=== block 1 ===
block_1/congestion.png
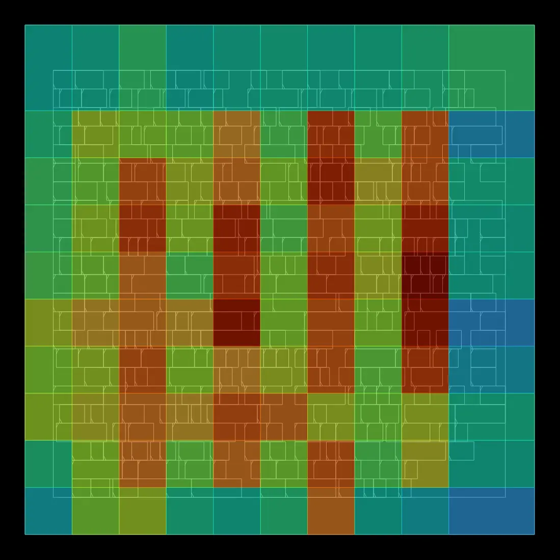

<file path="src/rtl/hazard_detect.sv">
// ID-stage hazard/stall controller for the 5-stage LEGv8 pipeline.
// Latency: stall/flush controls are combinational (Mealy) in the cycle the hazard is seen; counters update on the next edge.
// Backpressure: a hazard holds the PC and IF/ID and bubbles ID/EX; a load feeding CB(N)Z holds for two cycles.
//
// Ports:
//   clk, reset          rising-edge clock, synchronous active-high reset
//   IF_ID_*             source fields and qualifiers of the instruction in ID
//   ID_EX_*             destination / write / load flags of the EX-stage instruction
//   EX_MEM_*            destination / load flag of the MEM-stage instruction
//   BranchTaken         branch decision computed in ID
//   PCWrite/IF_ID_Write 0 holds PC / IF/ID register
//   ID_EX_Bubble        1 zeroes ID/EX control (NOP injection)
//   IF_ID_Flush         1 clears IF/ID on the next edge (taken branch)
//   stall_cnt/flush_cnt saturating counts of bubble cycles and flush cycles

module hazard_detect #(
  parameter int         CNT_W = 16,
  parameter logic [4:0] ZR    = 5'd31
) (
  input  logic             clk,
  input  logic             reset,
  input  logic [4:0]       IF_ID_Rn,
  input  logic [4:0]       IF_ID_Rm,
  input  logic [4:0]       IF_ID_Rt,
  input  logic             IF_ID_UsesRn,
  input  logic             IF_ID_UsesRm,
  input  logic             IF_ID_IsCB,
  input  logic [4:0]       ID_EX_Rd,
  input  logic             ID_EX_RegWrite,
  input  logic             ID_EX_MemRead,
  input  logic [4:0]       EX_MEM_Rd,
  input  logic             EX_MEM_MemRead,
  input  logic             BranchTaken,
  output logic             PCWrite,
  output logic             IF_ID_Write,
  output logic             ID_EX_Bubble,
  output logic             IF_ID_Flush,
  output logic [CNT_W-1:0] stall_cnt,
  output logic [CNT_W-1:0] flush_cnt
);

  typedef enum logic {RUN, STALL} state_t;

  state_t     state;
  logic [1:0] rem;

  // Producer matches. XZR as a destination is never a real producer. The
  // Uses*/IsCB qualifiers come first so that unused (possibly X) source
  // fields cannot create a hazard.
  logic rn_ex_match;
  logic rm_ex_match;
  logic rt_ex_match;
  logic rt_mem_match;

  always_comb begin
    rn_ex_match  = IF_ID_UsesRn && (ID_EX_Rd != ZR) && (IF_ID_Rn == ID_EX_Rd);
    rm_ex_match  = IF_ID_UsesRm && (ID_EX_Rd != ZR) && (IF_ID_Rm == ID_EX_Rd);
    rt_ex_match  = IF_ID_IsCB   && (ID_EX_Rd != ZR) && (IF_ID_Rt == ID_EX_Rd);
    rt_mem_match = IF_ID_IsCB   && (EX_MEM_Rd != ZR) && (IF_ID_Rt == EX_MEM_Rd);
  end

  // Stall cycles still required before the ID instruction may proceed.
  // Load-use needs one cycle (EX->MEM forwarding then covers it). An early
  // branch compares in ID, so an ALU result in EX or a load in MEM costs one
  // cycle, and a load still in EX costs two.
  logic       need_lu;
  logic [1:0] need_cb;
  logic [1:0] need;

  always_comb begin
    need_lu = ID_EX_MemRead && (rn_ex_match || rm_ex_match);

    need_cb = 2'd0;
    if (ID_EX_MemRead && rt_ex_match)
      need_cb = 2'd2;
    else if (ID_EX_RegWrite && rt_ex_match)
      need_cb = 2'd1;
    else if (EX_MEM_MemRead && rt_mem_match)
      need_cb = 2'd1;

    // need_cb is at least 1 whenever it is non-zero, so it dominates need_lu.
    need = (need_cb != 2'd0) ? need_cb : {1'b0, need_lu};
  end

  logic stalling;
  assign stalling = (state == STALL) || (need != 2'd0);

  // Control outputs. Reset forces a clean "run, no flush" pattern so nothing
  // downstream is held or cleared while the controller itself is resetting.
  // A branch decision seen during a stall is ignored: its operand is stale.
  always_comb begin
    PCWrite      = 1'b1;
    IF_ID_Write  = 1'b1;
    ID_EX_Bubble = 1'b0;
    IF_ID_Flush  = 1'b0;
    if (!reset) begin
      if (stalling) begin
        PCWrite      = 1'b0;
        IF_ID_Write  = 1'b0;
        ID_EX_Bubble = 1'b1;
      end else begin
        IF_ID_Flush  = BranchTaken;
      end
    end
  end

  // State: a two-cycle hazard spends its first cycle in RUN (Mealy stall)
  // and its remaining cycles in STALL, counted down by rem. A one-cycle
  // hazard stays in RUN and is simply re-evaluated on the next cycle, where
  // the advanced pipeline no longer shows the dependency.
  always_ff @(posedge clk) begin
    if (reset) begin
      state <= RUN;
      rem   <= 2'd0;
    end else begin
      case (state)
        RUN: begin
          if (need == 2'd2) begin
            rem   <= 2'd1;
            state <= STALL;
          end
        end
        STALL: begin
          if (rem <= 2'd1) begin
            rem   <= 2'd0;
            state <= RUN;
          end else begin
            rem <= rem - 2'd1;
          end
        end
        default: begin
          rem   <= 2'd0;
          state <= RUN;
        end
      endcase
    end
  end

  // Saturating performance counters.
  always_ff @(posedge clk) begin
    if (reset) begin
      stall_cnt <= '0;
      flush_cnt <= '0;
    end else begin
      if (ID_EX_Bubble && (stall_cnt != {CNT_W{1'b1}}))
        stall_cnt <= stall_cnt + CNT_W'(1);
      if (IF_ID_Flush && (flush_cnt != {CNT_W{1'b1}}))
        flush_cnt <= flush_cnt + CNT_W'(1);
    end
  end

endmodule

</file>
<file path="config.mk">
export PLATFORM = sky130hd
export DESIGN_NAME = hazard_detect
export DESIGN_NICKNAME = d
export VERILOG_FILES = /design/src/rtl/hazard_detect.sv
export SDC_FILE = /design/constraint.sdc
export NUM_CORES = 1
export LEC_CHECK = 0
export ABC_CLOCK_PERIOD_IN_PS = 3500
export CORE_MARGIN = 4
export CORE_UTILIZATION = 51
export CTS_BUF_LIST = sky130_fd_sc_hd__clkbuf_16
export DETAILED_ROUTE_END_ITERATION = 16
export GPL_ROUTABILITY_DRIVEN = 0
export PLACE_DENSITY_LB_ADDON = 0.2
export SETUP_SLACK_MARGIN = 0.4
export SLEW_MARGIN = 20
export SYNTH_ARGS = -nofsm -noshare
export SYNTH_HDL_FRONTEND = slang
export SYNTH_SLANG_ARGS = --single-unit
export TNS_END_PERCENT = 30
</file>
<file path="constraint.sdc">
create_clock -name clk -period 3.5 [get_ports clk]
set_clock_uncertainty 0.05 [all_clocks]
set_input_delay 0.7 -clock clk [delete_from_list [all_inputs] [get_ports clk]]
set_output_delay 0.7 -clock clk [all_outputs]
set_load 0.01 [all_outputs]
</file>
=== block 2 ===
`src/rtl/safecrack_param_fsm.sv`:
```
// Parametrised keypad safe controller.
// Detects button press edges, checks a full-length code before giving one
// verdict, counts failed attempts into a timed lockout, relocks itself after
// an idle period and lets an unlocked user reprogram the code atomically.
module safecrack_param_fsm #(
  parameter int                      BTN_W          = 4,
  parameter int                      CODE_LEN       = 3,
  parameter logic [CODE_LEN*BTN_W-1:0] DEFAULT_CODE = 12'hDD7,
  parameter int                      MAX_TRIES      = 3,
  parameter int                      LOCKOUT_CYCLES = 16,
  parameter int                      RELOCK_CYCLES  = 64,
  parameter logic [BTN_W-1:0]        PROG_KEY       = 4'b0001,
  parameter logic [BTN_W-1:0]        LOCK_KEY       = 4'b1000
) (
  input  logic                                                clk,
  input  logic                                                rst,
  input  logic [BTN_W-1:0]                                    btn,
  output logic                                                unlocked,
  output logic                                                locked_out,
  output logic                                                prog_mode,
  output logic [((CODE_LEN > 1) ? $clog2(CODE_LEN) : 1)-1:0] digit_idx,
  output logic [$clog2(MAX_TRIES+1)-1:0]                      fail_cnt
);

  localparam int IDX_W   = (CODE_LEN > 1) ? $clog2(CODE_LEN) : 1;
  localparam int FC_W    = $clog2(MAX_TRIES + 1);
  localparam int TMR_MAX = (LOCKOUT_CYCLES > RELOCK_CYCLES) ? LOCKOUT_CYCLES : RELOCK_CYCLES;
  localparam int TMR_W   = $clog2(TMR_MAX + 1);
  localparam bit RELOCK_EN = (RELOCK_CYCLES > 0);

  localparam logic [IDX_W-1:0] LAST_IDX    = IDX_W'(CODE_LEN - 1);
  localparam logic [FC_W-1:0]  FC_MAX      = FC_W'(MAX_TRIES);
  localparam logic [TMR_W-1:0] LOCK_LAST   = TMR_W'(LOCKOUT_CYCLES - 1);
  localparam logic [TMR_W-1:0] RELOCK_LAST = TMR_W'(RELOCK_EN ? RELOCK_CYCLES - 1 : 0);

  // State encoding bits double as the registered status outputs:
  // bit0 = unlocked, bit1 = locked_out, bit2 = prog_mode.
  typedef enum logic [2:0] {
    S_ENTRY    = 3'b000,
    S_UNLOCKED = 3'b001,
    S_LOCKOUT  = 3'b010,
    S_PROG     = 3'b101
  } state_t;

  state_t                      state;
  logic [BTN_W-1:0]            btn_q;
  logic [CODE_LEN*BTN_W-1:0]   code;
  logic [CODE_LEN*BTN_W-1:0]   staging;
  logic [CODE_LEN*BTN_W-1:0]   commit_code;
  logic                        mismatch;
  logic [TMR_W-1:0]            timer;
  logic                        press;
  logic                        last_digit;
  logic [BTN_W-1:0]            code_digit;

  assign press      = (btn != '0) && (btn_q == '0);
  assign last_digit = (digit_idx == LAST_IDX);
  assign code_digit = code[digit_idx*BTN_W +: BTN_W];

  assign unlocked   = state[0];
  assign locked_out = state[1];
  assign prog_mode  = state[2];

  // New code image: staged digits with the final digit taken straight from the press.
  always_comb begin
    commit_code = staging;
    commit_code[(CODE_LEN-1)*BTN_W +: BTN_W] = btn;
  end

  // Main controller: edge history, code store, counters and state transitions.
  always_ff @(posedge clk or negedge rst) begin
    if (!rst) begin
      state     <= S_ENTRY;
      btn_q     <= '0;
      code      <= DEFAULT_CODE;
      staging   <= '0;
      mismatch  <= 1'b0;
      timer     <= '0;
      digit_idx <= '0;
      fail_cnt  <= '0;
    end else begin
      btn_q <= btn;
      case (state)
        S_ENTRY: begin
          if (press) begin
            if (last_digit) begin
              digit_idx <= '0;
              mismatch  <= 1'b0;
              if (!mismatch && (btn == code_digit)) begin
                state    <= S_UNLOCKED;
                fail_cnt <= '0;
                timer    <= '0;
              end else if (int'(fail_cnt) + 1 < MAX_TRIES) begin
                fail_cnt <= fail_cnt + FC_W'(1);
              end else begin
                fail_cnt <= FC_MAX;
                state    <= S_LOCKOUT;
                timer    <= '0;
              end
            end else begin
              mismatch  <= mismatch | (btn != code_digit);
              digit_idx <= digit_idx + IDX_W'(1);
            end
          end
        end

        S_LOCKOUT: begin
          // Presses are ignored; only the timer matters here.
          if (timer == LOCK_LAST) begin
            state     <= S_ENTRY;
            fail_cnt  <= '0;
            digit_idx <= '0;
            mismatch  <= 1'b0;
            timer     <= '0;
          end else begin
            timer <= timer + TMR_W'(1);
          end
        end

        S_UNLOCKED: begin
          // A press takes priority over a coincident timer expiry.
          if (press) begin
            timer <= '0;
            if (btn == PROG_KEY) begin
              state     <= S_PROG;
              digit_idx <= '0;
              staging   <= '0;
            end else if (btn == LOCK_KEY) begin
              state <= S_ENTRY;
            end
          end else if (RELOCK_EN && (timer == RELOCK_LAST)) begin
            state <= S_ENTRY;
            timer <= '0;
          end else if (RELOCK_EN) begin
            timer <= timer + TMR_W'(1);
          end
        end

        S_PROG: begin
          if (press) begin
            timer <= '0;
            if (last_digit) begin
              code      <= commit_code;
              staging   <= '0;
              state     <= S_ENTRY;
              digit_idx <= '0;
              fail_cnt  <= '0;
            end else begin
              staging[digit_idx*BTN_W +: BTN_W] <= btn;
              digit_idx <= digit_idx + IDX_W'(1);
            end
          end else if (RELOCK_EN && (timer == RELOCK_LAST)) begin
            // Timeout abandons the half-entered code; the stored code is untouched.
            staging   <= '0;
            state     <= S_ENTRY;
            digit_idx <= '0;
            timer     <= '0;
          end else if (RELOCK_EN) begin
            timer <= timer + TMR_W'(1);
          end
        end

        default: begin
          state     <= S_ENTRY;
          digit_idx <= '0;
          fail_cnt  <= '0;
          mismatch  <= 1'b0;
          timer     <= '0;
          staging   <= '0;
        end
      endcase
    end
  end

endmodule

```
`config.mk`:
```
export PLATFORM = sky130hd
export DESIGN_NAME = safecrack_param_fsm
export DESIGN_NICKNAME = d
export VERILOG_FILES = /design/src/rtl/safecrack_param_fsm.sv
export SDC_FILE = /design/constraint.sdc
export NUM_CORES = 1
export LEC_CHECK = 0
export CAP_MARGIN = 10
export CELL_PAD_IN_SITES_DETAIL_PLACEMENT = 2
export CELL_PAD_IN_SITES_GLOBAL_PLACEMENT = 2
export CORE_MARGIN = 1
export CORE_UTILIZATION = 40
export CTS_CLUSTER_SIZE = 28
export DETAILED_ROUTE_END_ITERATION = 8
export PLACE_DENSITY = 0.81
export SLEW_MARGIN = 20
export SYNTH_ARGS = -nofsm -noshare
export SYNTH_HDL_FRONTEND = slang
export SYNTH_SLANG_ARGS = --single-unit
```
`constraint.sdc`:
```
create_clock -name clk -period 2.45 [get_ports clk]
set_clock_uncertainty 0.05 [all_clocks]
set_input_delay 0.3675 -clock clk [delete_from_list [all_inputs] [get_ports clk]]
set_output_delay 0.3675 -clock clk [all_outputs]
set_load 0.05 [all_outputs]
```
=== block 3 ===
`src/rtl/stepper_move_ctrl.sv`:
```
// stepper_move_ctrl
// Move-command controller for a 4-coil unipolar stepper (PMOD step driver).
// A command (direction, step count, half/full mode, step period) is taken
// over a valid/ready handshake. The controller then walks the 8-entry phase
// table at one step per period and tracks a signed absolute step position.
// Ports:
//   clk, rst        clock; asynchronous active-high reset
//   cmd_valid/ready handshake; ready is high only while idle
//   cmd_dir         0 = forward (phase index +), 1 = reverse (phase index -)
//   cmd_steps       number of steps in the move
//   cmd_half        1 = half-step, 0 = full-step
//   cmd_period      clk cycles per step (0 behaves as 1)
//   abort           ends a running move before its next step
//   busy            high while a move is running
//   done, aborted   one-cycle completion pulse; aborted qualifies done
//   pos             signed absolute position in steps
//   coil            registered coil drive
module stepper_move_ctrl #(
    parameter int DIV_W   = 26,
    parameter int CNT_W   = 16,
    parameter int POS_W   = 24,
    parameter bit HOLD_EN = 1'b0
) (
    input  logic                    clk,
    input  logic                    rst,
    input  logic                    cmd_valid,
    output logic                    cmd_ready,
    input  logic                    cmd_dir,
    input  logic [CNT_W-1:0]        cmd_steps,
    input  logic                    cmd_half,
    input  logic [DIV_W-1:0]        cmd_period,
    input  logic                    abort,
    output logic                    busy,
    output logic                    done,
    output logic                    aborted,
    output logic signed [POS_W-1:0] pos,
    output logic [3:0]              coil
);

    typedef enum logic [1:0] {IDLE, RUN, DONE} state_t;

    localparam logic signed [POS_W-1:0] POS_ONE   = POS_W'(1);
    localparam logic [DIV_W-1:0]        PERIOD_MIN = DIV_W'(1);

    state_t                    state;
    logic [2:0]                idx;
    logic [CNT_W-1:0]          remaining;
    logic [DIV_W-1:0]          period_r;
    logic [DIV_W-1:0]          ctr;
    logic                      dir_r;
    logic                      half_r;

    logic [2:0]                step_sz;
    logic [2:0]                idx_step;
    logic signed [POS_W-1:0]   pos_step;
    logic                      step_fire;
    logic [3:0]                idle_coil;

    function automatic logic [3:0] phase(input logic [2:0] i);
        logic [3:0] p;
        case (i)
            3'd0:    p = 4'b0001;
            3'd1:    p = 4'b0011;
            3'd2:    p = 4'b0010;
            3'd3:    p = 4'b0110;
            3'd4:    p = 4'b0100;
            3'd5:    p = 4'b1100;
            3'd6:    p = 4'b1000;
            default: p = 4'b1001;
        endcase
        return p;
    endfunction

    // Full-step moves by 2 so an odd index stays odd (two-coil drive).
    // The 3-bit index wraps naturally mod 8.
    assign step_sz   = half_r ? 3'd1 : 3'd2;
    assign idx_step  = dir_r ? (idx - step_sz) : (idx + step_sz);
    // Position counts steps, not phase positions: +/-1 even in full-step.
    assign pos_step  = dir_r ? (pos - POS_ONE) : (pos + POS_ONE);
    assign step_fire = (ctr == (period_r - PERIOD_MIN));
    assign idle_coil = HOLD_EN ? phase(idx) : 4'b0000;

    always_ff @(posedge clk or posedge rst) begin
        if (rst) begin
            state     <= IDLE;
            idx       <= 3'd0;
            pos       <= '0;
            remaining <= '0;
            period_r  <= '0;
            ctr       <= '0;
            dir_r     <= 1'b0;
            half_r    <= 1'b0;
            cmd_ready <= 1'b1;
            busy      <= 1'b0;
            done      <= 1'b0;
            aborted   <= 1'b0;
            coil      <= HOLD_EN ? 4'b0001 : 4'b0000;
        end else begin
            done    <= 1'b0;
            aborted <= 1'b0;
            case (state)
                IDLE: begin
                    if (cmd_valid && cmd_ready) begin
                        dir_r     <= cmd_dir;
                        half_r    <= cmd_half;
                        period_r  <= (cmd_period == '0) ? PERIOD_MIN : cmd_period;
                        remaining <= cmd_steps;
                        ctr       <= '0;
                        cmd_ready <= 1'b0;
                        if (cmd_steps == '0) begin
                            // Empty move: straight to the completion pulse.
                            state <= DONE;
                            done  <= 1'b1;
                        end else begin
                            state <= RUN;
                            busy  <= 1'b1;
                            coil  <= phase(idx);
                        end
                    end
                end
                RUN: begin
                    // The last step is left visible on the coils for one
                    // cycle before the move is closed out.
                    if (remaining == '0) begin
                        state <= DONE;
                        busy  <= 1'b0;
                        done  <= 1'b1;
                        coil  <= idle_coil;
                    end else if (abort) begin
                        state   <= DONE;
                        busy    <= 1'b0;
                        done    <= 1'b1;
                        aborted <= 1'b1;
                        coil    <= idle_coil;
                    end else if (step_fire) begin
                        ctr       <= '0;
                        idx       <= idx_step;
                        coil      <= phase(idx_step);
                        pos       <= pos_step;
                        remaining <= remaining - 1'b1;
                    end else begin
                        ctr <= ctr + 1'b1;
                    end
                end
                DONE: begin
                    state     <= IDLE;
                    cmd_ready <= 1'b1;
                end
                default: begin
                    state     <= IDLE;
                    cmd_ready <= 1'b1;
                    busy      <= 1'b0;
                end
            endcase
        end
    end

endmodule

```
`config.mk`:
```
export PLATFORM = sky130hd
export DESIGN_NAME = stepper_move_ctrl
export DESIGN_NICKNAME = d
export VERILOG_FILES = /design/src/rtl/stepper_move_ctrl.sv
export SDC_FILE = /design/constraint.sdc
export NUM_CORES = 1
export LEC_CHECK = 0
export CORE_MARGIN = 2
export CORE_UTILIZATION = 35
export DETAILED_ROUTE_END_ITERATION = 7
export HOLD_SLACK_MARGIN = 0.15
export PLACE_DENSITY = 0.53
export SETUP_SLACK_MARGIN = 0.1
export SLEW_MARGIN = 30
export SYNTH_ARGS = -nofsm -noshare
export SYNTH_HDL_FRONTEND = slang
export SYNTH_SLANG_ARGS = --single-unit
```
`constraint.sdc`:
```
create_clock -name clk -period 5.4 [get_ports clk]
set_input_delay 1.35 -clock clk [delete_from_list [all_inputs] [get_ports clk]]
set_output_delay 1.35 -clock clk [all_outputs]
set_load 0.005 [all_outputs]
```
block_2/metal_density.png
The die is cut into 15 by 15 equal tiles; dark blue is low, red is high, scaled to the fullest tile. Values are wire area over tile area, all layers added.
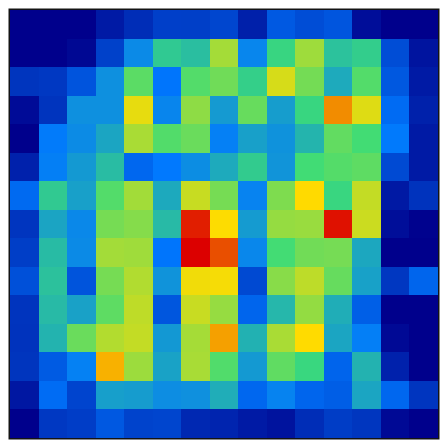
mean over tiles: 0.17
tiles over half the peak: 30%
nearly empty tiles: 8.9%
final routed wire length divided by cell count: 21.9 microns
global-route total usage across every layer: 24.1%
total routed wirelength: 6560 microns
Via Count: 1,790

==> flow_results.xml, block 2 <==
<?xml version="1.0" encoding="UTF-8"?>
<metrics>
  <group name="pwr">
    <metric name="pwr-share-comb" unit="%">39.8</metric>
    <metric name="final_total_power" unit="mW">2.17</metric>
    <metric name="dominant_power_group" unit="">combinational cells</metric>
  </group>
  <group name="detailed_routing">
    <metric name="wl_on_met1" unit="microns">2760</metric>
  </group>
  <group name="worst_setup_path">
    <metric name="startpoint" unit="">timer[1]</metric>
    <metric name="cp_num_buf_inv" unit="">1</metric>
  </group>
  <group name="logic_synthesis">
    <metric name="synth_area_per_cell" unit="sq um">11.2</metric>
    <metric name="synth_cell_types" unit="">52</metric>
  </group>
  <group name="layout">
    <metric name="multi_input_combinational_cell_count" unit="">142</metric>
    <metric name="fill_cells" unit="">528</metric>
    <metric name="multi_input_logic_portion_of_the_cell_area" unit="%">43.1</metric>
    <metric name="seq_cell_count" unit="">39</metric>
    <metric name="seqAreaFraction" unit="%">37.2</metric>
    <metric name="non_clock_inverter_count" unit="">7</metric>
  </group>
  <group name="die">
    <metric name="die_width" unit="microns">76.3</metric>
  </group>
  <group name="clock_tree">
    <metric name="cts-buffers-inserted" unit="">5</metric>
  </group>
  <group name="job">
    <metric name="max_cap_viol_count" unit="">0</metric>
  </group>
  <group name="global_routing">
    <metric name="number_of_antenna_violations_at_the_first_check_in_global_routing" unit="">0</metric>
    <metric name="first_global_vias" unit="">2018</metric>
    <metric name="use_met3" unit="%">3.11</metric>
    <metric name="globalRoute.totalOverflow" unit="">0</metric>
  </group>
  <group name="outcome">
    <metric name="status" unit="">finished clean</metric>
  </group>
</metrics>
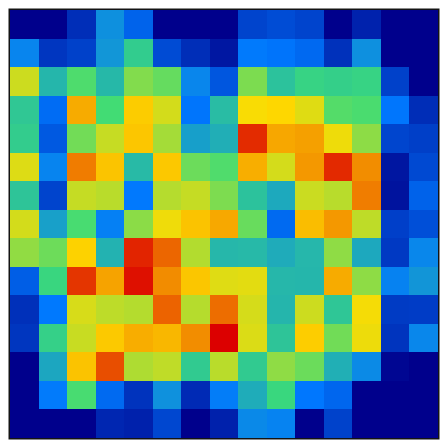
block_1/metal_density.png
The die is cut into 15 by 15 equal tiles; dark blue is low, red is high, scaled to the fullest tile. Values are wire area over tile area, all layers added.
fullest tile: 0.39
tiles over half the peak: 42%
nearly empty tiles: 12%
mean over tiles: 0.17
Via Count: 2,270
total routed wirelength: 5880 microns
final routed wire length divided by cell count: 15.0 microns
global-route total usage across every layer: 21.5%

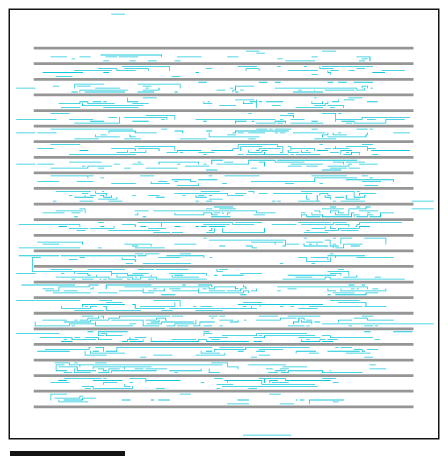
block_1/layer_met1.png
Scale bar: 20 microns. Supply wires on this layer in grey.
main direction: horizontal
share of all routed wire: 42%
wire length on this layer: 2,490 microns
GR Layer Usage met1: 25.7%

Notes on block_1/congestion.png above:
Post-Route Utilization: 77.4%
met3 Usage GRT: 3.87%
met2 Usage GRT: 39.1%

==> flow_results.xml, block 1 <==
<?xml version="1.0" encoding="UTF-8"?>
<metrics>
  <group name="logic_synthesis">
    <metric name="synth.cell_area" unit="sq um">2270</metric>
    <metric name="synth_warnings" unit="">0</metric>
    <metric name="synth_area_per_cell" unit="sq um">8.58</metric>
    <metric name="synth.logic.top_family" unit="">simple AND/OR/NAND/NOR gates</metric>
    <metric name="syn_nets" unit="">300</metric>
    <metric name="post_synth_aoi_oai_area" unit="%">19.4</metric>
    <metric name="synth_top_area_share" unit="%">30.9</metric>
    <metric name="synth_async_sr_flop_share" unit="%">0</metric>
  </group>
  <group name="detailed_routing">
    <metric name="route.top_layer_used" unit="">met4</metric>
    <metric name="wl_on_met1" unit="microns">2490</metric>
    <metric name="routed_via_density" unit="">5.79</metric>
  </group>
  <group name="pwr">
    <metric name="pwr-share-comb" unit="%">15.2</metric>
    <metric name="clockPowerShare" unit="%">43.0</metric>
    <metric name="dominant_power_group" unit="">clock</metric>
    <metric name="cellPowerDensity" unit="nW/um^2">305</metric>
  </group>
  <group name="die">
    <metric name="num_tap_cells" unit="">50</metric>
    <metric name="i_o_pin_total" unit="">70</metric>
  </group>
  <group name="worst_setup_path">
    <metric name="startpoint" unit="">IF_ID_Rm[0]</metric>
    <metric name="critical_path_depth" unit="">9</metric>
    <metric name="worst-r2r-cell-count" unit="">7</metric>
    <metric name="crit_path_max_incr_delay" unit="ns">0.43</metric>
    <metric name="path_max_fanout" unit="">2</metric>
  </group>
  <group name="layout">
    <metric name="multi_input_logic_portion_of_the_cell_area" unit="%">45.9</metric>
    <metric name="multi_input_combinational_cell_count" unit="">202</metric>
    <metric name="seq_area" unit="sq um">701</metric>
    <metric name="post_route_cells_drive_above_1_share" unit="%">15.2</metric>
    <metric name="fin_area" unit="sq um">3210</metric>
  </group>
  <group name="placement">
    <metric name="detailedPlacementHpwl" unit="microns">4080</metric>
    <metric name="place_ws" unit="ns">-0.145</metric>
  </group>
  <group name="min_path">
    <metric name="worstHoldEndpoint" unit="">rem[0]</metric>
  </group>
  <group name="outcome">
    <metric name="status" unit="">finished clean</metric>
  </group>
  <group name="sta">
    <metric name="max_freq" unit="MHz">320</metric>
  </group>
</metrics>
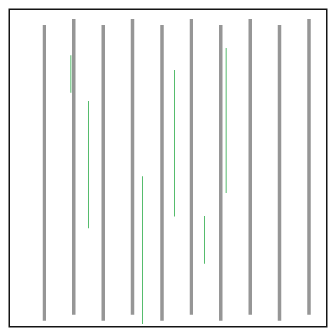
block_3/layer_met4.png
Supply wires on this layer in grey.
longest straight run: 68.0 microns
nets with wire on the layer: 4
main direction: vertical
share of all routed wire: 1.6%
Via Count: 6,181
total routed wirelength: 19,100 microns

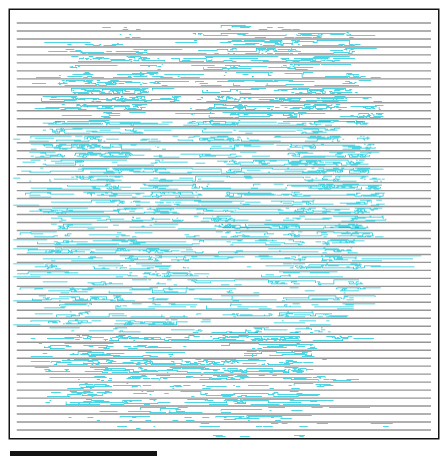
block_3/layer_met1.png
Scale bar: 50 microns. Supply wires on this layer in grey.
wire length on this layer: 9,970 microns
main direction: horizontal
longest straight run: 65.3 microns
share of all routed wire: 52%
GR Layer Usage met1: 28.0%

==> flow_results.xml, block 3 <==
<?xml version="1.0" encoding="UTF-8"?>
<metrics>
  <group name="outcome">
    <metric name="status" unit="">finished clean</metric>
  </group>
  <group name="logic_synthesis">
    <metric name="synth_cell_types" unit="">72</metric>
    <metric name="synth_top_flop_cell" unit="">sky130_fd_sc_hd__dfrtp_1</metric>
    <metric name="synth_warnings" unit="">0</metric>
    <metric name="number_of_synthesized_flops_with_an_enable_pin" unit="">0</metric>
  </group>
  <group name="placement">
    <metric name="detailedPlacementHpwl" unit="microns">14300</metric>
  </group>
  <group name="sta">
    <metric name="fin_ws" unit="ns">1.13</metric>
    <metric name="tightest_slew" unit="ns">0.895</metric>
    <metric name="post-route-min-period" unit="ns">4.27</metric>
  </group>
  <group name="layout">
    <metric name="post_route_cells_drive_above_1_share" unit="%">5.63</metric>
    <metric name="seq_area" unit="sq um">2680</metric>
    <metric name="area_growth_syn_to_layout" unit="%">19.4</metric>
    <metric name="seqAreaFraction" unit="%">31.9</metric>
    <metric name="largest_cell_class_by_area" unit="">combinational gates</metric>
    <metric name="non_clock_inverter_count" unit="">18</metric>
  </group>
  <group name="clock_tree">
    <metric name="tritoncts" unit="">built</metric>
    <metric name="postCtsSetupBuffers" unit="">0</metric>
    <metric name="numClockSinks" unit="">107</metric>
    <metric name="cts_resized" unit="">0</metric>
    <metric name="cts.root.buffer_cell" unit="">sky130_fd_sc_hd__clkbuf_16</metric>
  </group>
  <group name="worst_setup_path">
    <metric name="timing.rr.start" unit="">period_r[0]</metric>
    <metric name="crit_slowest_cell" unit="">sky130_fd_sc_hd__and4bb_1</metric>
    <metric name="cp_data_arrival_time" unit="ns">4.51</metric>
  </group>
  <group name="global_routing">
    <metric name="grt_first_pass_wirelength" unit="microns">31500</metric>
    <metric name="gr-max-usage-layer" unit="">met1</metric>
    <metric name="first_global_vias" unit="">5862</metric>
  </group>
  <group name="pwr">
    <metric name="clockPowerShare" unit="%">20.3</metric>
    <metric name="p_seq" unit="mW">1.29</metric>
    <metric name="final_total_power" unit="mW">3.46</metric>
    <metric name="seq_power_share" unit="%">37.3</metric>
    <metric name="swShare" unit="%">41.9</metric>
    <metric name="cellPowerDensity" unit="nW/um^2">412</metric>
  </group>
  <group name="min_path">
    <metric name="min-delay-path-class" unit="">flop to flop</metric>
  </group>
  <group name="detailed_routing">
    <metric name="routed_via_density" unit="">5.28</metric>
    <metric name="drt-wirelength-per-cell" unit="microns">16.3</metric>
    <metric name="route.top_layer_used" unit="">met4</metric>
    <metric name="drc" unit="">0</metric>
  </group>
</metrics>

==> screenshots <==
The metal 2 layer.
(a)
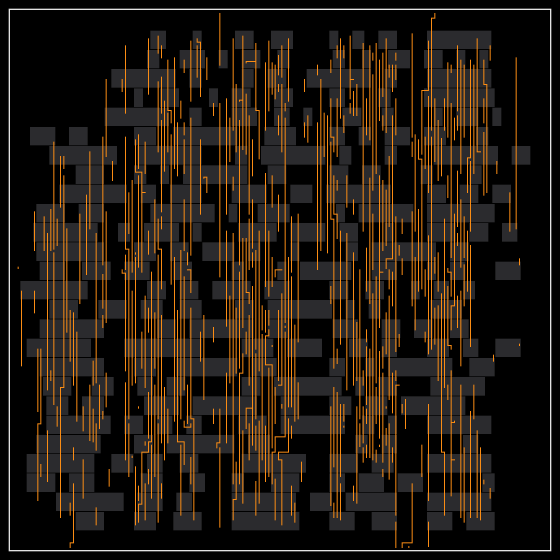
(b)
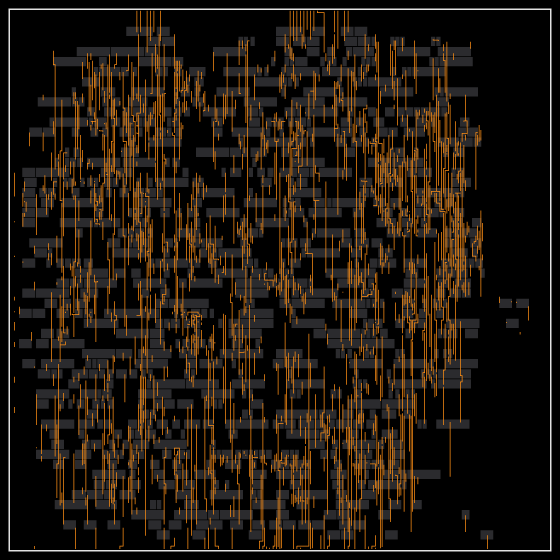
(c)
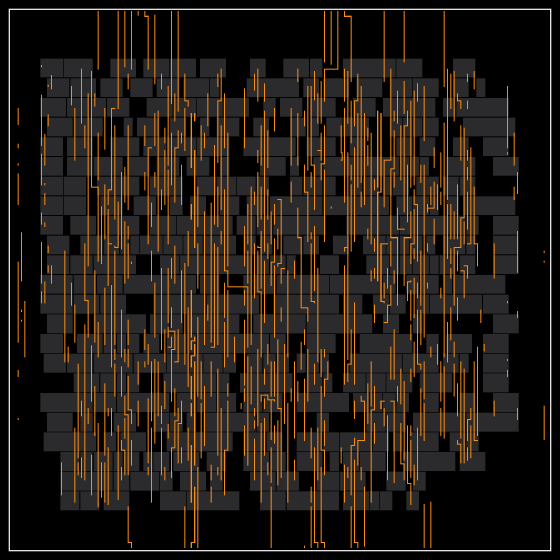
block 2 -> (a)
block 1 -> (c)
block 3 -> (b)


=== block 4 ===
block_4/layer_met1.png
Scale bar: 10 microns. Supply wires on this layer in grey.
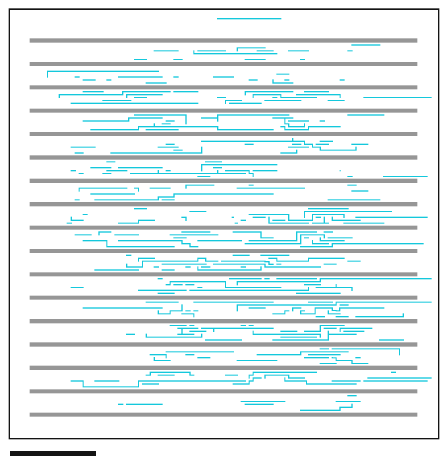

===== src/rtl/regfile_write_arbiter_if.sv =====
// Write-port bundle between the two requesters, the arbiter and the register file.
interface regfile_write_arbiter_if #(
  parameter int unsigned DATA_W = 8,
  parameter int unsigned ADDR_W = 3
) ();

  logic              a_valid;
  logic              a_ready;
  logic [ADDR_W-1:0] a_addr;
  logic [DATA_W-1:0] a_data;
  logic              b_valid;
  logic              b_ready;
  logic [ADDR_W-1:0] b_addr;
  logic [DATA_W-1:0] b_data;
  logic              rf_we3;
  logic [ADDR_W-1:0] rf_wa3;
  logic [DATA_W-1:0] rf_wd3;

  modport slave (
    input  a_valid, a_addr, a_data,
    input  b_valid, b_addr, b_data,
    output a_ready, b_ready,
    output rf_we3, rf_wa3, rf_wd3
  );

  modport master (
    output a_valid, a_addr, a_data,
    output b_valid, b_addr, b_data,
    input  a_ready, b_ready,
    input  rf_we3, rf_wa3, rf_wd3
  );

endinterface


===== src/rtl/regfile_write_arbiter.sv =====
// Shares the register-file write port between two requesters (round-robin) and
// zeroes the whole file after reset or on clear_req before serving any request.
module regfile_write_arbiter #(
  parameter int unsigned DATA_W     = 8,
  parameter int unsigned ADDR_W     = 3,
  parameter bit          PROTECT_R0 = 1'b1
) (
  input  logic                    clk,
  input  logic                    rst_n,
  input  logic                    clear_req,
  regfile_write_arbiter_if.slave  bus,
  output logic                    busy,
  output logic                    last_b
);

  localparam int unsigned NUM_REGS = 1 << ADDR_W;
  localparam logic [ADDR_W-1:0] LAST_ADDR = ADDR_W'(NUM_REGS - 1);

  typedef enum logic {
    CLEAR = 1'b0,
    RUN   = 1'b1
  } state_e;

  state_e            state_q;
  logic [ADDR_W-1:0] clr_cnt_q;
  logic              rf_we3_q;
  logic [ADDR_W-1:0] rf_wa3_q;
  logic [DATA_W-1:0] rf_wd3_q;
  logic              last_b_q;

  logic grant_a;
  logic grant_b;

  // Round-robin grant; on contention the requester not served last wins.
  always_comb begin
    grant_a = 1'b0;
    grant_b = 1'b0;
    if (state_q == RUN && !clear_req) begin
      if (bus.a_valid && bus.b_valid) begin
        grant_a = last_b_q;
        grant_b = !last_b_q;
      end else begin
        grant_a = bus.a_valid;
        grant_b = bus.b_valid;
      end
    end
  end

  always_ff @(posedge clk or negedge rst_n) begin
    if (!rst_n) begin
      state_q   <= CLEAR;
      clr_cnt_q <= '0;
      rf_we3_q  <= 1'b0;
      rf_wa3_q  <= '0;
      rf_wd3_q  <= '0;
      last_b_q  <= 1'b0;
    end else begin
      case (state_q)
        CLEAR: begin
          if (clear_req) begin
            clr_cnt_q <= '0;
            rf_we3_q  <= 1'b0;
          end else begin
            rf_we3_q <= 1'b1;
            rf_wa3_q <= clr_cnt_q;
            rf_wd3_q <= '0;
            if (clr_cnt_q == LAST_ADDR) begin
              state_q   <= RUN;
              clr_cnt_q <= '0;
            end else begin
              clr_cnt_q <= clr_cnt_q + ADDR_W'(1);
            end
          end
        end
        RUN: begin
          if (clear_req) begin
            state_q   <= CLEAR;
            clr_cnt_q <= '0;
            rf_we3_q  <= 1'b0;
          end else if (grant_a) begin
            rf_we3_q <= !(PROTECT_R0 && bus.a_addr == '0);
            rf_wa3_q <= bus.a_addr;
            rf_wd3_q <= bus.a_data;
            last_b_q <= 1'b0;
          end else if (grant_b) begin
            rf_we3_q <= !(PROTECT_R0 && bus.b_addr == '0);
            rf_wa3_q <= bus.b_addr;
            rf_wd3_q <= bus.b_data;
            last_b_q <= 1'b1;
          end else begin
            rf_we3_q <= 1'b0;
          end
        end
        default: begin
          state_q   <= CLEAR;
          clr_cnt_q <= '0;
          rf_we3_q  <= 1'b0;
        end
      endcase
    end
  end

  assign bus.a_ready = grant_a;
  assign bus.b_ready = grant_b;
  assign bus.rf_we3  = rf_we3_q;
  assign bus.rf_wa3  = rf_wa3_q;
  assign bus.rf_wd3  = rf_wd3_q;
  assign busy        = (state_q == CLEAR);
  assign last_b      = last_b_q;

endmodule


===== src/flat_wrapper.sv =====
// flat-port wrapper written by rule: the top's interface ports become plain ports
module regfile_write_arbiter_flat 
#(
  parameter int unsigned DATA_W     = 8,
  parameter int unsigned ADDR_W     = 3,
  parameter bit          PROTECT_R0 = 1'b1
)
  (clk, rst_n, clear_req, busy, last_b, bus_a_valid, bus_a_addr, bus_a_data, bus_b_valid, bus_b_addr, bus_b_data, bus_a_ready, bus_b_ready, bus_rf_we3, bus_rf_wa3, bus_rf_wd3);
  regfile_write_arbiter_if #(.DATA_W(DATA_W), .ADDR_W(ADDR_W)) bus_i ();
  input  logic clk;
  input  logic rst_n;
  input  logic clear_req;
  output logic busy;
  output logic last_b;
  input wire logic [$bits(bus_i.a_valid)-1:0] bus_a_valid;
  input wire logic [$bits(bus_i.a_addr)-1:0] bus_a_addr;
  input wire logic [$bits(bus_i.a_data)-1:0] bus_a_data;
  input wire logic [$bits(bus_i.b_valid)-1:0] bus_b_valid;
  input wire logic [$bits(bus_i.b_addr)-1:0] bus_b_addr;
  input wire logic [$bits(bus_i.b_data)-1:0] bus_b_data;
  output wire logic [$bits(bus_i.a_ready)-1:0] bus_a_ready;
  output wire logic [$bits(bus_i.b_ready)-1:0] bus_b_ready;
  output wire logic [$bits(bus_i.rf_we3)-1:0] bus_rf_we3;
  output wire logic [$bits(bus_i.rf_wa3)-1:0] bus_rf_wa3;
  output wire logic [$bits(bus_i.rf_wd3)-1:0] bus_rf_wd3;
  assign bus_i.a_valid = bus_a_valid;
  assign bus_i.a_addr = bus_a_addr;
  assign bus_i.a_data = bus_a_data;
  assign bus_i.b_valid = bus_b_valid;
  assign bus_i.b_addr = bus_b_addr;
  assign bus_i.b_data = bus_b_data;
  assign bus_a_ready = bus_i.a_ready;
  assign bus_b_ready = bus_i.b_ready;
  assign bus_rf_we3 = bus_i.rf_we3;
  assign bus_rf_wa3 = bus_i.rf_wa3;
  assign bus_rf_wd3 = bus_i.rf_wd3;
  regfile_write_arbiter #(.DATA_W(DATA_W), .ADDR_W(ADDR_W), .PROTECT_R0(PROTECT_R0)) u_core (.clk(clk), .rst_n(rst_n), .clear_req(clear_req), .bus(bus_i), .busy(busy), .last_b(last_b));
endmodule

===== config.mk =====
export PLATFORM = sky130hd
export DESIGN_NAME = regfile_write_arbiter_flat
export DESIGN_NICKNAME = d
export VERILOG_FILES = /design/src/rtl/regfile_write_arbiter_if.sv /design/src/rtl/regfile_write_arbiter.sv /design/src/flat_wrapper.sv
export SDC_FILE = /design/constraint.sdc
export NUM_CORES = 1
export LEC_CHECK = 0
export CAP_MARGIN = 20
export CORE_MARGIN = 2
export CORE_UTILIZATION = 42
export DETAILED_ROUTE_END_ITERATION = 8
export PLACE_DENSITY = 0.84
export SYNTH_ARGS = -nofsm -noshare
export SYNTH_HDL_FRONTEND = slang
export SYNTH_SLANG_ARGS = --single-unit

===== constraint.sdc =====
create_clock -name clk -period 2.17 [get_ports clk]
set_input_delay 0.434 -clock clk [delete_from_list [all_inputs] [get_ports clk]]
set_output_delay 0.434 -clock clk [all_outputs]
set_load 0.05 [all_outputs]

=== block 5 ===
<file path="config.mk">
export PLATFORM = sky130hd
export DESIGN_NAME = health_alarm_arbiter
export DESIGN_NICKNAME = d
export VERILOG_FILES = /design/src/rtl/health_alarm_arbiter.sv
export SDC_FILE = /design/constraint.sdc
export NUM_CORES = 1
export LEC_CHECK = 0
export ABC_AREA = 1
export CORE_MARGIN = 1
export CORE_UTILIZATION = 25
export CTS_CLUSTER_SIZE = 30
export DETAILED_ROUTE_END_ITERATION = 7
export PLACE_DENSITY = 0.51
export SLEW_MARGIN = 20
export SYNTH_ARGS = -nofsm -noshare
export SYNTH_HDL_FRONTEND = slang
export SYNTH_SLANG_ARGS = --single-unit
</file>
<file path="constraint.sdc">
create_clock -name i_clock -period 9.33 [get_ports i_clock]
set_clock_uncertainty 0.1 [all_clocks]
set_input_delay 0.933 -clock i_clock [delete_from_list [all_inputs] [get_ports i_clock]]
set_output_delay 0.933 -clock i_clock [all_outputs]
set_load 0.01 [all_outputs]
</file>
<file path="src/rtl/health_alarm_arbiter.sv">
// health_alarm_arbiter
// Shares one patient-alarm output among NUM_SRC abnormality detectors.
// Each source has a sticky 2-bit pending severity. A small FSM presents one
// alarm at a time. It picks the highest severity first, and breaks ties
// round-robin from a rotating pointer. An alarm ends on a nurse acknowledge
// or on a hold timeout, and is always followed by at least one quiet cycle.
//
// Optional feature macro: ALARM_MISS_COUNT_EN adds the o_miss_count port,
// an 8-bit saturating count of hold timeouts.
//
// Handshake: i_ack is a single-cycle pulse. It is acted on only while
// o_alarm_valid is high (SHOW). The edge that samples i_ack=1 ends the alarm,
// and o_alarm_valid is low after that edge. While o_alarm_valid is high,
// o_alarm_src and o_alarm_level are stable.

module health_alarm_arbiter #(
  parameter int NUM_SRC     = 4,
  parameter int HOLD_CYCLES = 8,
  parameter int SRC_W       = $clog2(NUM_SRC)
) (
  input  logic                 i_clock,
  input  logic                 i_reset_n,
  input  logic [2*NUM_SRC-1:0] i_abn,
  input  logic                 i_ack,
  output logic                 o_alarm_valid,
  output logic [SRC_W-1:0]     o_alarm_src,
  output logic [1:0]           o_alarm_level,
  output logic [NUM_SRC-1:0]   o_pending,
  output logic [1:0]           o_dbg_state
`ifdef ALARM_MISS_COUNT_EN
  ,
  output logic [7:0]           o_miss_count
`endif
);

  localparam int HOLD_W = $clog2(HOLD_CYCLES);

  typedef enum logic [1:0] {
    ST_IDLE = 2'd0,
    ST_SHOW = 2'd1,
    ST_GAP  = 2'd2
  } state_t;

  state_t            r_state;
  logic              r_alarm_valid;
  logic [SRC_W-1:0]  r_alarm_src;
  logic [1:0]        r_alarm_level;
  logic [HOLD_W-1:0] r_hold;
  logic [SRC_W-1:0]  r_rr_ptr;
  logic [1:0]        r_pend [NUM_SRC];
`ifdef ALARM_MISS_COUNT_EN
  logic [7:0]        r_miss;
`endif

  logic [1:0]        w_abn      [NUM_SRC];
  logic [1:0]        w_pend_max [NUM_SRC];
  logic [NUM_SRC-1:0] w_pending;
  logic              w_any;
  logic [1:0]        w_max_lvl;
  logic [SRC_W-1:0]  w_sel_src;
  logic              w_found;
  logic              w_ack_show;
  logic              w_timeout;
  logic [SRC_W-1:0]  w_rr_next;

  // Unpack the severities, form the sticky max per source, and flag the nonzero ones.
  always_comb begin
    for (int i = 0; i < NUM_SRC; i++) begin
      w_abn[i]      = i_abn[2*i +: 2];
      w_pend_max[i] = (w_abn[i] > r_pend[i]) ? w_abn[i] : r_pend[i];
      w_pending[i]  = |r_pend[i];
    end
  end

  assign w_any = |w_pending;

  // Find the highest pending level, then the first source at that level at or after rr_ptr.
  always_comb begin
    w_max_lvl = 2'd0;
    w_sel_src = '0;
    w_found   = 1'b0;
    for (int i = 0; i < NUM_SRC; i++) begin
      if (r_pend[i] > w_max_lvl) w_max_lvl = r_pend[i];
    end
    for (int k = 0; k < NUM_SRC; k++) begin
      int idx;
      idx = int'(r_rr_ptr) + k;
      if (idx >= NUM_SRC) idx = idx - NUM_SRC;
      if (!w_found && (r_pend[idx] == w_max_lvl)) begin
        w_found   = 1'b1;
        w_sel_src = SRC_W'(idx);
      end
    end
  end

  assign w_ack_show = (r_state == ST_SHOW) && i_ack;
  assign w_timeout  = (r_state == ST_SHOW) && !i_ack &&
                      (r_hold == HOLD_W'(HOLD_CYCLES - 1));
  assign w_rr_next  = (r_alarm_src == SRC_W'(NUM_SRC - 1)) ? '0 : r_alarm_src + 1'b1;

  // Pending store: sticky max. An ack on the shown source reloads it from the live
  // severity, unless the source escalated past the shown level while on display.
  always_ff @(posedge i_clock or negedge i_reset_n) begin
    if (!i_reset_n) begin
      for (int i = 0; i < NUM_SRC; i++) r_pend[i] <= 2'd0;
    end else begin
      for (int i = 0; i < NUM_SRC; i++) begin
        if (w_ack_show && (r_alarm_src == SRC_W'(i)) && !(r_pend[i] > r_alarm_level)) begin
          r_pend[i] <= w_abn[i];
        end else begin
          r_pend[i] <= w_pend_max[i];
        end
      end
    end
  end

  // Presentation FSM: IDLE -> SHOW (captured source/level) -> GAP -> IDLE.
  always_ff @(posedge i_clock or negedge i_reset_n) begin
    if (!i_reset_n) begin
      r_state       <= ST_IDLE;
      r_alarm_valid <= 1'b0;
      r_alarm_src   <= '0;
      r_alarm_level <= 2'd0;
      r_hold        <= '0;
      r_rr_ptr      <= '0;
`ifdef ALARM_MISS_COUNT_EN
      r_miss        <= 8'd0;
`endif
    end else begin
      case (r_state)
        ST_IDLE: begin
          if (w_any) begin
            r_state       <= ST_SHOW;
            r_alarm_valid <= 1'b1;
            r_alarm_src   <= w_sel_src;
            r_alarm_level <= w_max_lvl;
            r_hold        <= '0;
          end
        end
        ST_SHOW: begin
          if (w_ack_show) begin
            r_state       <= ST_GAP;
            r_alarm_valid <= 1'b0;
            r_rr_ptr      <= w_rr_next;
          end else if (w_timeout) begin
            r_state       <= ST_GAP;
            r_alarm_valid <= 1'b0;
            r_rr_ptr      <= w_rr_next;
`ifdef ALARM_MISS_COUNT_EN
            if (r_miss != 8'hFF) r_miss <= r_miss + 8'd1;
`endif
          end else begin
            r_hold <= r_hold + 1'b1;
          end
        end
        ST_GAP: begin
          r_state <= ST_IDLE;
        end
        default: begin
          r_state       <= ST_IDLE;
          r_alarm_valid <= 1'b0;
        end
      endcase
    end
  end

  assign o_alarm_valid = r_alarm_valid;
  assign o_alarm_src   = r_alarm_src;
  assign o_alarm_level = r_alarm_level;
  assign o_pending     = w_pending;
  assign o_dbg_state   = r_state;
`ifdef ALARM_MISS_COUNT_EN
  assign o_miss_count  = r_miss;
`endif

endmodule

</file>
block_5/congestion.png
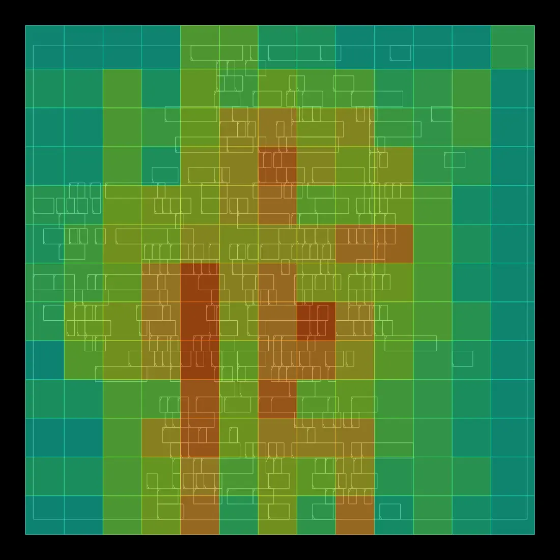
layer carrying the most global-route usage: met2
met3 Usage GRT: 1.35%
global-route total usage across every layer: 12.4%

==> flow_results.xml, block 5 <==
<?xml version="1.0" encoding="UTF-8"?>
<metrics>
  <group name="outcome">
    <metric name="status" unit="">finished clean</metric>
  </group>
  <group name="worst_setup_path">
    <metric name="critical_path_depth" unit="">24</metric>
    <metric name="path_max_fanout" unit="">5</metric>
    <metric name="setup.worst_path.start_class" unit="">flop</metric>
    <metric name="class_of_the_most_critical_setup_path" unit="">flop to flop</metric>
    <metric name="cp_data_arrival_time" unit="ns">4.02</metric>
  </group>
  <group name="placement">
    <metric name="gp_congestion" unit="">0.820</metric>
  </group>
  <group name="die">
    <metric name="i_o_pin_total" unit="">22</metric>
  </group>
  <group name="sta">
    <metric name="max_freq" unit="MHz">253</metric>
    <metric name="timing.final.hold_violations" unit="">0</metric>
  </group>
  <group name="layout">
    <metric name="post_route_cells_drive_above_1_share" unit="%">6.95</metric>
    <metric name="layout.non_clock_buffers" unit="">21</metric>
    <metric name="area_share_nonclk_buffers" unit="%">8.82</metric>
    <metric name="area_growth_syn_to_layout" unit="%">18.6</metric>
    <metric name="nClkBuffers" unit="">3</metric>
  </group>
  <group name="detailed_routing">
    <metric name="drc" unit="">0</metric>
    <metric name="drt_wl_total" unit="microns">4600</metric>
    <metric name="route.top_layer_used" unit="">met4</metric>
  </group>
  <group name="logic_synthesis">
    <metric name="post_synth_xor_area_fraction" unit="%">2.62</metric>
    <metric name="adder_share" unit="%">19.8</metric>
    <metric name="synth.logic.top_family" unit="">simple AND/OR/NAND/NOR gates</metric>
    <metric name="post_synth_aoi_oai_area" unit="%">14.6</metric>
  </group>
  <group name="global_routing">
    <metric name="grt.met2_usage" unit="%">21.0</metric>
    <metric name="first_global_vias" unit="">1764</metric>
  </group>
  <group name="min_path">
    <metric name="worstHoldEndpoint" unit="">o_alarm_valid</metric>
  </group>
</metrics>
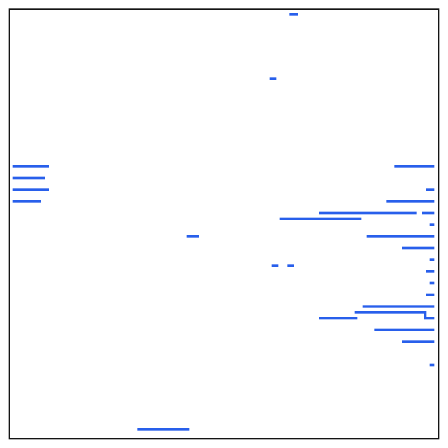
block_4/layer_met3.png
share of all routed wire: 4.2%
nets with wire on the layer: 26
main direction: horizontal
Via Count: 819
total routed wirelength: 2360 microns
met3 Usage GRT: 2.42%

Notes on block_4/layer_met1.png above:
wire length on this layer: 1,020 microns
main direction: horizontal
share of all routed wire: 43%
GR Layer Usage met1: 25.9%

==> flow_results.xml, block 4 <==
<?xml version="1.0" encoding="UTF-8"?>
<metrics>
  <group name="layout">
    <metric name="fill_cells" unit="">159</metric>
    <metric name="most-common-layout-cells" unit="">sky130_fd_sc_hd__clkdlybuf4s50_1, sky130_fd_sc_hd__dfrtp_1, sky130_fd_sc_hd__o21ai_1, sky130_fd_sc_hd__mux2i_1, sky130_fd_sc_hd__nand2_1</metric>
    <metric name="fin_area" unit="sq um">1370</metric>
    <metric name="nNetsFinal" unit="">162</metric>
    <metric name="area_growth_syn_to_layout" unit="%">56.0</metric>
  </group>
  <group name="logic_synthesis">
    <metric name="synth.logic.top_family" unit="">simple AND/OR/NAND/NOR gates</metric>
    <metric name="largest_area_cell" unit="">sky130_fd_sc_hd__dfrtp_1</metric>
    <metric name="synth-seq-area-share" unit="%">48.3</metric>
  </group>
  <group name="detailed_routing">
    <metric name="drt-initial-drc-count" unit="">18</metric>
    <metric name="drc" unit="">0</metric>
  </group>
  <group name="outcome">
    <metric name="status" unit="">finished clean</metric>
  </group>
  <group name="placement">
    <metric name="postPlaceCellArea" unit="sq um">1350</metric>
    <metric name="place_ws" unit="ns">0.219</metric>
  </group>
  <group name="worst_setup_path">
    <metric name="crit_slowest_cell" unit="">sky130_fd_sc_hd__clkdlybuf4s50_1</metric>
    <metric name="cp_data_arrival_time" unit="ns">1.53</metric>
    <metric name="crit_path_max_incr_delay" unit="ns">0.84</metric>
    <metric name="setup.reg_to_reg.worst_slack" unit="ns">0.61</metric>
    <metric name="timing.rr.start" unit="">u_core.state_q</metric>
  </group>
  <group name="sta">
    <metric name="timing.hold.ws" unit="ns">0.463</metric>
    <metric name="fin_setup_tns" unit="ns">0</metric>
  </group>
  <group name="die">
    <metric name="design.core.area" unit="sq um">1960</metric>
  </group>
  <group name="global_routing">
    <metric name="gr-max-usage-layer" unit="">met2</metric>
  </group>
</metrics>

=== block 6 ===
==> src/rtl/freq_pkg.sv <==
// Shared types and defaults for the frequency/duty-cycle meter.
package freq_pkg;

    localparam int CNT_W_DEF = 26;

    typedef enum logic {
        WAIT_FIRST = 1'b0,
        MEASURE    = 1'b1
    } state_t;

endpackage

==> src/rtl/sync_edge_det.sv <==
// Two-flop synchronizer for an asynchronous input, plus a delay stage for rising-edge detection.
module sync_edge_det (
    input  logic clk_in,
    input  logic reset_n,
    input  logic sig_in,
    output logic s,
    output logic rise
);

    logic r_meta;
    logic r_sync;
    logic r_sync_d;

    always_ff @(posedge clk_in or negedge reset_n) begin
        if (!reset_n) begin
            r_meta   <= 1'b0;
            r_sync   <= 1'b0;
            r_sync_d <= 1'b0;
        end else begin
            r_meta   <= sig_in;
            r_sync   <= r_meta;
            r_sync_d <= r_sync;
        end
    end

    assign s    = r_sync;
    assign rise = r_sync & ~r_sync_d;

endmodule

==> src/rtl/freq_meter.sv <==
// Measures period and high time of a slow square wave in clk_in cycles, one result per period,
// with a loss-of-signal flag when no rising edge arrives within TIMEOUT_CYC cycles.
module freq_meter
    import freq_pkg::*;
#(
    parameter int CNT_W       = CNT_W_DEF,
    parameter int TIMEOUT_CYC = 50_000_000
) (
    input  logic             clk_in,
    input  logic             reset_n,
    input  logic             enable,
    input  logic             sig_in,
    output logic [CNT_W-1:0] period,
    output logic [CNT_W-1:0] high_time,
    output logic             meas_valid,
    output logic             stuck,
    output logic             level,
    output state_t           dbg_state
);

    localparam logic [CNT_W-1:0] L_TIMEOUT = CNT_W'(TIMEOUT_CYC);

    logic             w_s;
    logic             w_rise;
    logic             w_capture;
    logic             w_timeout;
    state_t           r_state;
    state_t           w_next;
    logic [CNT_W-1:0] r_cnt;
    logic [CNT_W-1:0] r_hi_cnt;
    logic [CNT_W-1:0] r_period;
    logic [CNT_W-1:0] r_high_time;
    logic             r_meas_valid;
    logic             r_stuck;

    sync_edge_det u_sync (
        .clk_in  (clk_in),
        .reset_n (reset_n),
        .sig_in  (sig_in),
        .s       (w_s),
        .rise    (w_rise)
    );

    always_ff @(posedge clk_in or negedge reset_n) begin
        if (!reset_n) r_state <= WAIT_FIRST;
        else          r_state <= w_next;
    end

    // Priority: enable low, then rise, then timeout.
    always_comb begin
        w_next    = r_state;
        w_capture = 1'b0;
        w_timeout = 1'b0;
        if (!enable) begin
            w_next = WAIT_FIRST;
        end else begin
            case (r_state)
                WAIT_FIRST: if (w_rise) w_next = MEASURE;
                MEASURE: begin
                    if (w_rise) begin
                        w_capture = 1'b1;
                    end else if (r_cnt == L_TIMEOUT) begin
                        w_timeout = 1'b1;
                        w_next    = WAIT_FIRST;
                    end
                end
                default: w_next = WAIT_FIRST;
            endcase
        end
    end

    // Counters start at 1 on a rise so the cycle carrying the edge is part of the period.
    always_ff @(posedge clk_in or negedge reset_n) begin
        if (!reset_n) begin
            r_cnt        <= '0;
            r_hi_cnt     <= '0;
            r_period     <= '0;
            r_high_time  <= '0;
            r_meas_valid <= 1'b0;
            r_stuck      <= 1'b0;
        end else begin
            r_meas_valid <= 1'b0;
            if (!enable) begin
                r_cnt    <= '0;
                r_hi_cnt <= '0;
            end else if (r_state == WAIT_FIRST) begin
                r_cnt    <= w_rise ? CNT_W'(1) : '0;
                r_hi_cnt <= w_rise ? CNT_W'(1) : '0;
            end else if (w_capture) begin
                r_period     <= r_cnt;
                r_high_time  <= r_hi_cnt;
                r_meas_valid <= 1'b1;
                r_stuck      <= 1'b0;
                r_cnt        <= CNT_W'(1);
                r_hi_cnt     <= CNT_W'(1);
            end else if (w_timeout) begin
                r_stuck  <= 1'b1;
                r_cnt    <= '0;
                r_hi_cnt <= '0;
            end else begin
                r_cnt    <= r_cnt + CNT_W'(1);
                r_hi_cnt <= r_hi_cnt + CNT_W'(w_s);
            end
        end
    end

    assign period     = r_period;
    assign high_time  = r_high_time;
    assign meas_valid = r_meas_valid;
    assign stuck      = r_stuck;
    assign level      = w_s;
    assign dbg_state  = r_state;

endmodule

==> config.mk <==
export PLATFORM = sky130hd
export DESIGN_NAME = freq_meter
export DESIGN_NICKNAME = d
export VERILOG_FILES = /design/src/rtl/freq_pkg.sv /design/src/rtl/sync_edge_det.sv /design/src/rtl/freq_meter.sv
export SDC_FILE = /design/constraint.sdc
export NUM_CORES = 1
export LEC_CHECK = 0
export CELL_PAD_IN_SITES_DETAIL_PLACEMENT = 0
export CELL_PAD_IN_SITES_GLOBAL_PLACEMENT = 1
export CORE_ASPECT_RATIO = 1.2
export CORE_UTILIZATION = 41
export CTS_BUF_LIST = sky130_fd_sc_hd__clkbuf_4
export CTS_CLUSTER_DIAMETER = 30
export DETAILED_ROUTE_END_ITERATION = 6
export PLACE_DENSITY = 0.83
export REMOVE_ABC_BUFFERS = 1
export SETUP_SLACK_MARGIN = 0.3
export SYNTH_ARGS = -nofsm -noshare
export SYNTH_HDL_FRONTEND = slang
export SYNTH_HIERARCHICAL = 1
export SYNTH_SLANG_ARGS = --single-unit
==> constraint.sdc <==
create_clock -name clk_in -period 2 [get_ports clk_in]
set_clock_uncertainty 0.2 [all_clocks]
set_input_delay 0.2 -clock clk_in [delete_from_list [all_inputs] [get_ports clk_in]]
set_output_delay 0.2 -clock clk_in [all_outputs]
set_load 0.05 [all_outputs]
=== block 7 ===
### config.mk
export PLATFORM = sky130hd
export DESIGN_NAME = prog_loader
export DESIGN_NICKNAME = d
export VERILOG_FILES = /design/src/rtl/prog_loader.sv
export SDC_FILE = /design/constraint.sdc
export NUM_CORES = 1
export LEC_CHECK = 0
export CAP_MARGIN = 20
export CORE_MARGIN = 2
export CORE_UTILIZATION = 55
export CTS_CLUSTER_DIAMETER = 100
export CTS_CLUSTER_SIZE = 30
export DETAILED_ROUTE_END_ITERATION = 16
export PLACE_DENSITY = 0.82
export SLEW_MARGIN = 20
export SYNTH_ARGS = -nofsm -noshare
export SYNTH_HDL_FRONTEND = slang
export SYNTH_SLANG_ARGS = --single-unit
export TNS_END_PERCENT = 20
### constraint.sdc
create_clock -name clk -period 4.83 [get_ports clk]
set_input_delay 0.7245 -clock clk [delete_from_list [all_inputs] [get_ports clk]]
set_output_delay 0.7245 -clock clk [all_outputs]
set_load 0.03 [all_outputs]
### src/rtl/prog_loader.sv
// Serial in-circuit programming loader: receives 6-bit host commands and data
// frames over a slow asynchronous serial clock and drives program-memory strobes.
module prog_loader #(
    parameter int ADDR_WIDTH  = 13,
    parameter int INSTR_WIDTH = 14,
    parameter int PROG_CYCLES = 64
) (
    input  logic                   clk,
    input  logic                   rst,
    input  logic                   prog_en_i,
    input  logic                   icsp_clk_i,
    input  logic                   icsp_din_i,
    output logic                   icsp_dout_o,
    output logic                   icsp_oe_o,
    output logic                   cpu_hold_o,
    output logic [ADDR_WIDTH-1:0]  mem_addr_o,
    output logic                   mem_wr_en_o,
    output logic [INSTR_WIDTH-1:0] mem_wr_data_o,
    output logic                   mem_rd_en_o,
    input  logic [INSTR_WIDTH-1:0] mem_rd_data_i,
    output logic                   busy_o
);

    localparam int FRAME_BITS = INSTR_WIDTH + 2;
    localparam int CNT_W      = $clog2(FRAME_BITS);
    localparam int WAIT_W     = $clog2(PROG_CYCLES + 1);

    localparam logic [CNT_W-1:0]  CMD_LAST   = CNT_W'(5);
    localparam logic [CNT_W-1:0]  FRAME_LAST = CNT_W'(FRAME_BITS - 1);
    localparam logic [WAIT_W-1:0] WAIT_LAST  = WAIT_W'(PROG_CYCLES - 1);

    localparam logic [5:0] CMD_LOAD_DATA  = 6'h02;
    localparam logic [5:0] CMD_READ_DATA  = 6'h04;
    localparam logic [5:0] CMD_INC_ADDR   = 6'h06;
    localparam logic [5:0] CMD_BEGIN_PROG = 6'h08;
    localparam logic [5:0] CMD_RESET_ADDR = 6'h16;

    typedef enum logic [2:0] {
        S_IDLE,
        S_CMD,
        S_DATA_IN,
        S_DATA_OUT,
        S_PROG_WAIT
    } state_e;

    state_e                 state_q, state_d;
    logic [2:0]             clk_sync_q;
    logic [1:0]             din_sync_q;
    logic [CNT_W-1:0]       bit_cnt_q, bit_cnt_d;
    logic [5:0]             cmd_sh_q, cmd_sh_d;
    logic                   cmd_rdy_q, cmd_rdy_d;
    logic [FRAME_BITS-1:0]  data_sh_q, data_sh_d;
    logic [INSTR_WIDTH-1:0] data_q, data_d;
    logic [ADDR_WIDTH-1:0]  addr_q, addr_d;
    logic [WAIT_W-1:0]      wait_cnt_q, wait_cnt_d;
    logic                   cap_q, cap_d;

    logic                   sedge;
    logic                   din_bit;
    logic [FRAME_BITS-1:0]  rx_frame;
    logic                   wr_stb;
    logic                   rd_stb;

    // Both synchronizers have the same depth, so the data bit is aligned with its clock edge.
    assign sedge    = clk_sync_q[1] & ~clk_sync_q[2];
    assign din_bit  = din_sync_q[1];
    assign rx_frame = {din_bit, data_sh_q[FRAME_BITS-1:1]};

    always_comb begin
        // NOTE: every signal written here gets a default first, so no latch can be inferred.
        state_d    = state_q;
        bit_cnt_d  = bit_cnt_q;
        cmd_sh_d   = cmd_sh_q;
        cmd_rdy_d  = 1'b0;
        data_sh_d  = data_sh_q;
        data_d     = data_q;
        addr_d     = addr_q;
        wait_cnt_d = wait_cnt_q;
        cap_d      = 1'b0;
        wr_stb     = 1'b0;
        rd_stb     = 1'b0;

        if (!prog_en_i) begin
            state_d    = S_IDLE;
            bit_cnt_d  = '0;
            addr_d     = '0;
            wait_cnt_d = '0;
        end else begin
            case (state_q)
                S_IDLE: begin
                    state_d   = S_CMD;
                    bit_cnt_d = '0;
                    addr_d    = '0;
                end

                S_CMD: begin
                    if (cmd_rdy_q) begin
                        bit_cnt_d = '0;
                        case (cmd_sh_q)
                            CMD_LOAD_DATA: state_d = S_DATA_IN;
                            CMD_READ_DATA: begin
                                rd_stb    = 1'b1;
                                data_sh_d = '0;
                                cap_d     = 1'b1;
                                state_d   = S_DATA_OUT;
                            end
                            CMD_INC_ADDR: addr_d = addr_q + ADDR_WIDTH'(1);
                            CMD_BEGIN_PROG: begin
                                wr_stb     = 1'b1;
                                wait_cnt_d = '0;
                                state_d    = S_PROG_WAIT;
                            end
                            CMD_RESET_ADDR: addr_d = '0;
                            default: ;
                        endcase
                    end else if (sedge) begin
                        cmd_sh_d = {din_bit, cmd_sh_q[5:1]};
                        if (bit_cnt_q == CMD_LAST) begin
                            bit_cnt_d = '0;
                            cmd_rdy_d = 1'b1;
                        end else begin
                            bit_cnt_d = bit_cnt_q + CNT_W'(1);
                        end
                    end
                end

                S_DATA_IN: begin
                    if (sedge) begin
                        data_sh_d = rx_frame;
                        if (bit_cnt_q == FRAME_LAST) begin
                            data_d    = rx_frame[INSTR_WIDTH:1];
                            bit_cnt_d = '0;
                            state_d   = S_CMD;
                        end else begin
                            bit_cnt_d = bit_cnt_q + CNT_W'(1);
                        end
                    end
                end

                S_DATA_OUT: begin
                    // Read data arrives one cycle after the strobe; frame it with zero start/stop bits.
                    if (cap_q) begin
                        data_sh_d = {1'b0, mem_rd_data_i, 1'b0};
                    end else if (sedge) begin
                        data_sh_d = {1'b0, data_sh_q[FRAME_BITS-1:1]};
                        if (bit_cnt_q == FRAME_LAST) begin
                            bit_cnt_d = '0;
                            state_d   = S_CMD;
                        end else begin
                            bit_cnt_d = bit_cnt_q + CNT_W'(1);
                        end
                    end
                end

                S_PROG_WAIT: begin
                    if (wait_cnt_q == WAIT_LAST) begin
                        wait_cnt_d = '0;
                        state_d    = S_CMD;
                    end else begin
                        wait_cnt_d = wait_cnt_q + WAIT_W'(1);
                    end
                end

                default: state_d = S_IDLE;
            endcase
        end
    end

    always_ff @(posedge clk) begin
        // NOTE: registers use non-blocking assignments so every flop samples pre-edge values.
        if (rst) begin
            state_q    <= S_IDLE;
            clk_sync_q <= '0;
            din_sync_q <= '0;
            bit_cnt_q  <= '0;
            cmd_sh_q   <= '0;
            cmd_rdy_q  <= 1'b0;
            data_sh_q  <= '0;
            data_q     <= '0;
            addr_q     <= '0;
            wait_cnt_q <= '0;
            cap_q      <= 1'b0;
        end else begin
            state_q    <= state_d;
            clk_sync_q <= {clk_sync_q[1:0], icsp_clk_i};
            din_sync_q <= {din_sync_q[0], icsp_din_i};
            bit_cnt_q  <= bit_cnt_d;
            cmd_sh_q   <= cmd_sh_d;
            cmd_rdy_q  <= cmd_rdy_d;
            data_sh_q  <= data_sh_d;
            data_q     <= data_d;
            addr_q     <= addr_d;
            wait_cnt_q <= wait_cnt_d;
            cap_q      <= cap_d;
        end
    end

    assign icsp_oe_o     = (state_q == S_DATA_OUT);
    assign icsp_dout_o   = icsp_oe_o & data_sh_q[0];
    assign cpu_hold_o    = (state_q != S_IDLE);
    assign busy_o        = (state_q == S_PROG_WAIT);
    assign mem_addr_o    = addr_q;
    assign mem_wr_data_o = data_q;
    // Strobes decode straight from the command cycle; reset masks them immediately.
    assign mem_wr_en_o   = wr_stb & ~rst;
    assign mem_rd_en_o   = rd_stb & ~rst;

endmodule

=== block 8 ===
$ cat src/rtl/fp_mul_pkg.sv
// Shared types and limits for the FP multiplier arbiter.
package fp_mul_pkg;

    typedef logic [31:0] fp32_t;
    typedef logic [2:0]  rmode_t;

    typedef enum logic [1:0] {IDLE, BUSY, DONE} arb_state_e;

    localparam int MUL_LAT_MAX = 15;

endpackage

$ cat src/rtl/fp_mul_arbiter_rr_arb2.sv
// Two-way round-robin grant: ptr picks the winner only when both request.
module rr_arb2 (
    input  logic [1:0] req,
    input  logic       ptr,
    output logic [1:0] gnt
);

    always_comb begin
        gnt = req;
        if (req == 2'b11) gnt = ptr ? 2'b10 : 2'b01;
    end

endmodule

$ cat src/rtl/fp_mul_arbiter.sv
// Shares one FP multiplier between two requesters; one operation in flight,
// round-robin grant, operands held for MUL_LAT cycles, result held until consumed.
module fp_mul_arbiter
    import fp_mul_pkg::*;
#(
    parameter int MUL_LAT = 1
) (
    input  logic          clk,
    input  logic          rst_n,
    input  logic [1:0]    req_valid,
    output logic [1:0]    req_ready,
    input  fp32_t [1:0]   req_x,
    input  fp32_t [1:0]   req_y,
    input  rmode_t [1:0]  req_rmode,
    output logic [1:0]    rsp_valid,
    input  logic [1:0]    rsp_ready,
    output fp32_t         rsp_z,
    output logic          rsp_ovrf,
    output logic          rsp_udrf,
    output logic          mul_valid,
    output fp32_t         mul_x,
    output fp32_t         mul_y,
    output rmode_t        mul_rmode,
    input  fp32_t         mul_z,
    input  logic          mul_ovrf,
    input  logic          mul_udrf
);

    localparam logic [3:0] LAT4 = 4'(MUL_LAT);

    arb_state_e state;
    logic [3:0] cnt;
    logic       owner;
    logic       ptr;
    logic [1:0] gnt;
    logic       g;

    rr_arb2 u_arb (
        .req (req_valid),
        .ptr (ptr),
        .gnt (gnt)
    );

    assign g = gnt[1];

    always_comb begin
        req_ready = (state == IDLE) ? gnt : 2'b00;
        rsp_valid = 2'b00;
        if (state == DONE) rsp_valid[owner] = 1'b1;
        mul_valid = (state == BUSY);
    end

    always_ff @(posedge clk) begin
        if (!rst_n) begin
            state     <= IDLE;
            cnt       <= '0;
            owner     <= 1'b0;
            ptr       <= 1'b0;
            mul_x     <= '0;
            mul_y     <= '0;
            mul_rmode <= '0;
            rsp_z     <= '0;
            rsp_ovrf  <= 1'b0;
            rsp_udrf  <= 1'b0;
        end else begin
            case (state)
                IDLE: if (gnt != 2'b00) begin
                    mul_x     <= req_x[g];
                    mul_y     <= req_y[g];
                    mul_rmode <= req_rmode[g];
                    owner     <= g;
                    cnt       <= LAT4;
                    state     <= BUSY;
                end
                BUSY: begin
                    cnt <= cnt - 4'd1;
                    // Final latency cycle: multiplier output is valid now.
                    if (cnt == 4'd1) begin
                        rsp_z    <= mul_z;
                        rsp_ovrf <= mul_ovrf;
                        rsp_udrf <= mul_udrf;
                        state    <= DONE;
                    end
                end
                DONE: if (rsp_ready[owner]) begin
                    ptr   <= ~owner;
                    state <= IDLE;
                end
                default: state <= IDLE;
            endcase
        end
    end

endmodule

$ cat config.mk
export PLATFORM = sky130hd
export DESIGN_NAME = fp_mul_arbiter
export DESIGN_NICKNAME = d
export VERILOG_FILES = /design/src/rtl/fp_mul_pkg.sv /design/src/rtl/fp_mul_arbiter_rr_arb2.sv /design/src/rtl/fp_mul_arbiter.sv
export SDC_FILE = /design/constraint.sdc
export NUM_CORES = 1
export LEC_CHECK = 0
export CORE_MARGIN = 2
export CORE_UTILIZATION = 44
export DETAILED_ROUTE_END_ITERATION = 7
export PLACE_DENSITY = 0.86
export SYNTH_ARGS = -nofsm -noshare
export SYNTH_HDL_FRONTEND = slang
export SYNTH_SLANG_ARGS = --single-unit
$ cat constraint.sdc
create_clock -name clk -period 3.7 [get_ports clk]
set_input_delay 1.11 -clock clk [delete_from_list [all_inputs] [get_ports clk]]
set_output_delay 1.11 -clock clk [all_outputs]
set_load 0.005 [all_outputs]

==> notes/layouts.md <==
Pictures saved along the way, in no particular order.

Congestion heat map.
shot_01.png
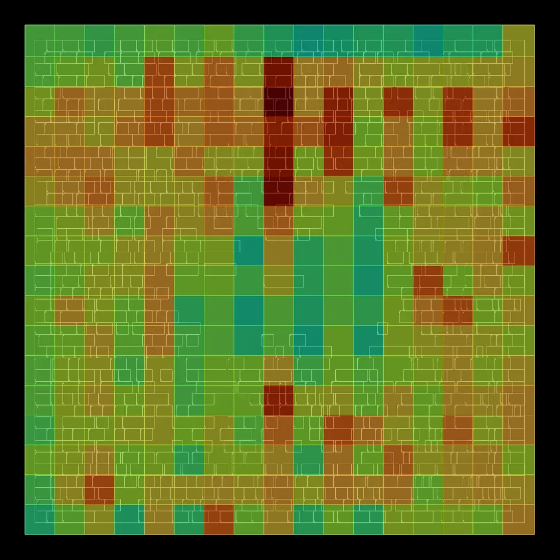
shot_02.png
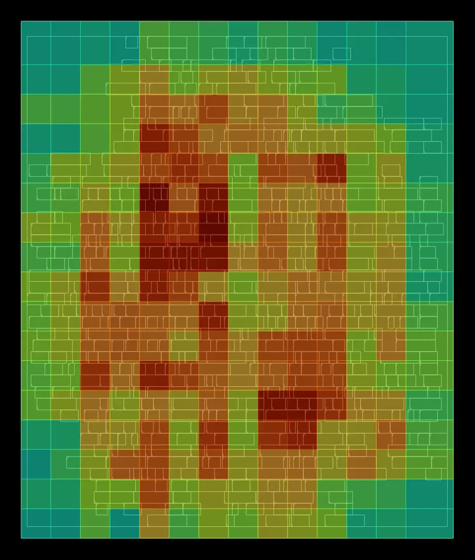
shot_03.png
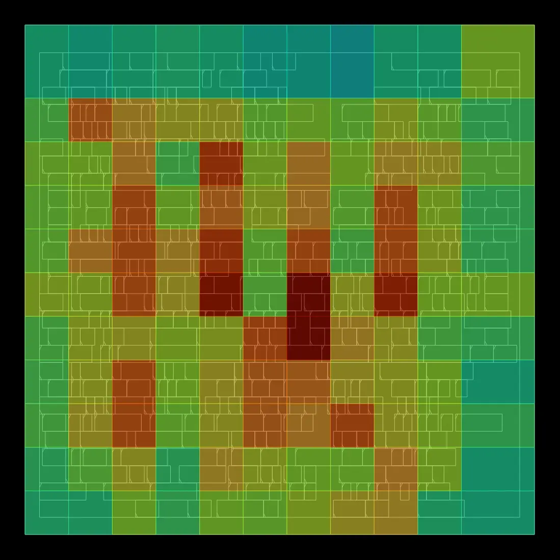
shot_03.png: block 7
shot_01.png: block 8
shot_02.png: block 6
The one with the least wire per cell is shot_03.png.

block_6/layer_met1.png
Scale bar: 20 microns. Supply wires on this layer in grey.
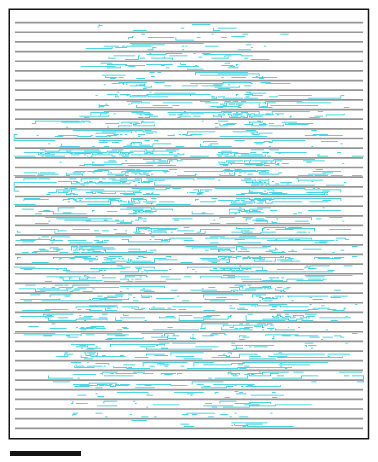
share of all routed wire: 40%
main direction: horizontal
wire length on this layer: 5,130 microns
nets with wire on the layer: 530
longest straight run: 28.5 microns
total routed wirelength: 12,900 microns
GR Layer Usage met1: 24.9%
Via Count: 4,020

==> flow_results.xml, block 6 <==
<?xml version="1.0" encoding="UTF-8"?>
<metrics>
  <group name="detailed_routing">
    <metric name="routed_via_density" unit="">5.45</metric>
    <metric name="wire_length_on_met2" unit="microns">6970</metric>
  </group>
  <group name="layout">
    <metric name="post_route_cells_drive_above_1_share" unit="%">51.5</metric>
    <metric name="layout.non_clock_buffers" unit="">168</metric>
    <metric name="seq_area" unit="sq um">2750</metric>
    <metric name="finish.cell_count_without_fillers" unit="">737</metric>
    <metric name="fill_cells" unit="">849</metric>
  </group>
  <group name="die">
    <metric name="die_width" unit="microns">101</metric>
    <metric name="die_height" unit="microns">121</metric>
  </group>
  <group name="outcome">
    <metric name="failed_checks" unit="">negative setup slack</metric>
    <metric name="status" unit="">finished, violations left</metric>
  </group>
  <group name="worst_setup_path">
    <metric name="path_max_fanout" unit="">9</metric>
    <metric name="crit_path_max_incr_delay" unit="ns">0.50</metric>
    <metric name="cp_cell_sequence" unit="">ha_4 -&gt; ha_4 -&gt; nand4_1 -&gt; or4_4 -&gt; or3_4 -&gt; a21oi_2</metric>
    <metric name="critPathMostFrequentCell" unit="">sky130_fd_sc_hd__ha_4</metric>
    <metric name="worst-endpoint-required" unit="ns">2.21</metric>
    <metric name="worst-r2r-cell-count" unit="">6</metric>
  </group>
  <group name="placement">
    <metric name="detailedPlacementHpwl" unit="microns">7270</metric>
    <metric name="place.port_buffers" unit="">59</metric>
  </group>
  <group name="job">
    <metric name="max_cap_viol_count" unit="">0</metric>
  </group>
  <group name="pwr">
    <metric name="swShare" unit="%">24.9</metric>
    <metric name="dominant_power_group" unit="">registers</metric>
  </group>
  <group name="sta">
    <metric name="fin_ws" unit="ns">-0.135</metric>
    <metric name="post-route-min-period" unit="ns">2.13</metric>
    <metric name="setup_viol_count_final" unit="">72</metric>
  </group>
  <group name="global_routing">
    <metric name="grt.total_usage" unit="%">20.8</metric>
  </group>
  <group name="clock_tree">
    <metric name="postCtsSetupBuffers" unit="">17</metric>
    <metric name="tritoncts" unit="">built</metric>
  </group>
  <group name="logic_synthesis">
    <metric name="synth_cell_types" unit="">36</metric>
    <metric name="synthesis.instances" unit="">420</metric>
    <metric name="synth_top_flop_cell" unit="">sky130_fd_sc_hd__dfrtp_1</metric>
  </group>
</metrics>
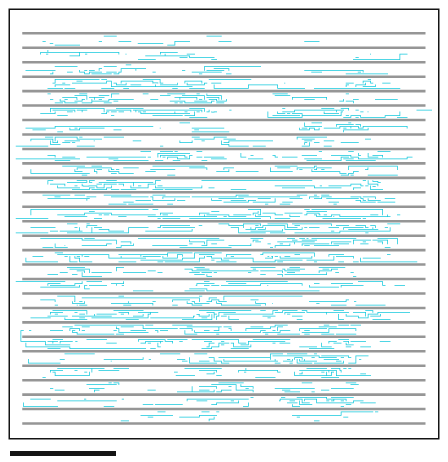
block_7/layer_met1.png
Scale bar: 20 microns. Supply wires on this layer in grey.
share of all routed wire: 45%
nets with wire on the layer: 404
wire length on this layer: 3,130 microns
longest straight run: 22.1 microns
GR Layer Usage met1: 29.3%
Via Count: 2,893
total routed wirelength: 6950 microns

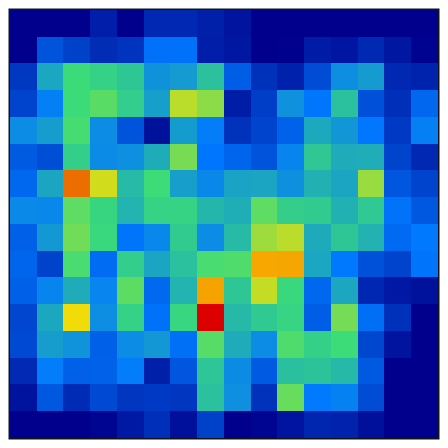
block_7/metal_density.png
The die is cut into 16 by 16 equal tiles; dark blue is low, red is high, scaled to the fullest tile. Values are wire area over tile area, all layers added.
tiles over half the peak: 11%
mean over tiles: 0.17
nearly empty tiles: 11%
fullest tile: 0.65
final routed wire length divided by cell count: 13.8 microns
global-route total usage across every layer: 23.4%

==> flow_results.xml, block 7 <==
<?xml version="1.0" encoding="UTF-8"?>
<metrics>
  <group name="outcome">
    <metric name="status" unit="">finished clean</metric>
  </group>
  <group name="logic_synthesis">
    <metric name="largest_area_cell" unit="">sky130_fd_sc_hd__dfxtp_1</metric>
    <metric name="synth-seq-area-share" unit="%">43.5</metric>
    <metric name="synth_warnings" unit="">0</metric>
    <metric name="syn_nets" unit="">406</metric>
    <metric name="yosysCellCount" unit="">383</metric>
    <metric name="most_common_cell" unit="">sky130_fd_sc_hd__dfxtp_1</metric>
  </group>
  <group name="min_path">
    <metric name="timing.hold.worst_path_depth" unit="">1</metric>
    <metric name="min-delay-path-class" unit="">flop to flop</metric>
  </group>
  <group name="pwr">
    <metric name="p_seq" unit="mW">0.582</metric>
    <metric name="swShare" unit="%">22.8</metric>
    <metric name="power_combinational" unit="mW">0.0424</metric>
    <metric name="cellPowerDensity" unit="nW/um^2">275</metric>
  </group>
  <group name="die">
    <metric name="design.core.area" unit="sq um">5570</metric>
    <metric name="floorplan.core_util" unit="%">57.8</metric>
    <metric name="num_tap_cells" unit="">72</metric>
  </group>
  <group name="placement">
    <metric name="detailedPlacementHpwl" unit="microns">4790</metric>
  </group>
  <group name="sta">
    <metric name="slew_headroom" unit="%">36.9</metric>
    <metric name="layout_worst_path_cycle_share" unit="%">71.9</metric>
  </group>
  <group name="worst_setup_path">
    <metric name="path_max_fanout" unit="">7</metric>
    <metric name="timing.rr.start" unit="">state_q[2]</metric>
    <metric name="worst-endpoint-required" unit="ns">4.11</metric>
  </group>
  <group name="layout">
    <metric name="multi_input_combinational_cell_count" unit="">286</metric>
    <metric name="nClkBuffers" unit="">9</metric>
    <metric name="flip_flop_count_of_the_largest_register_after_layout" unit="">16</metric>
    <metric name="most-common-layout-cells" unit="">sky130_fd_sc_hd__dfxtp_1, sky130_fd_sc_hd__nand2_1, sky130_fd_sc_hd__clkdlybuf4s50_1</metric>
    <metric name="area_growth_syn_to_layout" unit="%">22.5</metric>
    <metric name="finish.utilization" unit="%">70.8</metric>
  </group>
  <group name="clock_tree">
    <metric name="cts.root.buffer_cell" unit="">sky130_fd_sc_hd__clkbuf_8</metric>
    <metric name="worstSkewPairLatency" unit="ns">0.35</metric>
  </group>
  <group name="job">
    <metric name="max_cap_viol_count" unit="">0</metric>
  </group>
</metrics>
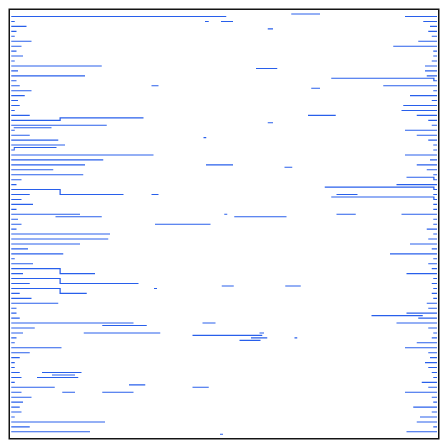
block_8/layer_met3.png
wire length on this layer: 1,440 microns
longest straight run: 58.9 microns
share of all routed wire: 8.0%
main direction: horizontal
met3 Usage GRT: 6.88%
total routed wirelength: 17,900 microns

==> flow_results.xml, block 8 <==
<?xml version="1.0" encoding="UTF-8"?>
<metrics>
  <group name="worst_setup_path">
    <metric name="critical_path_depth" unit="">5</metric>
    <metric name="worst-r2r-cell-count" unit="">4</metric>
    <metric name="setup.reg_to_reg.worst_slack" unit="ns">1.67</metric>
  </group>
  <group name="pwr">
    <metric name="leakage" unit="nW">3.54</metric>
    <metric name="cellInternalPower" unit="mW">2.45</metric>
  </group>
  <group name="min_path">
    <metric name="timing.hold.worst_path_depth" unit="">2</metric>
  </group>
  <group name="layout">
    <metric name="seq_cell_count" unit="">109</metric>
    <metric name="multi_input_combinational_cell_count" unit="">411</metric>
    <metric name="most-common-layout-cells" unit="">sky130_fd_sc_hd__clkdlybuf4s50_1, sky130_fd_sc_hd__dfxtp_1, sky130_fd_sc_hd__nand2_1</metric>
    <metric name="fin_area" unit="sq um">8640</metric>
    <metric name="area_share_nonclk_buffers" unit="%">33.5</metric>
  </group>
  <group name="clock_tree">
    <metric name="cts-buffers-inserted" unit="">9</metric>
  </group>
  <group name="sta">
    <metric name="worst_clock_skew" unit="ns">0.00959</metric>
    <metric name="layout_worst_path_cycle_share" unit="%">96.9</metric>
    <metric name="rsz_0062_raised_after_global_routing" unit="">false</metric>
    <metric name="fin_ws" unit="ns">0.114</metric>
  </group>
  <group name="die">
    <metric name="core.rowCount" unit="">41</metric>
  </group>
  <group name="logic_synthesis">
    <metric name="synth_warnings" unit="">0</metric>
    <metric name="largest_area_cell" unit="">sky130_fd_sc_hd__dfxtp_1</metric>
  </group>
  <group name="outcome">
    <metric name="status" unit="">finished clean</metric>
  </group>
  <group name="detailed_routing">
    <metric name="wire_length_on_met2" unit="microns">8760</metric>
    <metric name="drt-wirelength-per-cell" unit="microns">17.9</metric>
  </group>
</metrics>

=== block 9 ===
--- src/rtl/cla_unmask_decoder.sv ---
// Receive-side unmask path: recovers a = (s - b - c) ^ k with a bit-serial
// ripple-borrow subtractor (one bit per clock, LSB first), returned over valid/ready.
module cla_unmask_decoder #(
  parameter int W = 4
) (
  input  logic         clk,
  input  logic         rst_n,
  input  logic         in_valid,
  output logic         in_ready,
  input  logic [W:0]   s,
  input  logic [W-1:0] b,
  input  logic         c,
  input  logic [W-1:0] k,
  output logic         out_valid,
  input  logic         out_ready,
  output logic [W-1:0] a,
  output logic [W-1:0] enca,
  output logic         range_err
);

  // Handshake: a request transfers on a rising edge with in_valid && in_ready;
  // a result transfers on a rising edge with out_valid && out_ready. Data is
  // sampled only at the transfer edge and out_valid never drops without a transfer.

  localparam int IW = $clog2(W + 1);
  localparam logic [IW-1:0] LAST = IW'(W);

  typedef enum logic [1:0] {IDLE, SUB, UNMASK, DONE} state_t;

  state_t        state;
  logic [W:0]    s_q;
  logic [W:0]    b_q;   // carries a constant 0 in bit W so the top stage sees bi = 0
  logic [W-1:0]  k_q;
  logic          borrow;
  logic [IW-1:0] idx;
  logic [W:0]    d_q;

  logic bi;
  logic si;
  logic d_bit;
  logic borrow_nxt;

  assign in_ready = (state == IDLE);

  always_comb begin
    si         = s_q[idx];
    bi         = b_q[idx];
    d_bit      = si ^ bi ^ borrow;
    borrow_nxt = (~si & (bi | borrow)) | (bi & borrow);
  end

  always_ff @(posedge clk or negedge rst_n) begin
    if (!rst_n) begin
      state     <= IDLE;
      s_q       <= '0;
      b_q       <= '0;
      k_q       <= '0;
      borrow    <= 1'b0;
      idx       <= '0;
      d_q       <= '0;
      out_valid <= 1'b0;
      a         <= '0;
      enca      <= '0;
      range_err <= 1'b0;
    end else begin
      case (state)
        IDLE: begin
          if (in_valid) begin
            s_q    <= s;
            b_q    <= {1'b0, b};
            k_q    <= k;
            borrow <= c;
            idx    <= '0;
            state  <= SUB;
          end
        end
        SUB: begin
          d_q[idx] <= d_bit;
          borrow   <= borrow_nxt;
          idx      <= idx + 1'b1;
          if (idx == LAST) state <= UNMASK;
        end
        UNMASK: begin
          enca      <= d_q[W-1:0];
          a         <= d_q[W-1:0] ^ k_q;
          // Final borrow means a negative difference; d[W] means it reached 2^W.
          range_err <= borrow | d_q[W];
          out_valid <= 1'b1;
          state     <= DONE;
        end
        DONE: begin
          if (out_ready) begin
            out_valid <= 1'b0;
            state     <= IDLE;
          end
        end
        default: state <= IDLE;
      endcase
    end
  end

endmodule
--- config.mk ---
export PLATFORM = sky130hd
export DESIGN_NAME = cla_unmask_decoder
export DESIGN_NICKNAME = d
export VERILOG_FILES = /design/src/rtl/cla_unmask_decoder.sv
export SDC_FILE = /design/constraint.sdc
export NUM_CORES = 1
export LEC_CHECK = 0
export ABC_AREA = 1
export CAP_MARGIN = 20
export CORE_AREA = 2 2 65 67
export CTS_BUF_LIST = sky130_fd_sc_hd__clkbuf_2 sky130_fd_sc_hd__clkbuf_4 sky130_fd_sc_hd__clkbuf_8
export CTS_CLUSTER_DIAMETER = 40
export CTS_CLUSTER_SIZE = 30
export DETAILED_ROUTE_END_ITERATION = 16
export DIE_AREA = 0 0 67 69
export HOLD_SLACK_MARGIN = 0.03
export PLACE_DENSITY = 0.68
export SLEW_MARGIN = 20
export SYNTH_ARGS = -nofsm -noshare
export SYNTH_HDL_FRONTEND = slang
export SYNTH_SLANG_ARGS = --single-unit
--- constraint.sdc ---
create_clock -name clk -period 3.05 [get_ports clk]
set_input_delay 0.61 -clock clk [delete_from_list [all_inputs] [get_ports clk]]
set_output_delay 0.61 -clock clk [all_outputs]
set_load 0.1 [all_outputs]
=== block 10 ===
`src/rtl/vga_rx_timing_recovery_if.sv`:
```
// Bundle between a VGA-timed source and the timing-recovery receiver.
//   vga_hsync_in / vga_vsync_in : incoming syncs, active low
//   vga_rgb_in                  : incoming pixel, RRRGGGBB
//   rx_*                        : recovered coordinates, data-enable and pixel
//   frame_start                 : first active pixel of each locked frame
//   locked / timing_err         : lock status and 1-cycle length-violation pulse
//   err_count                   : saturating count of timing_err pulses
//   meas_line_len / meas_frame_lines : last measured line / frame length
// master: the source side (drives the syncs, observes the recovery results).
// slave : the receiver.
interface vga_rx_timing_recovery_if;
  logic       vga_hsync_in;
  logic       vga_vsync_in;
  logic [7:0] vga_rgb_in;
  logic [9:0] rx_x;
  logic [9:0] rx_y;
  logic       rx_de;
  logic [7:0] rx_rgb;
  logic       frame_start;
  logic       locked;
  logic       timing_err;
  logic [7:0] err_count;
  logic [9:0] meas_line_len;
  logic [9:0] meas_frame_lines;

  modport master (
    output vga_hsync_in, vga_vsync_in, vga_rgb_in,
    input  rx_x, rx_y, rx_de, rx_rgb, frame_start, locked, timing_err,
           err_count, meas_line_len, meas_frame_lines
  );

  modport slave (
    input  vga_hsync_in, vga_vsync_in, vga_rgb_in,
    output rx_x, rx_y, rx_de, rx_rgb, frame_start, locked, timing_err,
           err_count, meas_line_len, meas_frame_lines
  );
endinterface

```
`src/rtl/vga_rx_timing_recovery.sv`:
```
// Receive side of the 640x480 VGA link: samples hsync/vsync/RGB on pixel_clk,
// recovers pixel coordinates and data-enable, measures line and frame lengths
// against nominal totals and reports lock and timing errors.
// Ports:
//   pixel_clk : pixel clock (~25 MHz)
//   reset     : asynchronous, active high
//   bus       : vga_rx_timing_recovery_if.slave (sync/pixel inputs, recovery outputs)
// Pins to rx_* outputs take 2 pixel_clk cycles.
module vga_rx_timing_recovery #(
  parameter int unsigned H_ACTIVE    = 640,
  parameter int unsigned H_START     = 135,
  parameter int unsigned H_TOTAL     = 800,
  parameter int unsigned V_ACTIVE    = 480,
  parameter int unsigned V_START     = 34,
  parameter int unsigned V_TOTAL     = 525,
  parameter int unsigned LOCK_FRAMES = 2
) (
  input  logic                       pixel_clk,
  input  logic                       reset,
  vga_rx_timing_recovery_if.slave    bus
);

  typedef enum logic [1:0] {
    SEARCH = 2'd0,
    VERIFY = 2'd1,
    LOCKED = 2'd2
  } state_t;

  localparam logic [9:0] CNT_MAX   = '1;
  localparam logic [9:0] H_TOT     = 10'(H_TOTAL);
  localparam logic [9:0] V_TOT     = 10'(V_TOTAL);
  localparam logic [9:0] H_BEG     = 10'(H_START);
  localparam logic [9:0] H_END     = 10'(H_START + H_ACTIVE);
  localparam logic [9:0] V_BEG     = 10'(V_START);
  localparam logic [9:0] V_END     = 10'(V_START + V_ACTIVE);
  localparam logic [7:0] LOCK_N    = 8'(LOCK_FRAMES);

  // input stage and edge history
  logic       s_hs, s_vs, prev_hs, prev_vs;
  logic [7:0] s_rgb;
  logic       hs_fall, vs_fall;

  // counters
  logic [9:0] h_cnt, v_cnt, h_inc, v_inc;
  logic       vs_pend;
  logic       line_rst, line_bad, frame_bad, line_bad_chk;

  // state machine
  state_t     state, state_nxt;
  logic       err_evt;
  logic [7:0] good;
  logic [7:0] good_inc;
  logic       frame_dirty;
  logic       skip_line;

  // outputs
  logic       locked_c, act, h_win, v_win;
  logic [9:0] rx_x_q, rx_y_q, meas_line_q, meas_frame_q;
  logic [7:0] rx_rgb_q, err_count_q;
  logic       rx_de_q, frame_start_q, timing_err_q;

  always_ff @(posedge pixel_clk or posedge reset) begin
    if (reset) begin
      s_hs    <= 1'b1;
      s_vs    <= 1'b1;
      s_rgb   <= '0;
      prev_hs <= 1'b1;
      prev_vs <= 1'b1;
    end else begin
      s_hs    <= bus.vga_hsync_in;
      s_vs    <= bus.vga_vsync_in;
      s_rgb   <= bus.vga_rgb_in;
      prev_hs <= s_hs;
      prev_vs <= s_vs;
    end
  end

  assign hs_fall  = prev_hs & ~s_hs;
  assign vs_fall  = prev_vs & ~s_vs;
  assign h_inc    = (h_cnt == CNT_MAX) ? CNT_MAX : h_cnt + 10'd1;
  assign v_inc    = (v_cnt == CNT_MAX) ? CNT_MAX : v_cnt + 10'd1;
  // A vsync edge arriving with or before an hsync edge restarts the frame on
  // that hsync edge.
  assign line_rst  = hs_fall & (vs_pend | vs_fall);
  assign line_bad  = hs_fall & (h_inc != H_TOT);
  assign frame_bad = line_rst & (v_inc != V_TOT);
  assign line_bad_chk = line_bad & ~skip_line;
  assign good_inc  = good + 8'd1;

  always_ff @(posedge pixel_clk or posedge reset) begin
    if (reset) begin
      h_cnt        <= '0;
      v_cnt        <= '0;
      vs_pend      <= 1'b0;
      meas_line_q  <= '0;
      meas_frame_q <= '0;
    end else begin
      h_cnt <= hs_fall ? '0 : h_inc;
      if (hs_fall)
        meas_line_q <= h_inc;
      if (line_rst) begin
        v_cnt        <= '0;
        vs_pend      <= 1'b0;
        meas_frame_q <= v_inc;
      end else begin
        if (hs_fall)
          v_cnt <= v_inc;
        if (vs_fall)
          vs_pend <= 1'b1;
      end
    end
  end

  always_ff @(posedge pixel_clk or posedge reset) begin
    if (reset)
      state <= SEARCH;
    else
      state <= state_nxt;
  end

  always_comb begin
    state_nxt = state;
    err_evt   = 1'b0;
    unique case (state)
      SEARCH: begin
        if (line_rst)
          state_nxt = VERIFY;
      end
      VERIFY: begin
        // the line closing a frame counts towards that frame
        if (line_rst) begin
          if (frame_bad || frame_dirty || line_bad_chk) begin
            err_evt   = 1'b1;
            state_nxt = SEARCH;
          end else if (good_inc == LOCK_N) begin
            state_nxt = LOCKED;
          end
        end
      end
      LOCKED: begin
        if (line_bad || frame_bad) begin
          err_evt   = 1'b1;
          state_nxt = SEARCH;
        end
      end
      default: state_nxt = SEARCH;
    endcase
  end

  always_comb begin
    locked_c = (state == LOCKED);
    act      = locked_c & h_win & v_win;
  end

  // saturated counters sit at 1023, beyond both windows
  assign h_win = (h_cnt >= H_BEG) && (h_cnt < H_END);
  assign v_win = (v_cnt >= V_BEG) && (v_cnt < V_END);

  always_ff @(posedge pixel_clk or posedge reset) begin
    if (reset) begin
      good        <= '0;
      frame_dirty <= 1'b0;
      skip_line   <= 1'b0;
    end else if (state == SEARCH) begin
      if (line_rst) begin
        good        <= '0;
        frame_dirty <= 1'b0;
        skip_line   <= 1'b1;
      end
    end else if (state == VERIFY) begin
      if (hs_fall)
        skip_line <= 1'b0;
      if (line_rst) begin
        frame_dirty <= 1'b0;
        if (!err_evt)
          good <= good_inc;
      end else if (line_bad_chk) begin
        frame_dirty <= 1'b1;
      end
    end
  end

  always_ff @(posedge pixel_clk or posedge reset) begin
    if (reset) begin
      rx_de_q       <= 1'b0;
      rx_x_q        <= '0;
      rx_y_q        <= '0;
      rx_rgb_q      <= '0;
      frame_start_q <= 1'b0;
      timing_err_q  <= 1'b0;
      err_count_q   <= '0;
    end else begin
      rx_de_q       <= act;
      rx_x_q        <= act ? h_cnt - H_BEG : '0;
      rx_y_q        <= act ? v_cnt - V_BEG : '0;
      rx_rgb_q      <= act ? s_rgb : '0;
      frame_start_q <= act & (h_cnt == H_BEG) & (v_cnt == V_BEG);
      timing_err_q  <= err_evt;
      if (err_evt && (err_count_q != '1))
        err_count_q <= err_count_q + 8'd1;
    end
  end

  assign bus.rx_x             = rx_x_q;
  assign bus.rx_y             = rx_y_q;
  assign bus.rx_de            = rx_de_q;
  assign bus.rx_rgb           = rx_rgb_q;
  assign bus.frame_start      = frame_start_q;
  assign bus.locked           = locked_c;
  assign bus.timing_err       = timing_err_q;
  assign bus.err_count        = err_count_q;
  assign bus.meas_line_len    = meas_line_q;
  assign bus.meas_frame_lines = meas_frame_q;

endmodule

```
`src/flat_wrapper.sv`:
```
// flat-port wrapper written by rule: the top's interface ports become plain ports
module vga_rx_timing_recovery_flat 
#(
  parameter int unsigned H_ACTIVE    = 640,
  parameter int unsigned H_START     = 135,
  parameter int unsigned H_TOTAL     = 800,
  parameter int unsigned V_ACTIVE    = 480,
  parameter int unsigned V_START     = 34,
  parameter int unsigned V_TOTAL     = 525,
  parameter int unsigned LOCK_FRAMES = 2
)
  (pixel_clk, reset, bus_vga_hsync_in, bus_vga_vsync_in, bus_vga_rgb_in, bus_rx_x, bus_rx_y, bus_rx_de, bus_rx_rgb, bus_frame_start, bus_locked, bus_timing_err, bus_err_count, bus_meas_line_len, bus_meas_frame_lines);
  vga_rx_timing_recovery_if bus_i ();
  input  logic pixel_clk;
  input  logic reset;
  input wire logic [$bits(bus_i.vga_hsync_in)-1:0] bus_vga_hsync_in;
  input wire logic [$bits(bus_i.vga_vsync_in)-1:0] bus_vga_vsync_in;
  input wire logic [$bits(bus_i.vga_rgb_in)-1:0] bus_vga_rgb_in;
  output wire logic [$bits(bus_i.rx_x)-1:0] bus_rx_x;
  output wire logic [$bits(bus_i.rx_y)-1:0] bus_rx_y;
  output wire logic [$bits(bus_i.rx_de)-1:0] bus_rx_de;
  output wire logic [$bits(bus_i.rx_rgb)-1:0] bus_rx_rgb;
  output wire logic [$bits(bus_i.frame_start)-1:0] bus_frame_start;
  output wire logic [$bits(bus_i.locked)-1:0] bus_locked;
  output wire logic [$bits(bus_i.timing_err)-1:0] bus_timing_err;
  output wire logic [$bits(bus_i.err_count)-1:0] bus_err_count;
  output wire logic [$bits(bus_i.meas_line_len)-1:0] bus_meas_line_len;
  output wire logic [$bits(bus_i.meas_frame_lines)-1:0] bus_meas_frame_lines;
  assign bus_i.vga_hsync_in = bus_vga_hsync_in;
  assign bus_i.vga_vsync_in = bus_vga_vsync_in;
  assign bus_i.vga_rgb_in = bus_vga_rgb_in;
  assign bus_rx_x = bus_i.rx_x;
  assign bus_rx_y = bus_i.rx_y;
  assign bus_rx_de = bus_i.rx_de;
  assign bus_rx_rgb = bus_i.rx_rgb;
  assign bus_frame_start = bus_i.frame_start;
  assign bus_locked = bus_i.locked;
  assign bus_timing_err = bus_i.timing_err;
  assign bus_err_count = bus_i.err_count;
  assign bus_meas_line_len = bus_i.meas_line_len;
  assign bus_meas_frame_lines = bus_i.meas_frame_lines;
  vga_rx_timing_recovery #(.H_ACTIVE(H_ACTIVE), .H_START(H_START), .H_TOTAL(H_TOTAL), .V_ACTIVE(V_ACTIVE), .V_START(V_START), .V_TOTAL(V_TOTAL), .LOCK_FRAMES(LOCK_FRAMES)) u_core (.pixel_clk(pixel_clk), .reset(reset), .bus(bus_i));
endmodule
```
`config.mk`:
```
export PLATFORM = sky130hd
export DESIGN_NAME = vga_rx_timing_recovery_flat
export DESIGN_NICKNAME = d
export VERILOG_FILES = /design/src/rtl/vga_rx_timing_recovery_if.sv /design/src/rtl/vga_rx_timing_recovery.sv /design/src/flat_wrapper.sv
export SDC_FILE = /design/constraint.sdc
export NUM_CORES = 1
export LEC_CHECK = 0
export CAP_MARGIN = 20
export CORE_UTILIZATION = 40
export CTS_BUF_LIST = sky130_fd_sc_hd__clkbuf_8
export DETAILED_ROUTE_END_ITERATION = 8
export DONT_BUFFER_PORTS = 1
export HOLD_SLACK_MARGIN = 0.05
export PLACE_DENSITY = 0.57
export RECOVER_POWER = 25
export SLEW_MARGIN = 25
export SYNTH_ARGS = -nofsm -noshare
export SYNTH_HDL_FRONTEND = slang
export SYNTH_SLANG_ARGS = --single-unit
```
`constraint.sdc`:
```
create_clock -name pixel_clk -period 3.6 [get_ports pixel_clk]
set_input_delay 0.72 -clock pixel_clk [delete_from_list [all_inputs] [get_ports pixel_clk]]
set_output_delay 0.72 -clock pixel_clk [all_outputs]
set_load 0.02 [all_outputs]
```
=== block 11 ===
`src/rtl/sram_req_bridge_pkg.sv`:
```
// Shared types, default address map and the address decoder for the dual-SRAM request bridge.
package sram_pkg;

  localparam int unsigned SRAM_AW_DEF = 20;
  localparam logic [31:0] BASE_LO_DEF = 32'h8000_0000;
  localparam logic [31:0] EXT_LO_DEF  = 32'h8040_0000;

  typedef enum logic [1:0] {OWN_NONE, OWN_INST, OWN_DATA} owner_e;
  typedef enum logic {SLOT_IDLE, SLOT_BUSY} slot_e;
  typedef enum logic [1:0] {CHIP_BASE, CHIP_EXT, CHIP_NONE} chip_e;

  // Window arithmetic is done in 33 bits so a window touching 4 GiB cannot wrap.
  function automatic chip_e decode_chip(input logic [31:0] addr,
                                        input logic [31:0] base_lo,
                                        input logic [31:0] ext_lo,
                                        input int unsigned aw);
    logic [32:0] win;
    logic [32:0] off_base;
    logic [32:0] off_ext;
    win      = 33'd1 << (aw + 32'd2);
    off_base = {1'b0, addr} - {1'b0, base_lo};
    off_ext  = {1'b0, addr} - {1'b0, ext_lo};
    if ((addr >= base_lo) && (off_base < win)) begin
      return CHIP_BASE;
    end else if ((addr >= ext_lo) && (off_ext < win)) begin
      return CHIP_EXT;
    end else begin
      return CHIP_NONE;
    end
  endfunction

endpackage

```
`src/rtl/sram_req_bridge_slot.sv`:
```
// One per SRAM chip: IDLE/BUSY slot FSM with owner tracking, combinational request-pin drive
// in the issue cycle and a capture strobe for the owner in the BUSY cycle.
module sram_req_slot
  import sram_pkg::*;
#(
  parameter int unsigned SRAM_AW = SRAM_AW_DEF
) (
  input  logic               clk_i,
  input  logic               rst_i,
  input  logic               grant_inst_i,
  input  logic               grant_data_i,
  input  logic [SRAM_AW-1:0] inst_paddr_i,
  input  logic [SRAM_AW-1:0] data_paddr_i,
  input  logic               data_we_i,
  input  logic [3:0]         data_be_n_i,
  input  logic [31:0]        data_wdata_i,
  output logic               idle_o,
  output logic               cap_inst_o,
  output logic               cap_data_o,
  output logic               ce_n_o,
  output logic               we_n_o,
  output logic [3:0]         be_n_o,
  output logic [SRAM_AW-1:0] paddr_o,
  output logic [31:0]        wdata_o
);

  slot_e  state_q, state_d;
  owner_e owner_q, owner_d;
  logic   go_data_s, go_inst_s;

  assign idle_o     = (state_q == SLOT_IDLE);
  assign go_data_s  = idle_o && grant_data_i && !rst_i;
  assign go_inst_s  = idle_o && grant_inst_i && !grant_data_i && !rst_i;
  assign cap_inst_o = (state_q == SLOT_BUSY) && (owner_q == OWN_INST);
  assign cap_data_o = (state_q == SLOT_BUSY) && (owner_q == OWN_DATA);

  always_ff @(posedge clk_i) begin
    if (rst_i) begin
      state_q <= SLOT_IDLE;
      owner_q <= OWN_NONE;
    end else begin
      state_q <= state_d;
      owner_q <= owner_d;
    end
  end

  always_comb begin
    state_d = state_q;
    owner_d = owner_q;
    case (state_q)
      SLOT_IDLE: begin
        if (go_data_s) begin
          state_d = SLOT_BUSY;
          owner_d = OWN_DATA;
        end else if (go_inst_s) begin
          state_d = SLOT_BUSY;
          owner_d = OWN_INST;
        end else begin
          state_d = SLOT_IDLE;
          owner_d = OWN_NONE;
        end
      end
      SLOT_BUSY: begin
        state_d = SLOT_IDLE;
        owner_d = OWN_NONE;
      end
      default: begin
        state_d = SLOT_IDLE;
        owner_d = OWN_NONE;
      end
    endcase
  end

  // Pins are only active in the issue cycle; the controller registers them at its end.
  always_comb begin
    ce_n_o  = 1'b1;
    we_n_o  = 1'b1;
    be_n_o  = 4'hF;
    paddr_o = '0;
    wdata_o = 32'h0;
    if (go_data_s) begin
      ce_n_o  = 1'b0;
      we_n_o  = ~data_we_i;
      be_n_o  = data_we_i ? data_be_n_i : 4'b0000;
      paddr_o = data_paddr_i;
      wdata_o = data_wdata_i;
    end else if (go_inst_s) begin
      ce_n_o  = 1'b0;
      we_n_o  = 1'b1;
      be_n_o  = 4'b0000;
      paddr_o = inst_paddr_i;
      wdata_o = 32'h0;
    end else begin
      ce_n_o  = 1'b1;
    end
  end

endmodule

```
`src/rtl/sram_req_bridge.sv`:
```
// Dual-SRAM initiator bridge: decodes fetch and load/store requests to BASE/EXT SRAM,
// arbitrates per chip (DATA over INST) and returns registered data with a one-cycle ACK.
module sram_req_bridge
  import sram_pkg::*;
#(
  parameter int unsigned SRAM_AW = SRAM_AW_DEF,
  parameter logic [31:0] BASE_LO = BASE_LO_DEF,
  parameter logic [31:0] EXT_LO  = EXT_LO_DEF
) (
  input  logic               CLK,
  input  logic               RST,
  input  logic               INST_REQ,
  input  logic [31:0]        INST_ADDR,
  output logic               INST_ACK,
  output logic [31:0]        INST_RDATA,
  input  logic               DATA_REQ,
  input  logic               DATA_WE,
  input  logic [31:0]        DATA_ADDR,
  input  logic [3:0]         DATA_BE_N,
  input  logic [31:0]        DATA_WDATA,
  output logic               DATA_ACK,
  output logic [31:0]        DATA_RDATA,
  output logic               DATA_ERR,
  output logic               BASE_RAM_CE_N_I,
  output logic               BASE_RAM_WE_N_I,
  output logic [3:0]         BASE_RAM_BE_N_I,
  output logic [SRAM_AW-1:0] BASE_RAM_PADDR_I,
  output logic [31:0]        BASE_RAM_WDATA_I,
  input  logic [31:0]        BASE_RAM_RDATA,
  output logic               EXT_RAM_CE_N_I,
  output logic               EXT_RAM_WE_N_I,
  output logic [3:0]         EXT_RAM_BE_N_I,
  output logic [SRAM_AW-1:0] EXT_RAM_PADDR_I,
  output logic [31:0]        EXT_RAM_WDATA_I,
  input  logic [31:0]        EXT_RAM_RDATA
);

  chip_e inst_chip_s, data_chip_s;
  logic  inst_elig_s, data_elig_s;
  logic  base_idle_s, ext_idle_s;
  logic  base_cap_inst_s, base_cap_data_s, ext_cap_inst_s, ext_cap_data_s;
  logic  base_gnt_inst_s, base_gnt_data_s, ext_gnt_inst_s, ext_gnt_data_s;

  logic        inst_ack_q, inst_ack_d;
  logic [31:0] inst_rdata_q, inst_rdata_d;
  logic        data_ack_q, data_ack_d;
  logic        data_err_q, data_err_d;
  logic [31:0] data_rdata_q, data_rdata_d;

  assign inst_chip_s = decode_chip(INST_ADDR, BASE_LO, EXT_LO, SRAM_AW);
  assign data_chip_s = decode_chip(DATA_ADDR, BASE_LO, EXT_LO, SRAM_AW);

  // A port acknowledging this cycle or owning a BUSY slot must not be served again.
  assign inst_elig_s = INST_REQ && !RST && !inst_ack_q && !base_cap_inst_s && !ext_cap_inst_s;
  assign data_elig_s = DATA_REQ && !RST && !data_ack_q && !base_cap_data_s && !ext_cap_data_s;

  assign base_gnt_data_s = data_elig_s && (data_chip_s == CHIP_BASE);
  assign ext_gnt_data_s  = data_elig_s && (data_chip_s == CHIP_EXT);
  assign base_gnt_inst_s = inst_elig_s && (inst_chip_s == CHIP_BASE) && !base_gnt_data_s;
  assign ext_gnt_inst_s  = inst_elig_s && (inst_chip_s == CHIP_EXT) && !ext_gnt_data_s;

  sram_req_slot #(.SRAM_AW(SRAM_AW)) u_base_slot (
    .clk_i        (CLK),
    .rst_i        (RST),
    .grant_inst_i (base_gnt_inst_s),
    .grant_data_i (base_gnt_data_s),
    .inst_paddr_i (INST_ADDR[SRAM_AW+1:2]),
    .data_paddr_i (DATA_ADDR[SRAM_AW+1:2]),
    .data_we_i    (DATA_WE),
    .data_be_n_i  (DATA_BE_N),
    .data_wdata_i (DATA_WDATA),
    .idle_o       (base_idle_s),
    .cap_inst_o   (base_cap_inst_s),
    .cap_data_o   (base_cap_data_s),
    .ce_n_o       (BASE_RAM_CE_N_I),
    .we_n_o       (BASE_RAM_WE_N_I),
    .be_n_o       (BASE_RAM_BE_N_I),
    .paddr_o      (BASE_RAM_PADDR_I),
    .wdata_o      (BASE_RAM_WDATA_I)
  );

  sram_req_slot #(.SRAM_AW(SRAM_AW)) u_ext_slot (
    .clk_i        (CLK),
    .rst_i        (RST),
    .grant_inst_i (ext_gnt_inst_s),
    .grant_data_i (ext_gnt_data_s),
    .inst_paddr_i (INST_ADDR[SRAM_AW+1:2]),
    .data_paddr_i (DATA_ADDR[SRAM_AW+1:2]),
    .data_we_i    (DATA_WE),
    .data_be_n_i  (DATA_BE_N),
    .data_wdata_i (DATA_WDATA),
    .idle_o       (ext_idle_s),
    .cap_inst_o   (ext_cap_inst_s),
    .cap_data_o   (ext_cap_data_s),
    .ce_n_o       (EXT_RAM_CE_N_I),
    .we_n_o       (EXT_RAM_WE_N_I),
    .be_n_o       (EXT_RAM_BE_N_I),
    .paddr_o      (EXT_RAM_PADDR_I),
    .wdata_o      (EXT_RAM_WDATA_I)
  );

  always_comb begin
    inst_ack_d   = 1'b0;
    inst_rdata_d = inst_rdata_q;
    if (base_cap_inst_s) begin
      inst_ack_d   = 1'b1;
      inst_rdata_d = BASE_RAM_RDATA;
    end else if (ext_cap_inst_s) begin
      inst_ack_d   = 1'b1;
      inst_rdata_d = EXT_RAM_RDATA;
    end else if (inst_elig_s && (inst_chip_s == CHIP_NONE)) begin
      inst_ack_d   = 1'b1;
      inst_rdata_d = 32'h0;
    end else begin
      inst_ack_d   = 1'b0;
    end
  end

  // DATA_WE is still held in the BUSY cycle, so it tells stores (no data update) from loads.
  always_comb begin
    data_ack_d   = 1'b0;
    data_err_d   = 1'b0;
    data_rdata_d = data_rdata_q;
    if (base_cap_data_s) begin
      data_ack_d = 1'b1;
      if (!DATA_WE) begin
        data_rdata_d = BASE_RAM_RDATA;
      end else begin
        data_rdata_d = data_rdata_q;
      end
    end else if (ext_cap_data_s) begin
      data_ack_d = 1'b1;
      if (!DATA_WE) begin
        data_rdata_d = EXT_RAM_RDATA;
      end else begin
        data_rdata_d = data_rdata_q;
      end
    end else if (data_elig_s && (data_chip_s == CHIP_NONE)) begin
      data_ack_d = 1'b1;
      data_err_d = 1'b1;
    end else begin
      data_ack_d = 1'b0;
    end
  end

  always_ff @(posedge CLK) begin
    if (RST) begin
      inst_ack_q   <= 1'b0;
      inst_rdata_q <= 32'h0;
      data_ack_q   <= 1'b0;
      data_err_q   <= 1'b0;
      data_rdata_q <= 32'h0;
    end else begin
      inst_ack_q   <= inst_ack_d;
      inst_rdata_q <= inst_rdata_d;
      data_ack_q   <= data_ack_d;
      data_err_q   <= data_err_d;
      data_rdata_q <= data_rdata_d;
    end
  end

  assign INST_ACK   = inst_ack_q;
  assign INST_RDATA = inst_rdata_q;
  assign DATA_ACK   = data_ack_q;
  assign DATA_ERR   = data_err_q;
  assign DATA_RDATA = data_rdata_q;

endmodule

```
`config.mk`:
```
export PLATFORM = sky130hd
export DESIGN_NAME = sram_req_bridge
export DESIGN_NICKNAME = d
export VERILOG_FILES = /design/src/rtl/sram_req_bridge_pkg.sv /design/src/rtl/sram_req_bridge_slot.sv /design/src/rtl/sram_req_bridge.sv
export SDC_FILE = /design/constraint.sdc
export NUM_CORES = 1
export LEC_CHECK = 0
export CAP_MARGIN = 20
export CORE_AREA = 2 2 137 139
export DETAILED_ROUTE_END_ITERATION = 12
export DIE_AREA = 0 0 139 141
export GPL_TIMING_DRIVEN = 0
export PLACE_DENSITY = 0.65
export SKIP_CTS_REPAIR_TIMING = 1
export SLEW_MARGIN = 40
export SYNTH_ARGS = -nofsm -noshare
export SYNTH_HDL_FRONTEND = slang
export SYNTH_HIERARCHICAL = 1
export SYNTH_SLANG_ARGS = --single-unit
```
`constraint.sdc`:
```
create_clock -name CLK -period 3.7 [get_ports CLK]
set_input_delay 0.74 -clock CLK [delete_from_list [all_inputs] [get_ports CLK]]
set_output_delay 0.74 -clock CLK [all_outputs]
set_load 0.01 [all_outputs]
```
block_9/congestion.png
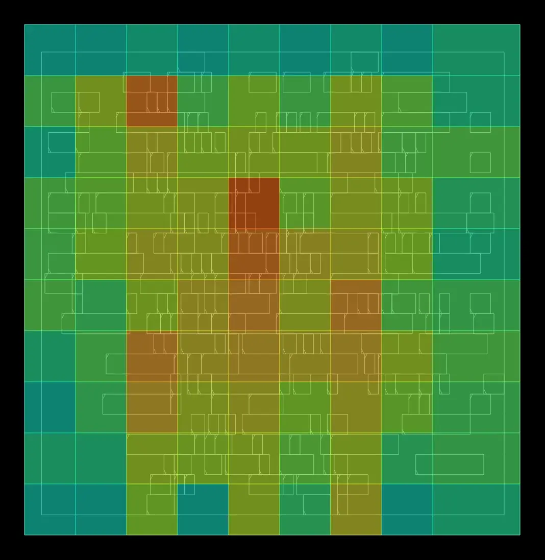
met3 Usage GRT: 5.06%
GR Layer Usage met1: 20.2%
Post-Route Utilization: 52.0%
final routed wire length divided by cell count: 11.0 microns

==> flow_results.xml, block 9 <==
<?xml version="1.0" encoding="UTF-8"?>
<metrics>
  <group name="outcome">
    <metric name="status" unit="">finished clean</metric>
  </group>
  <group name="worst_setup_path">
    <metric name="rr_endpoint" unit="">d_q[3]</metric>
    <metric name="cp_cell_sequence" unit="">inv_1 -&gt; ha_1 -&gt; buf_4</metric>
    <metric name="worst_path_dominant_cell_family" unit="">buffers and inverters</metric>
  </group>
  <group name="layout">
    <metric name="post_route_cells_drive_above_1_share" unit="%">14.6</metric>
    <metric name="antennaDiodeCount" unit="">0</metric>
    <metric name="largest_cell_class_by_area" unit="">flip-flops and latches</metric>
    <metric name="area_used_by_multi_input_combinational_logic" unit="sq um">714</metric>
    <metric name="nClkBuffers" unit="">5</metric>
  </group>
  <group name="clock_tree">
    <metric name="tritoncts" unit="">built</metric>
  </group>
  <group name="logic_synthesis">
    <metric name="numSynthFlops" unit="">34</metric>
    <metric name="synthesis.instances" unit="">197</metric>
    <metric name="post_synth_aoi_oai_area" unit="%">6.17</metric>
  </group>
  <group name="sta">
    <metric name="rsz_0062_raised_after_global_routing" unit="">false</metric>
    <metric name="post-route-min-period" unit="ns">1.98</metric>
    <metric name="max_freq" unit="MHz">504</metric>
    <metric name="tightest_slew" unit="ns">0.426</metric>
    <metric name="layout_worst_path_cycle_share" unit="%">65.1</metric>
  </group>
  <group name="placement">
    <metric name="place_ws" unit="ns">1.15</metric>
  </group>
  <group name="detailed_routing">
    <metric name="wl_on_met1" unit="microns">1420</metric>
  </group>
  <group name="min_path">
    <metric name="min-delay-path-class" unit="">flop to flop</metric>
    <metric name="timing.hold.worst_path_depth" unit="">2</metric>
  </group>
  <group name="job">
    <metric name="max_cap_viol_count" unit="">0</metric>
  </group>
  <group name="die">
    <metric name="die_width" unit="microns">67</metric>
  </group>
</metrics>
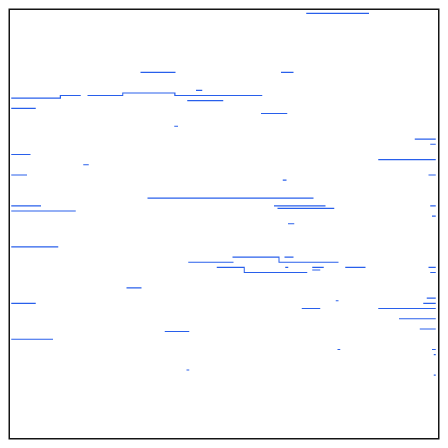
block_10/layer_met3.png
wire length on this layer: 411 microns
longest straight run: 43.7 microns
Via Count: 3,536
total routed wirelength: 10,500 microns
met3 Usage GRT: 4.04%

==> flow_results.xml, block 10 <==
<?xml version="1.0" encoding="UTF-8"?>
<metrics>
  <group name="outcome">
    <metric name="status" unit="">finished, violations left</metric>
    <metric name="failed_checks" unit="">max-capacitance violations, max-slew violations</metric>
  </group>
  <group name="placement">
    <metric name="place_ws" unit="ns">0.570</metric>
    <metric name="placed_cells" unit="">649</metric>
  </group>
  <group name="global_routing">
    <metric name="grt_first_pass_wirelength" unit="microns">17800</metric>
    <metric name="number_of_antenna_violations_at_the_first_check_in_global_routing" unit="">0</metric>
  </group>
  <group name="layout">
    <metric name="seq_cell_count" unit="">104</metric>
    <metric name="nNetsFinal" unit="">515</metric>
    <metric name="non_clock_inverter_count" unit="">14</metric>
    <metric name="finish.cell_count_without_fillers" unit="">665</metric>
  </group>
  <group name="die">
    <metric name="floorplan.die_area" unit="sq um">12900</metric>
    <metric name="die_height" unit="microns">113</metric>
    <metric name="design.core.area" unit="sq um">12100</metric>
    <metric name="floorplan.core_util" unit="%">41.2</metric>
  </group>
  <group name="job">
    <metric name="max_cap_viol_count" unit="">1</metric>
  </group>
  <group name="sta">
    <metric name="worst_clock_skew" unit="ns">0.0136</metric>
    <metric name="slew_viol_final" unit="">75</metric>
  </group>
  <group name="detailed_routing">
    <metric name="wire_length_on_met2" unit="microns">4850</metric>
    <metric name="drt-wirelength-per-cell" unit="microns">15.8</metric>
    <metric name="ant_nets" unit="">0</metric>
  </group>
  <group name="worst_setup_path">
    <metric name="cp-end-kind" unit="">flop</metric>
    <metric name="critical_path_depth" unit="">9</metric>
    <metric name="worst_path_dominant_cell_family" unit="">AND-OR/OR-AND gates</metric>
  </group>
  <group name="logic_synthesis">
    <metric name="synth.area.mux_share" unit="%">1.91</metric>
    <metric name="yosysCellCount" unit="">505</metric>
    <metric name="synth-seq-area-share" unit="%">52.5</metric>
    <metric name="yosys-stat-area" unit="sq um">4970</metric>
  </group>
  <group name="min_path">
    <metric name="timing.hold.worst_path_depth" unit="">0</metric>
  </group>
  <group name="clock_tree">
    <metric name="cts-root-to-sink-buffers" unit="">2</metric>
  </group>
</metrics>
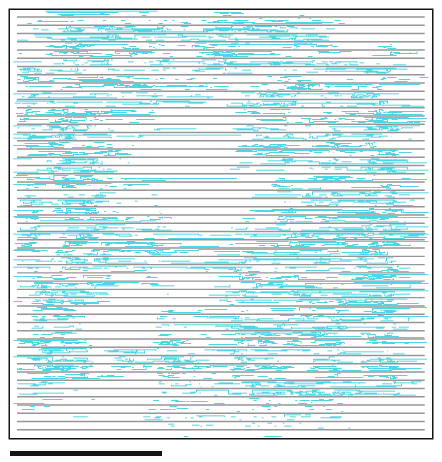
block_11/layer_met1.png
Scale bar: 50 microns. Supply wires on this layer in grey.
longest straight run: 43.2 microns
wire length on this layer: 9,730 microns
share of all routed wire: 41%
nets with wire on the layer: 1,066
main direction: horizontal
GR Layer Usage met1: 27.3%
total routed wirelength: 23,700 microns
Via Count: 6,555

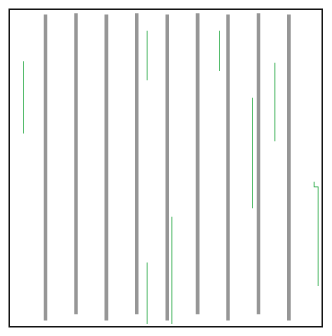
block_11/layer_met4.png
Supply wires on this layer in grey.
main direction: vertical
nets with wire on the layer: 8
longest straight run: 49.0 microns
wire length on this layer: 278 microns
share of all routed wire: 1.2%

==> flow_results.xml, block 11 <==
<?xml version="1.0" encoding="UTF-8"?>
<metrics>
  <group name="outcome">
    <metric name="status" unit="">finished, violations left</metric>
    <metric name="failed_checks" unit="">negative setup slack</metric>
  </group>
  <group name="logic_synthesis">
    <metric name="synth.area.mux_share" unit="%">6.36</metric>
    <metric name="numSynthFlops" unit="">73</metric>
    <metric name="synth_cell_types" unit="">44</metric>
    <metric name="largest_area_cell" unit="">sky130_fd_sc_hd__dfxtp_1</metric>
  </group>
  <group name="clock_tree">
    <metric name="cts-root-to-sink-buffers" unit="">2</metric>
  </group>
  <group name="sta">
    <metric name="setup_viol_count_final" unit="">1</metric>
    <metric name="fin_ws" unit="ns">-0.0180</metric>
  </group>
  <group name="worst_setup_path">
    <metric name="crit_slowest_cell" unit="">sky130_fd_sc_hd__or4_4</metric>
  </group>
  <group name="layout">
    <metric name="area_growth_syn_to_layout" unit="%">92.8</metric>
    <metric name="area_used_by_multi_input_combinational_logic" unit="sq um">3320</metric>
  </group>
</metrics>


## Gallery

Met1 routing.
Scale bar: 20 microns. Supply wires on this layer in grey.
image #1
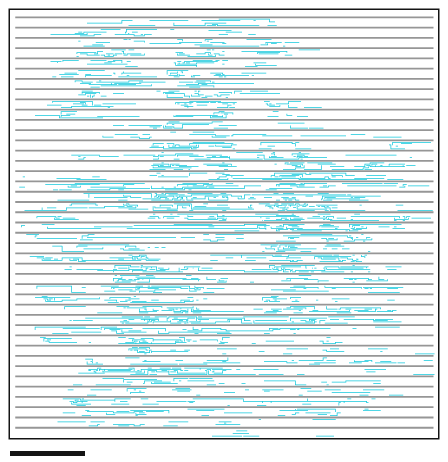
image #2
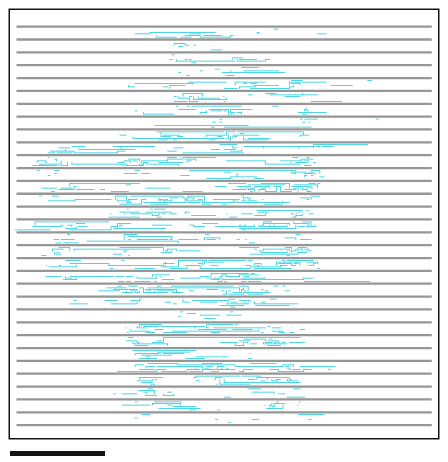
image #3
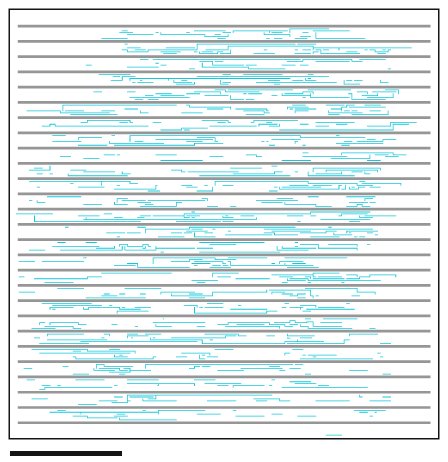
image #4
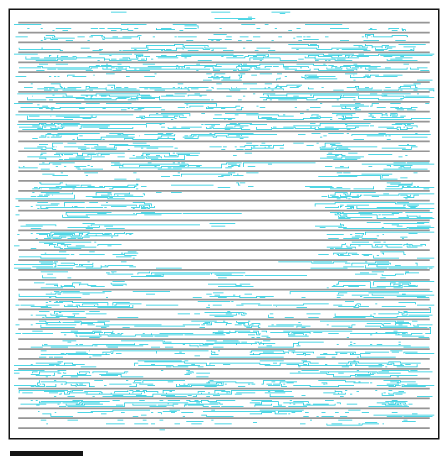
image #5
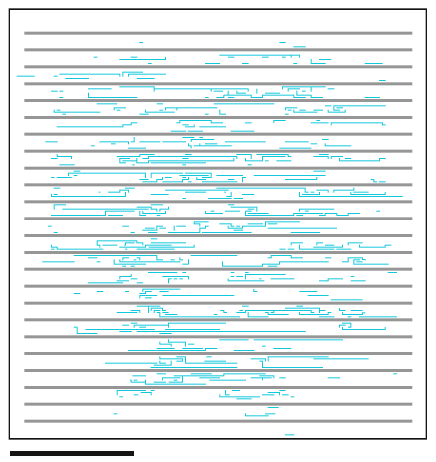
| from | picture |
|---|---|
| block 8 | image #4 |
| block 2 | image #3 |
| block 5 | image #2 |
| block 10 | image #1 |
| block 9 | image #5 |
- smallest die: image #5

Key to image #3:
wire length on this layer: 2,760 microns
share of all routed wire: 42%
longest straight run: 30.8 microns


## Gallery

Metal 4.
Supply wires on this layer in grey.
picture 1
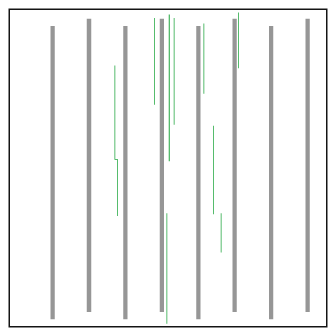
picture 2
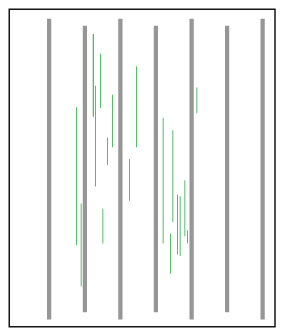
picture 3
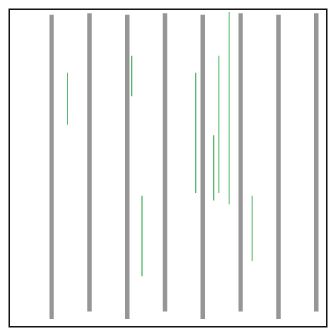
- picture 2 = block 6
- picture 1 = block 8
- picture 3 = block 10

Key to picture 3:
share of all routed wire: 2.6%
longest straight run: 68.7 microns
main direction: vertical
nets with wire on the layer: 5
wire length on this layer: 268 microns

Power is estimated from default activity; no workload was simulated.
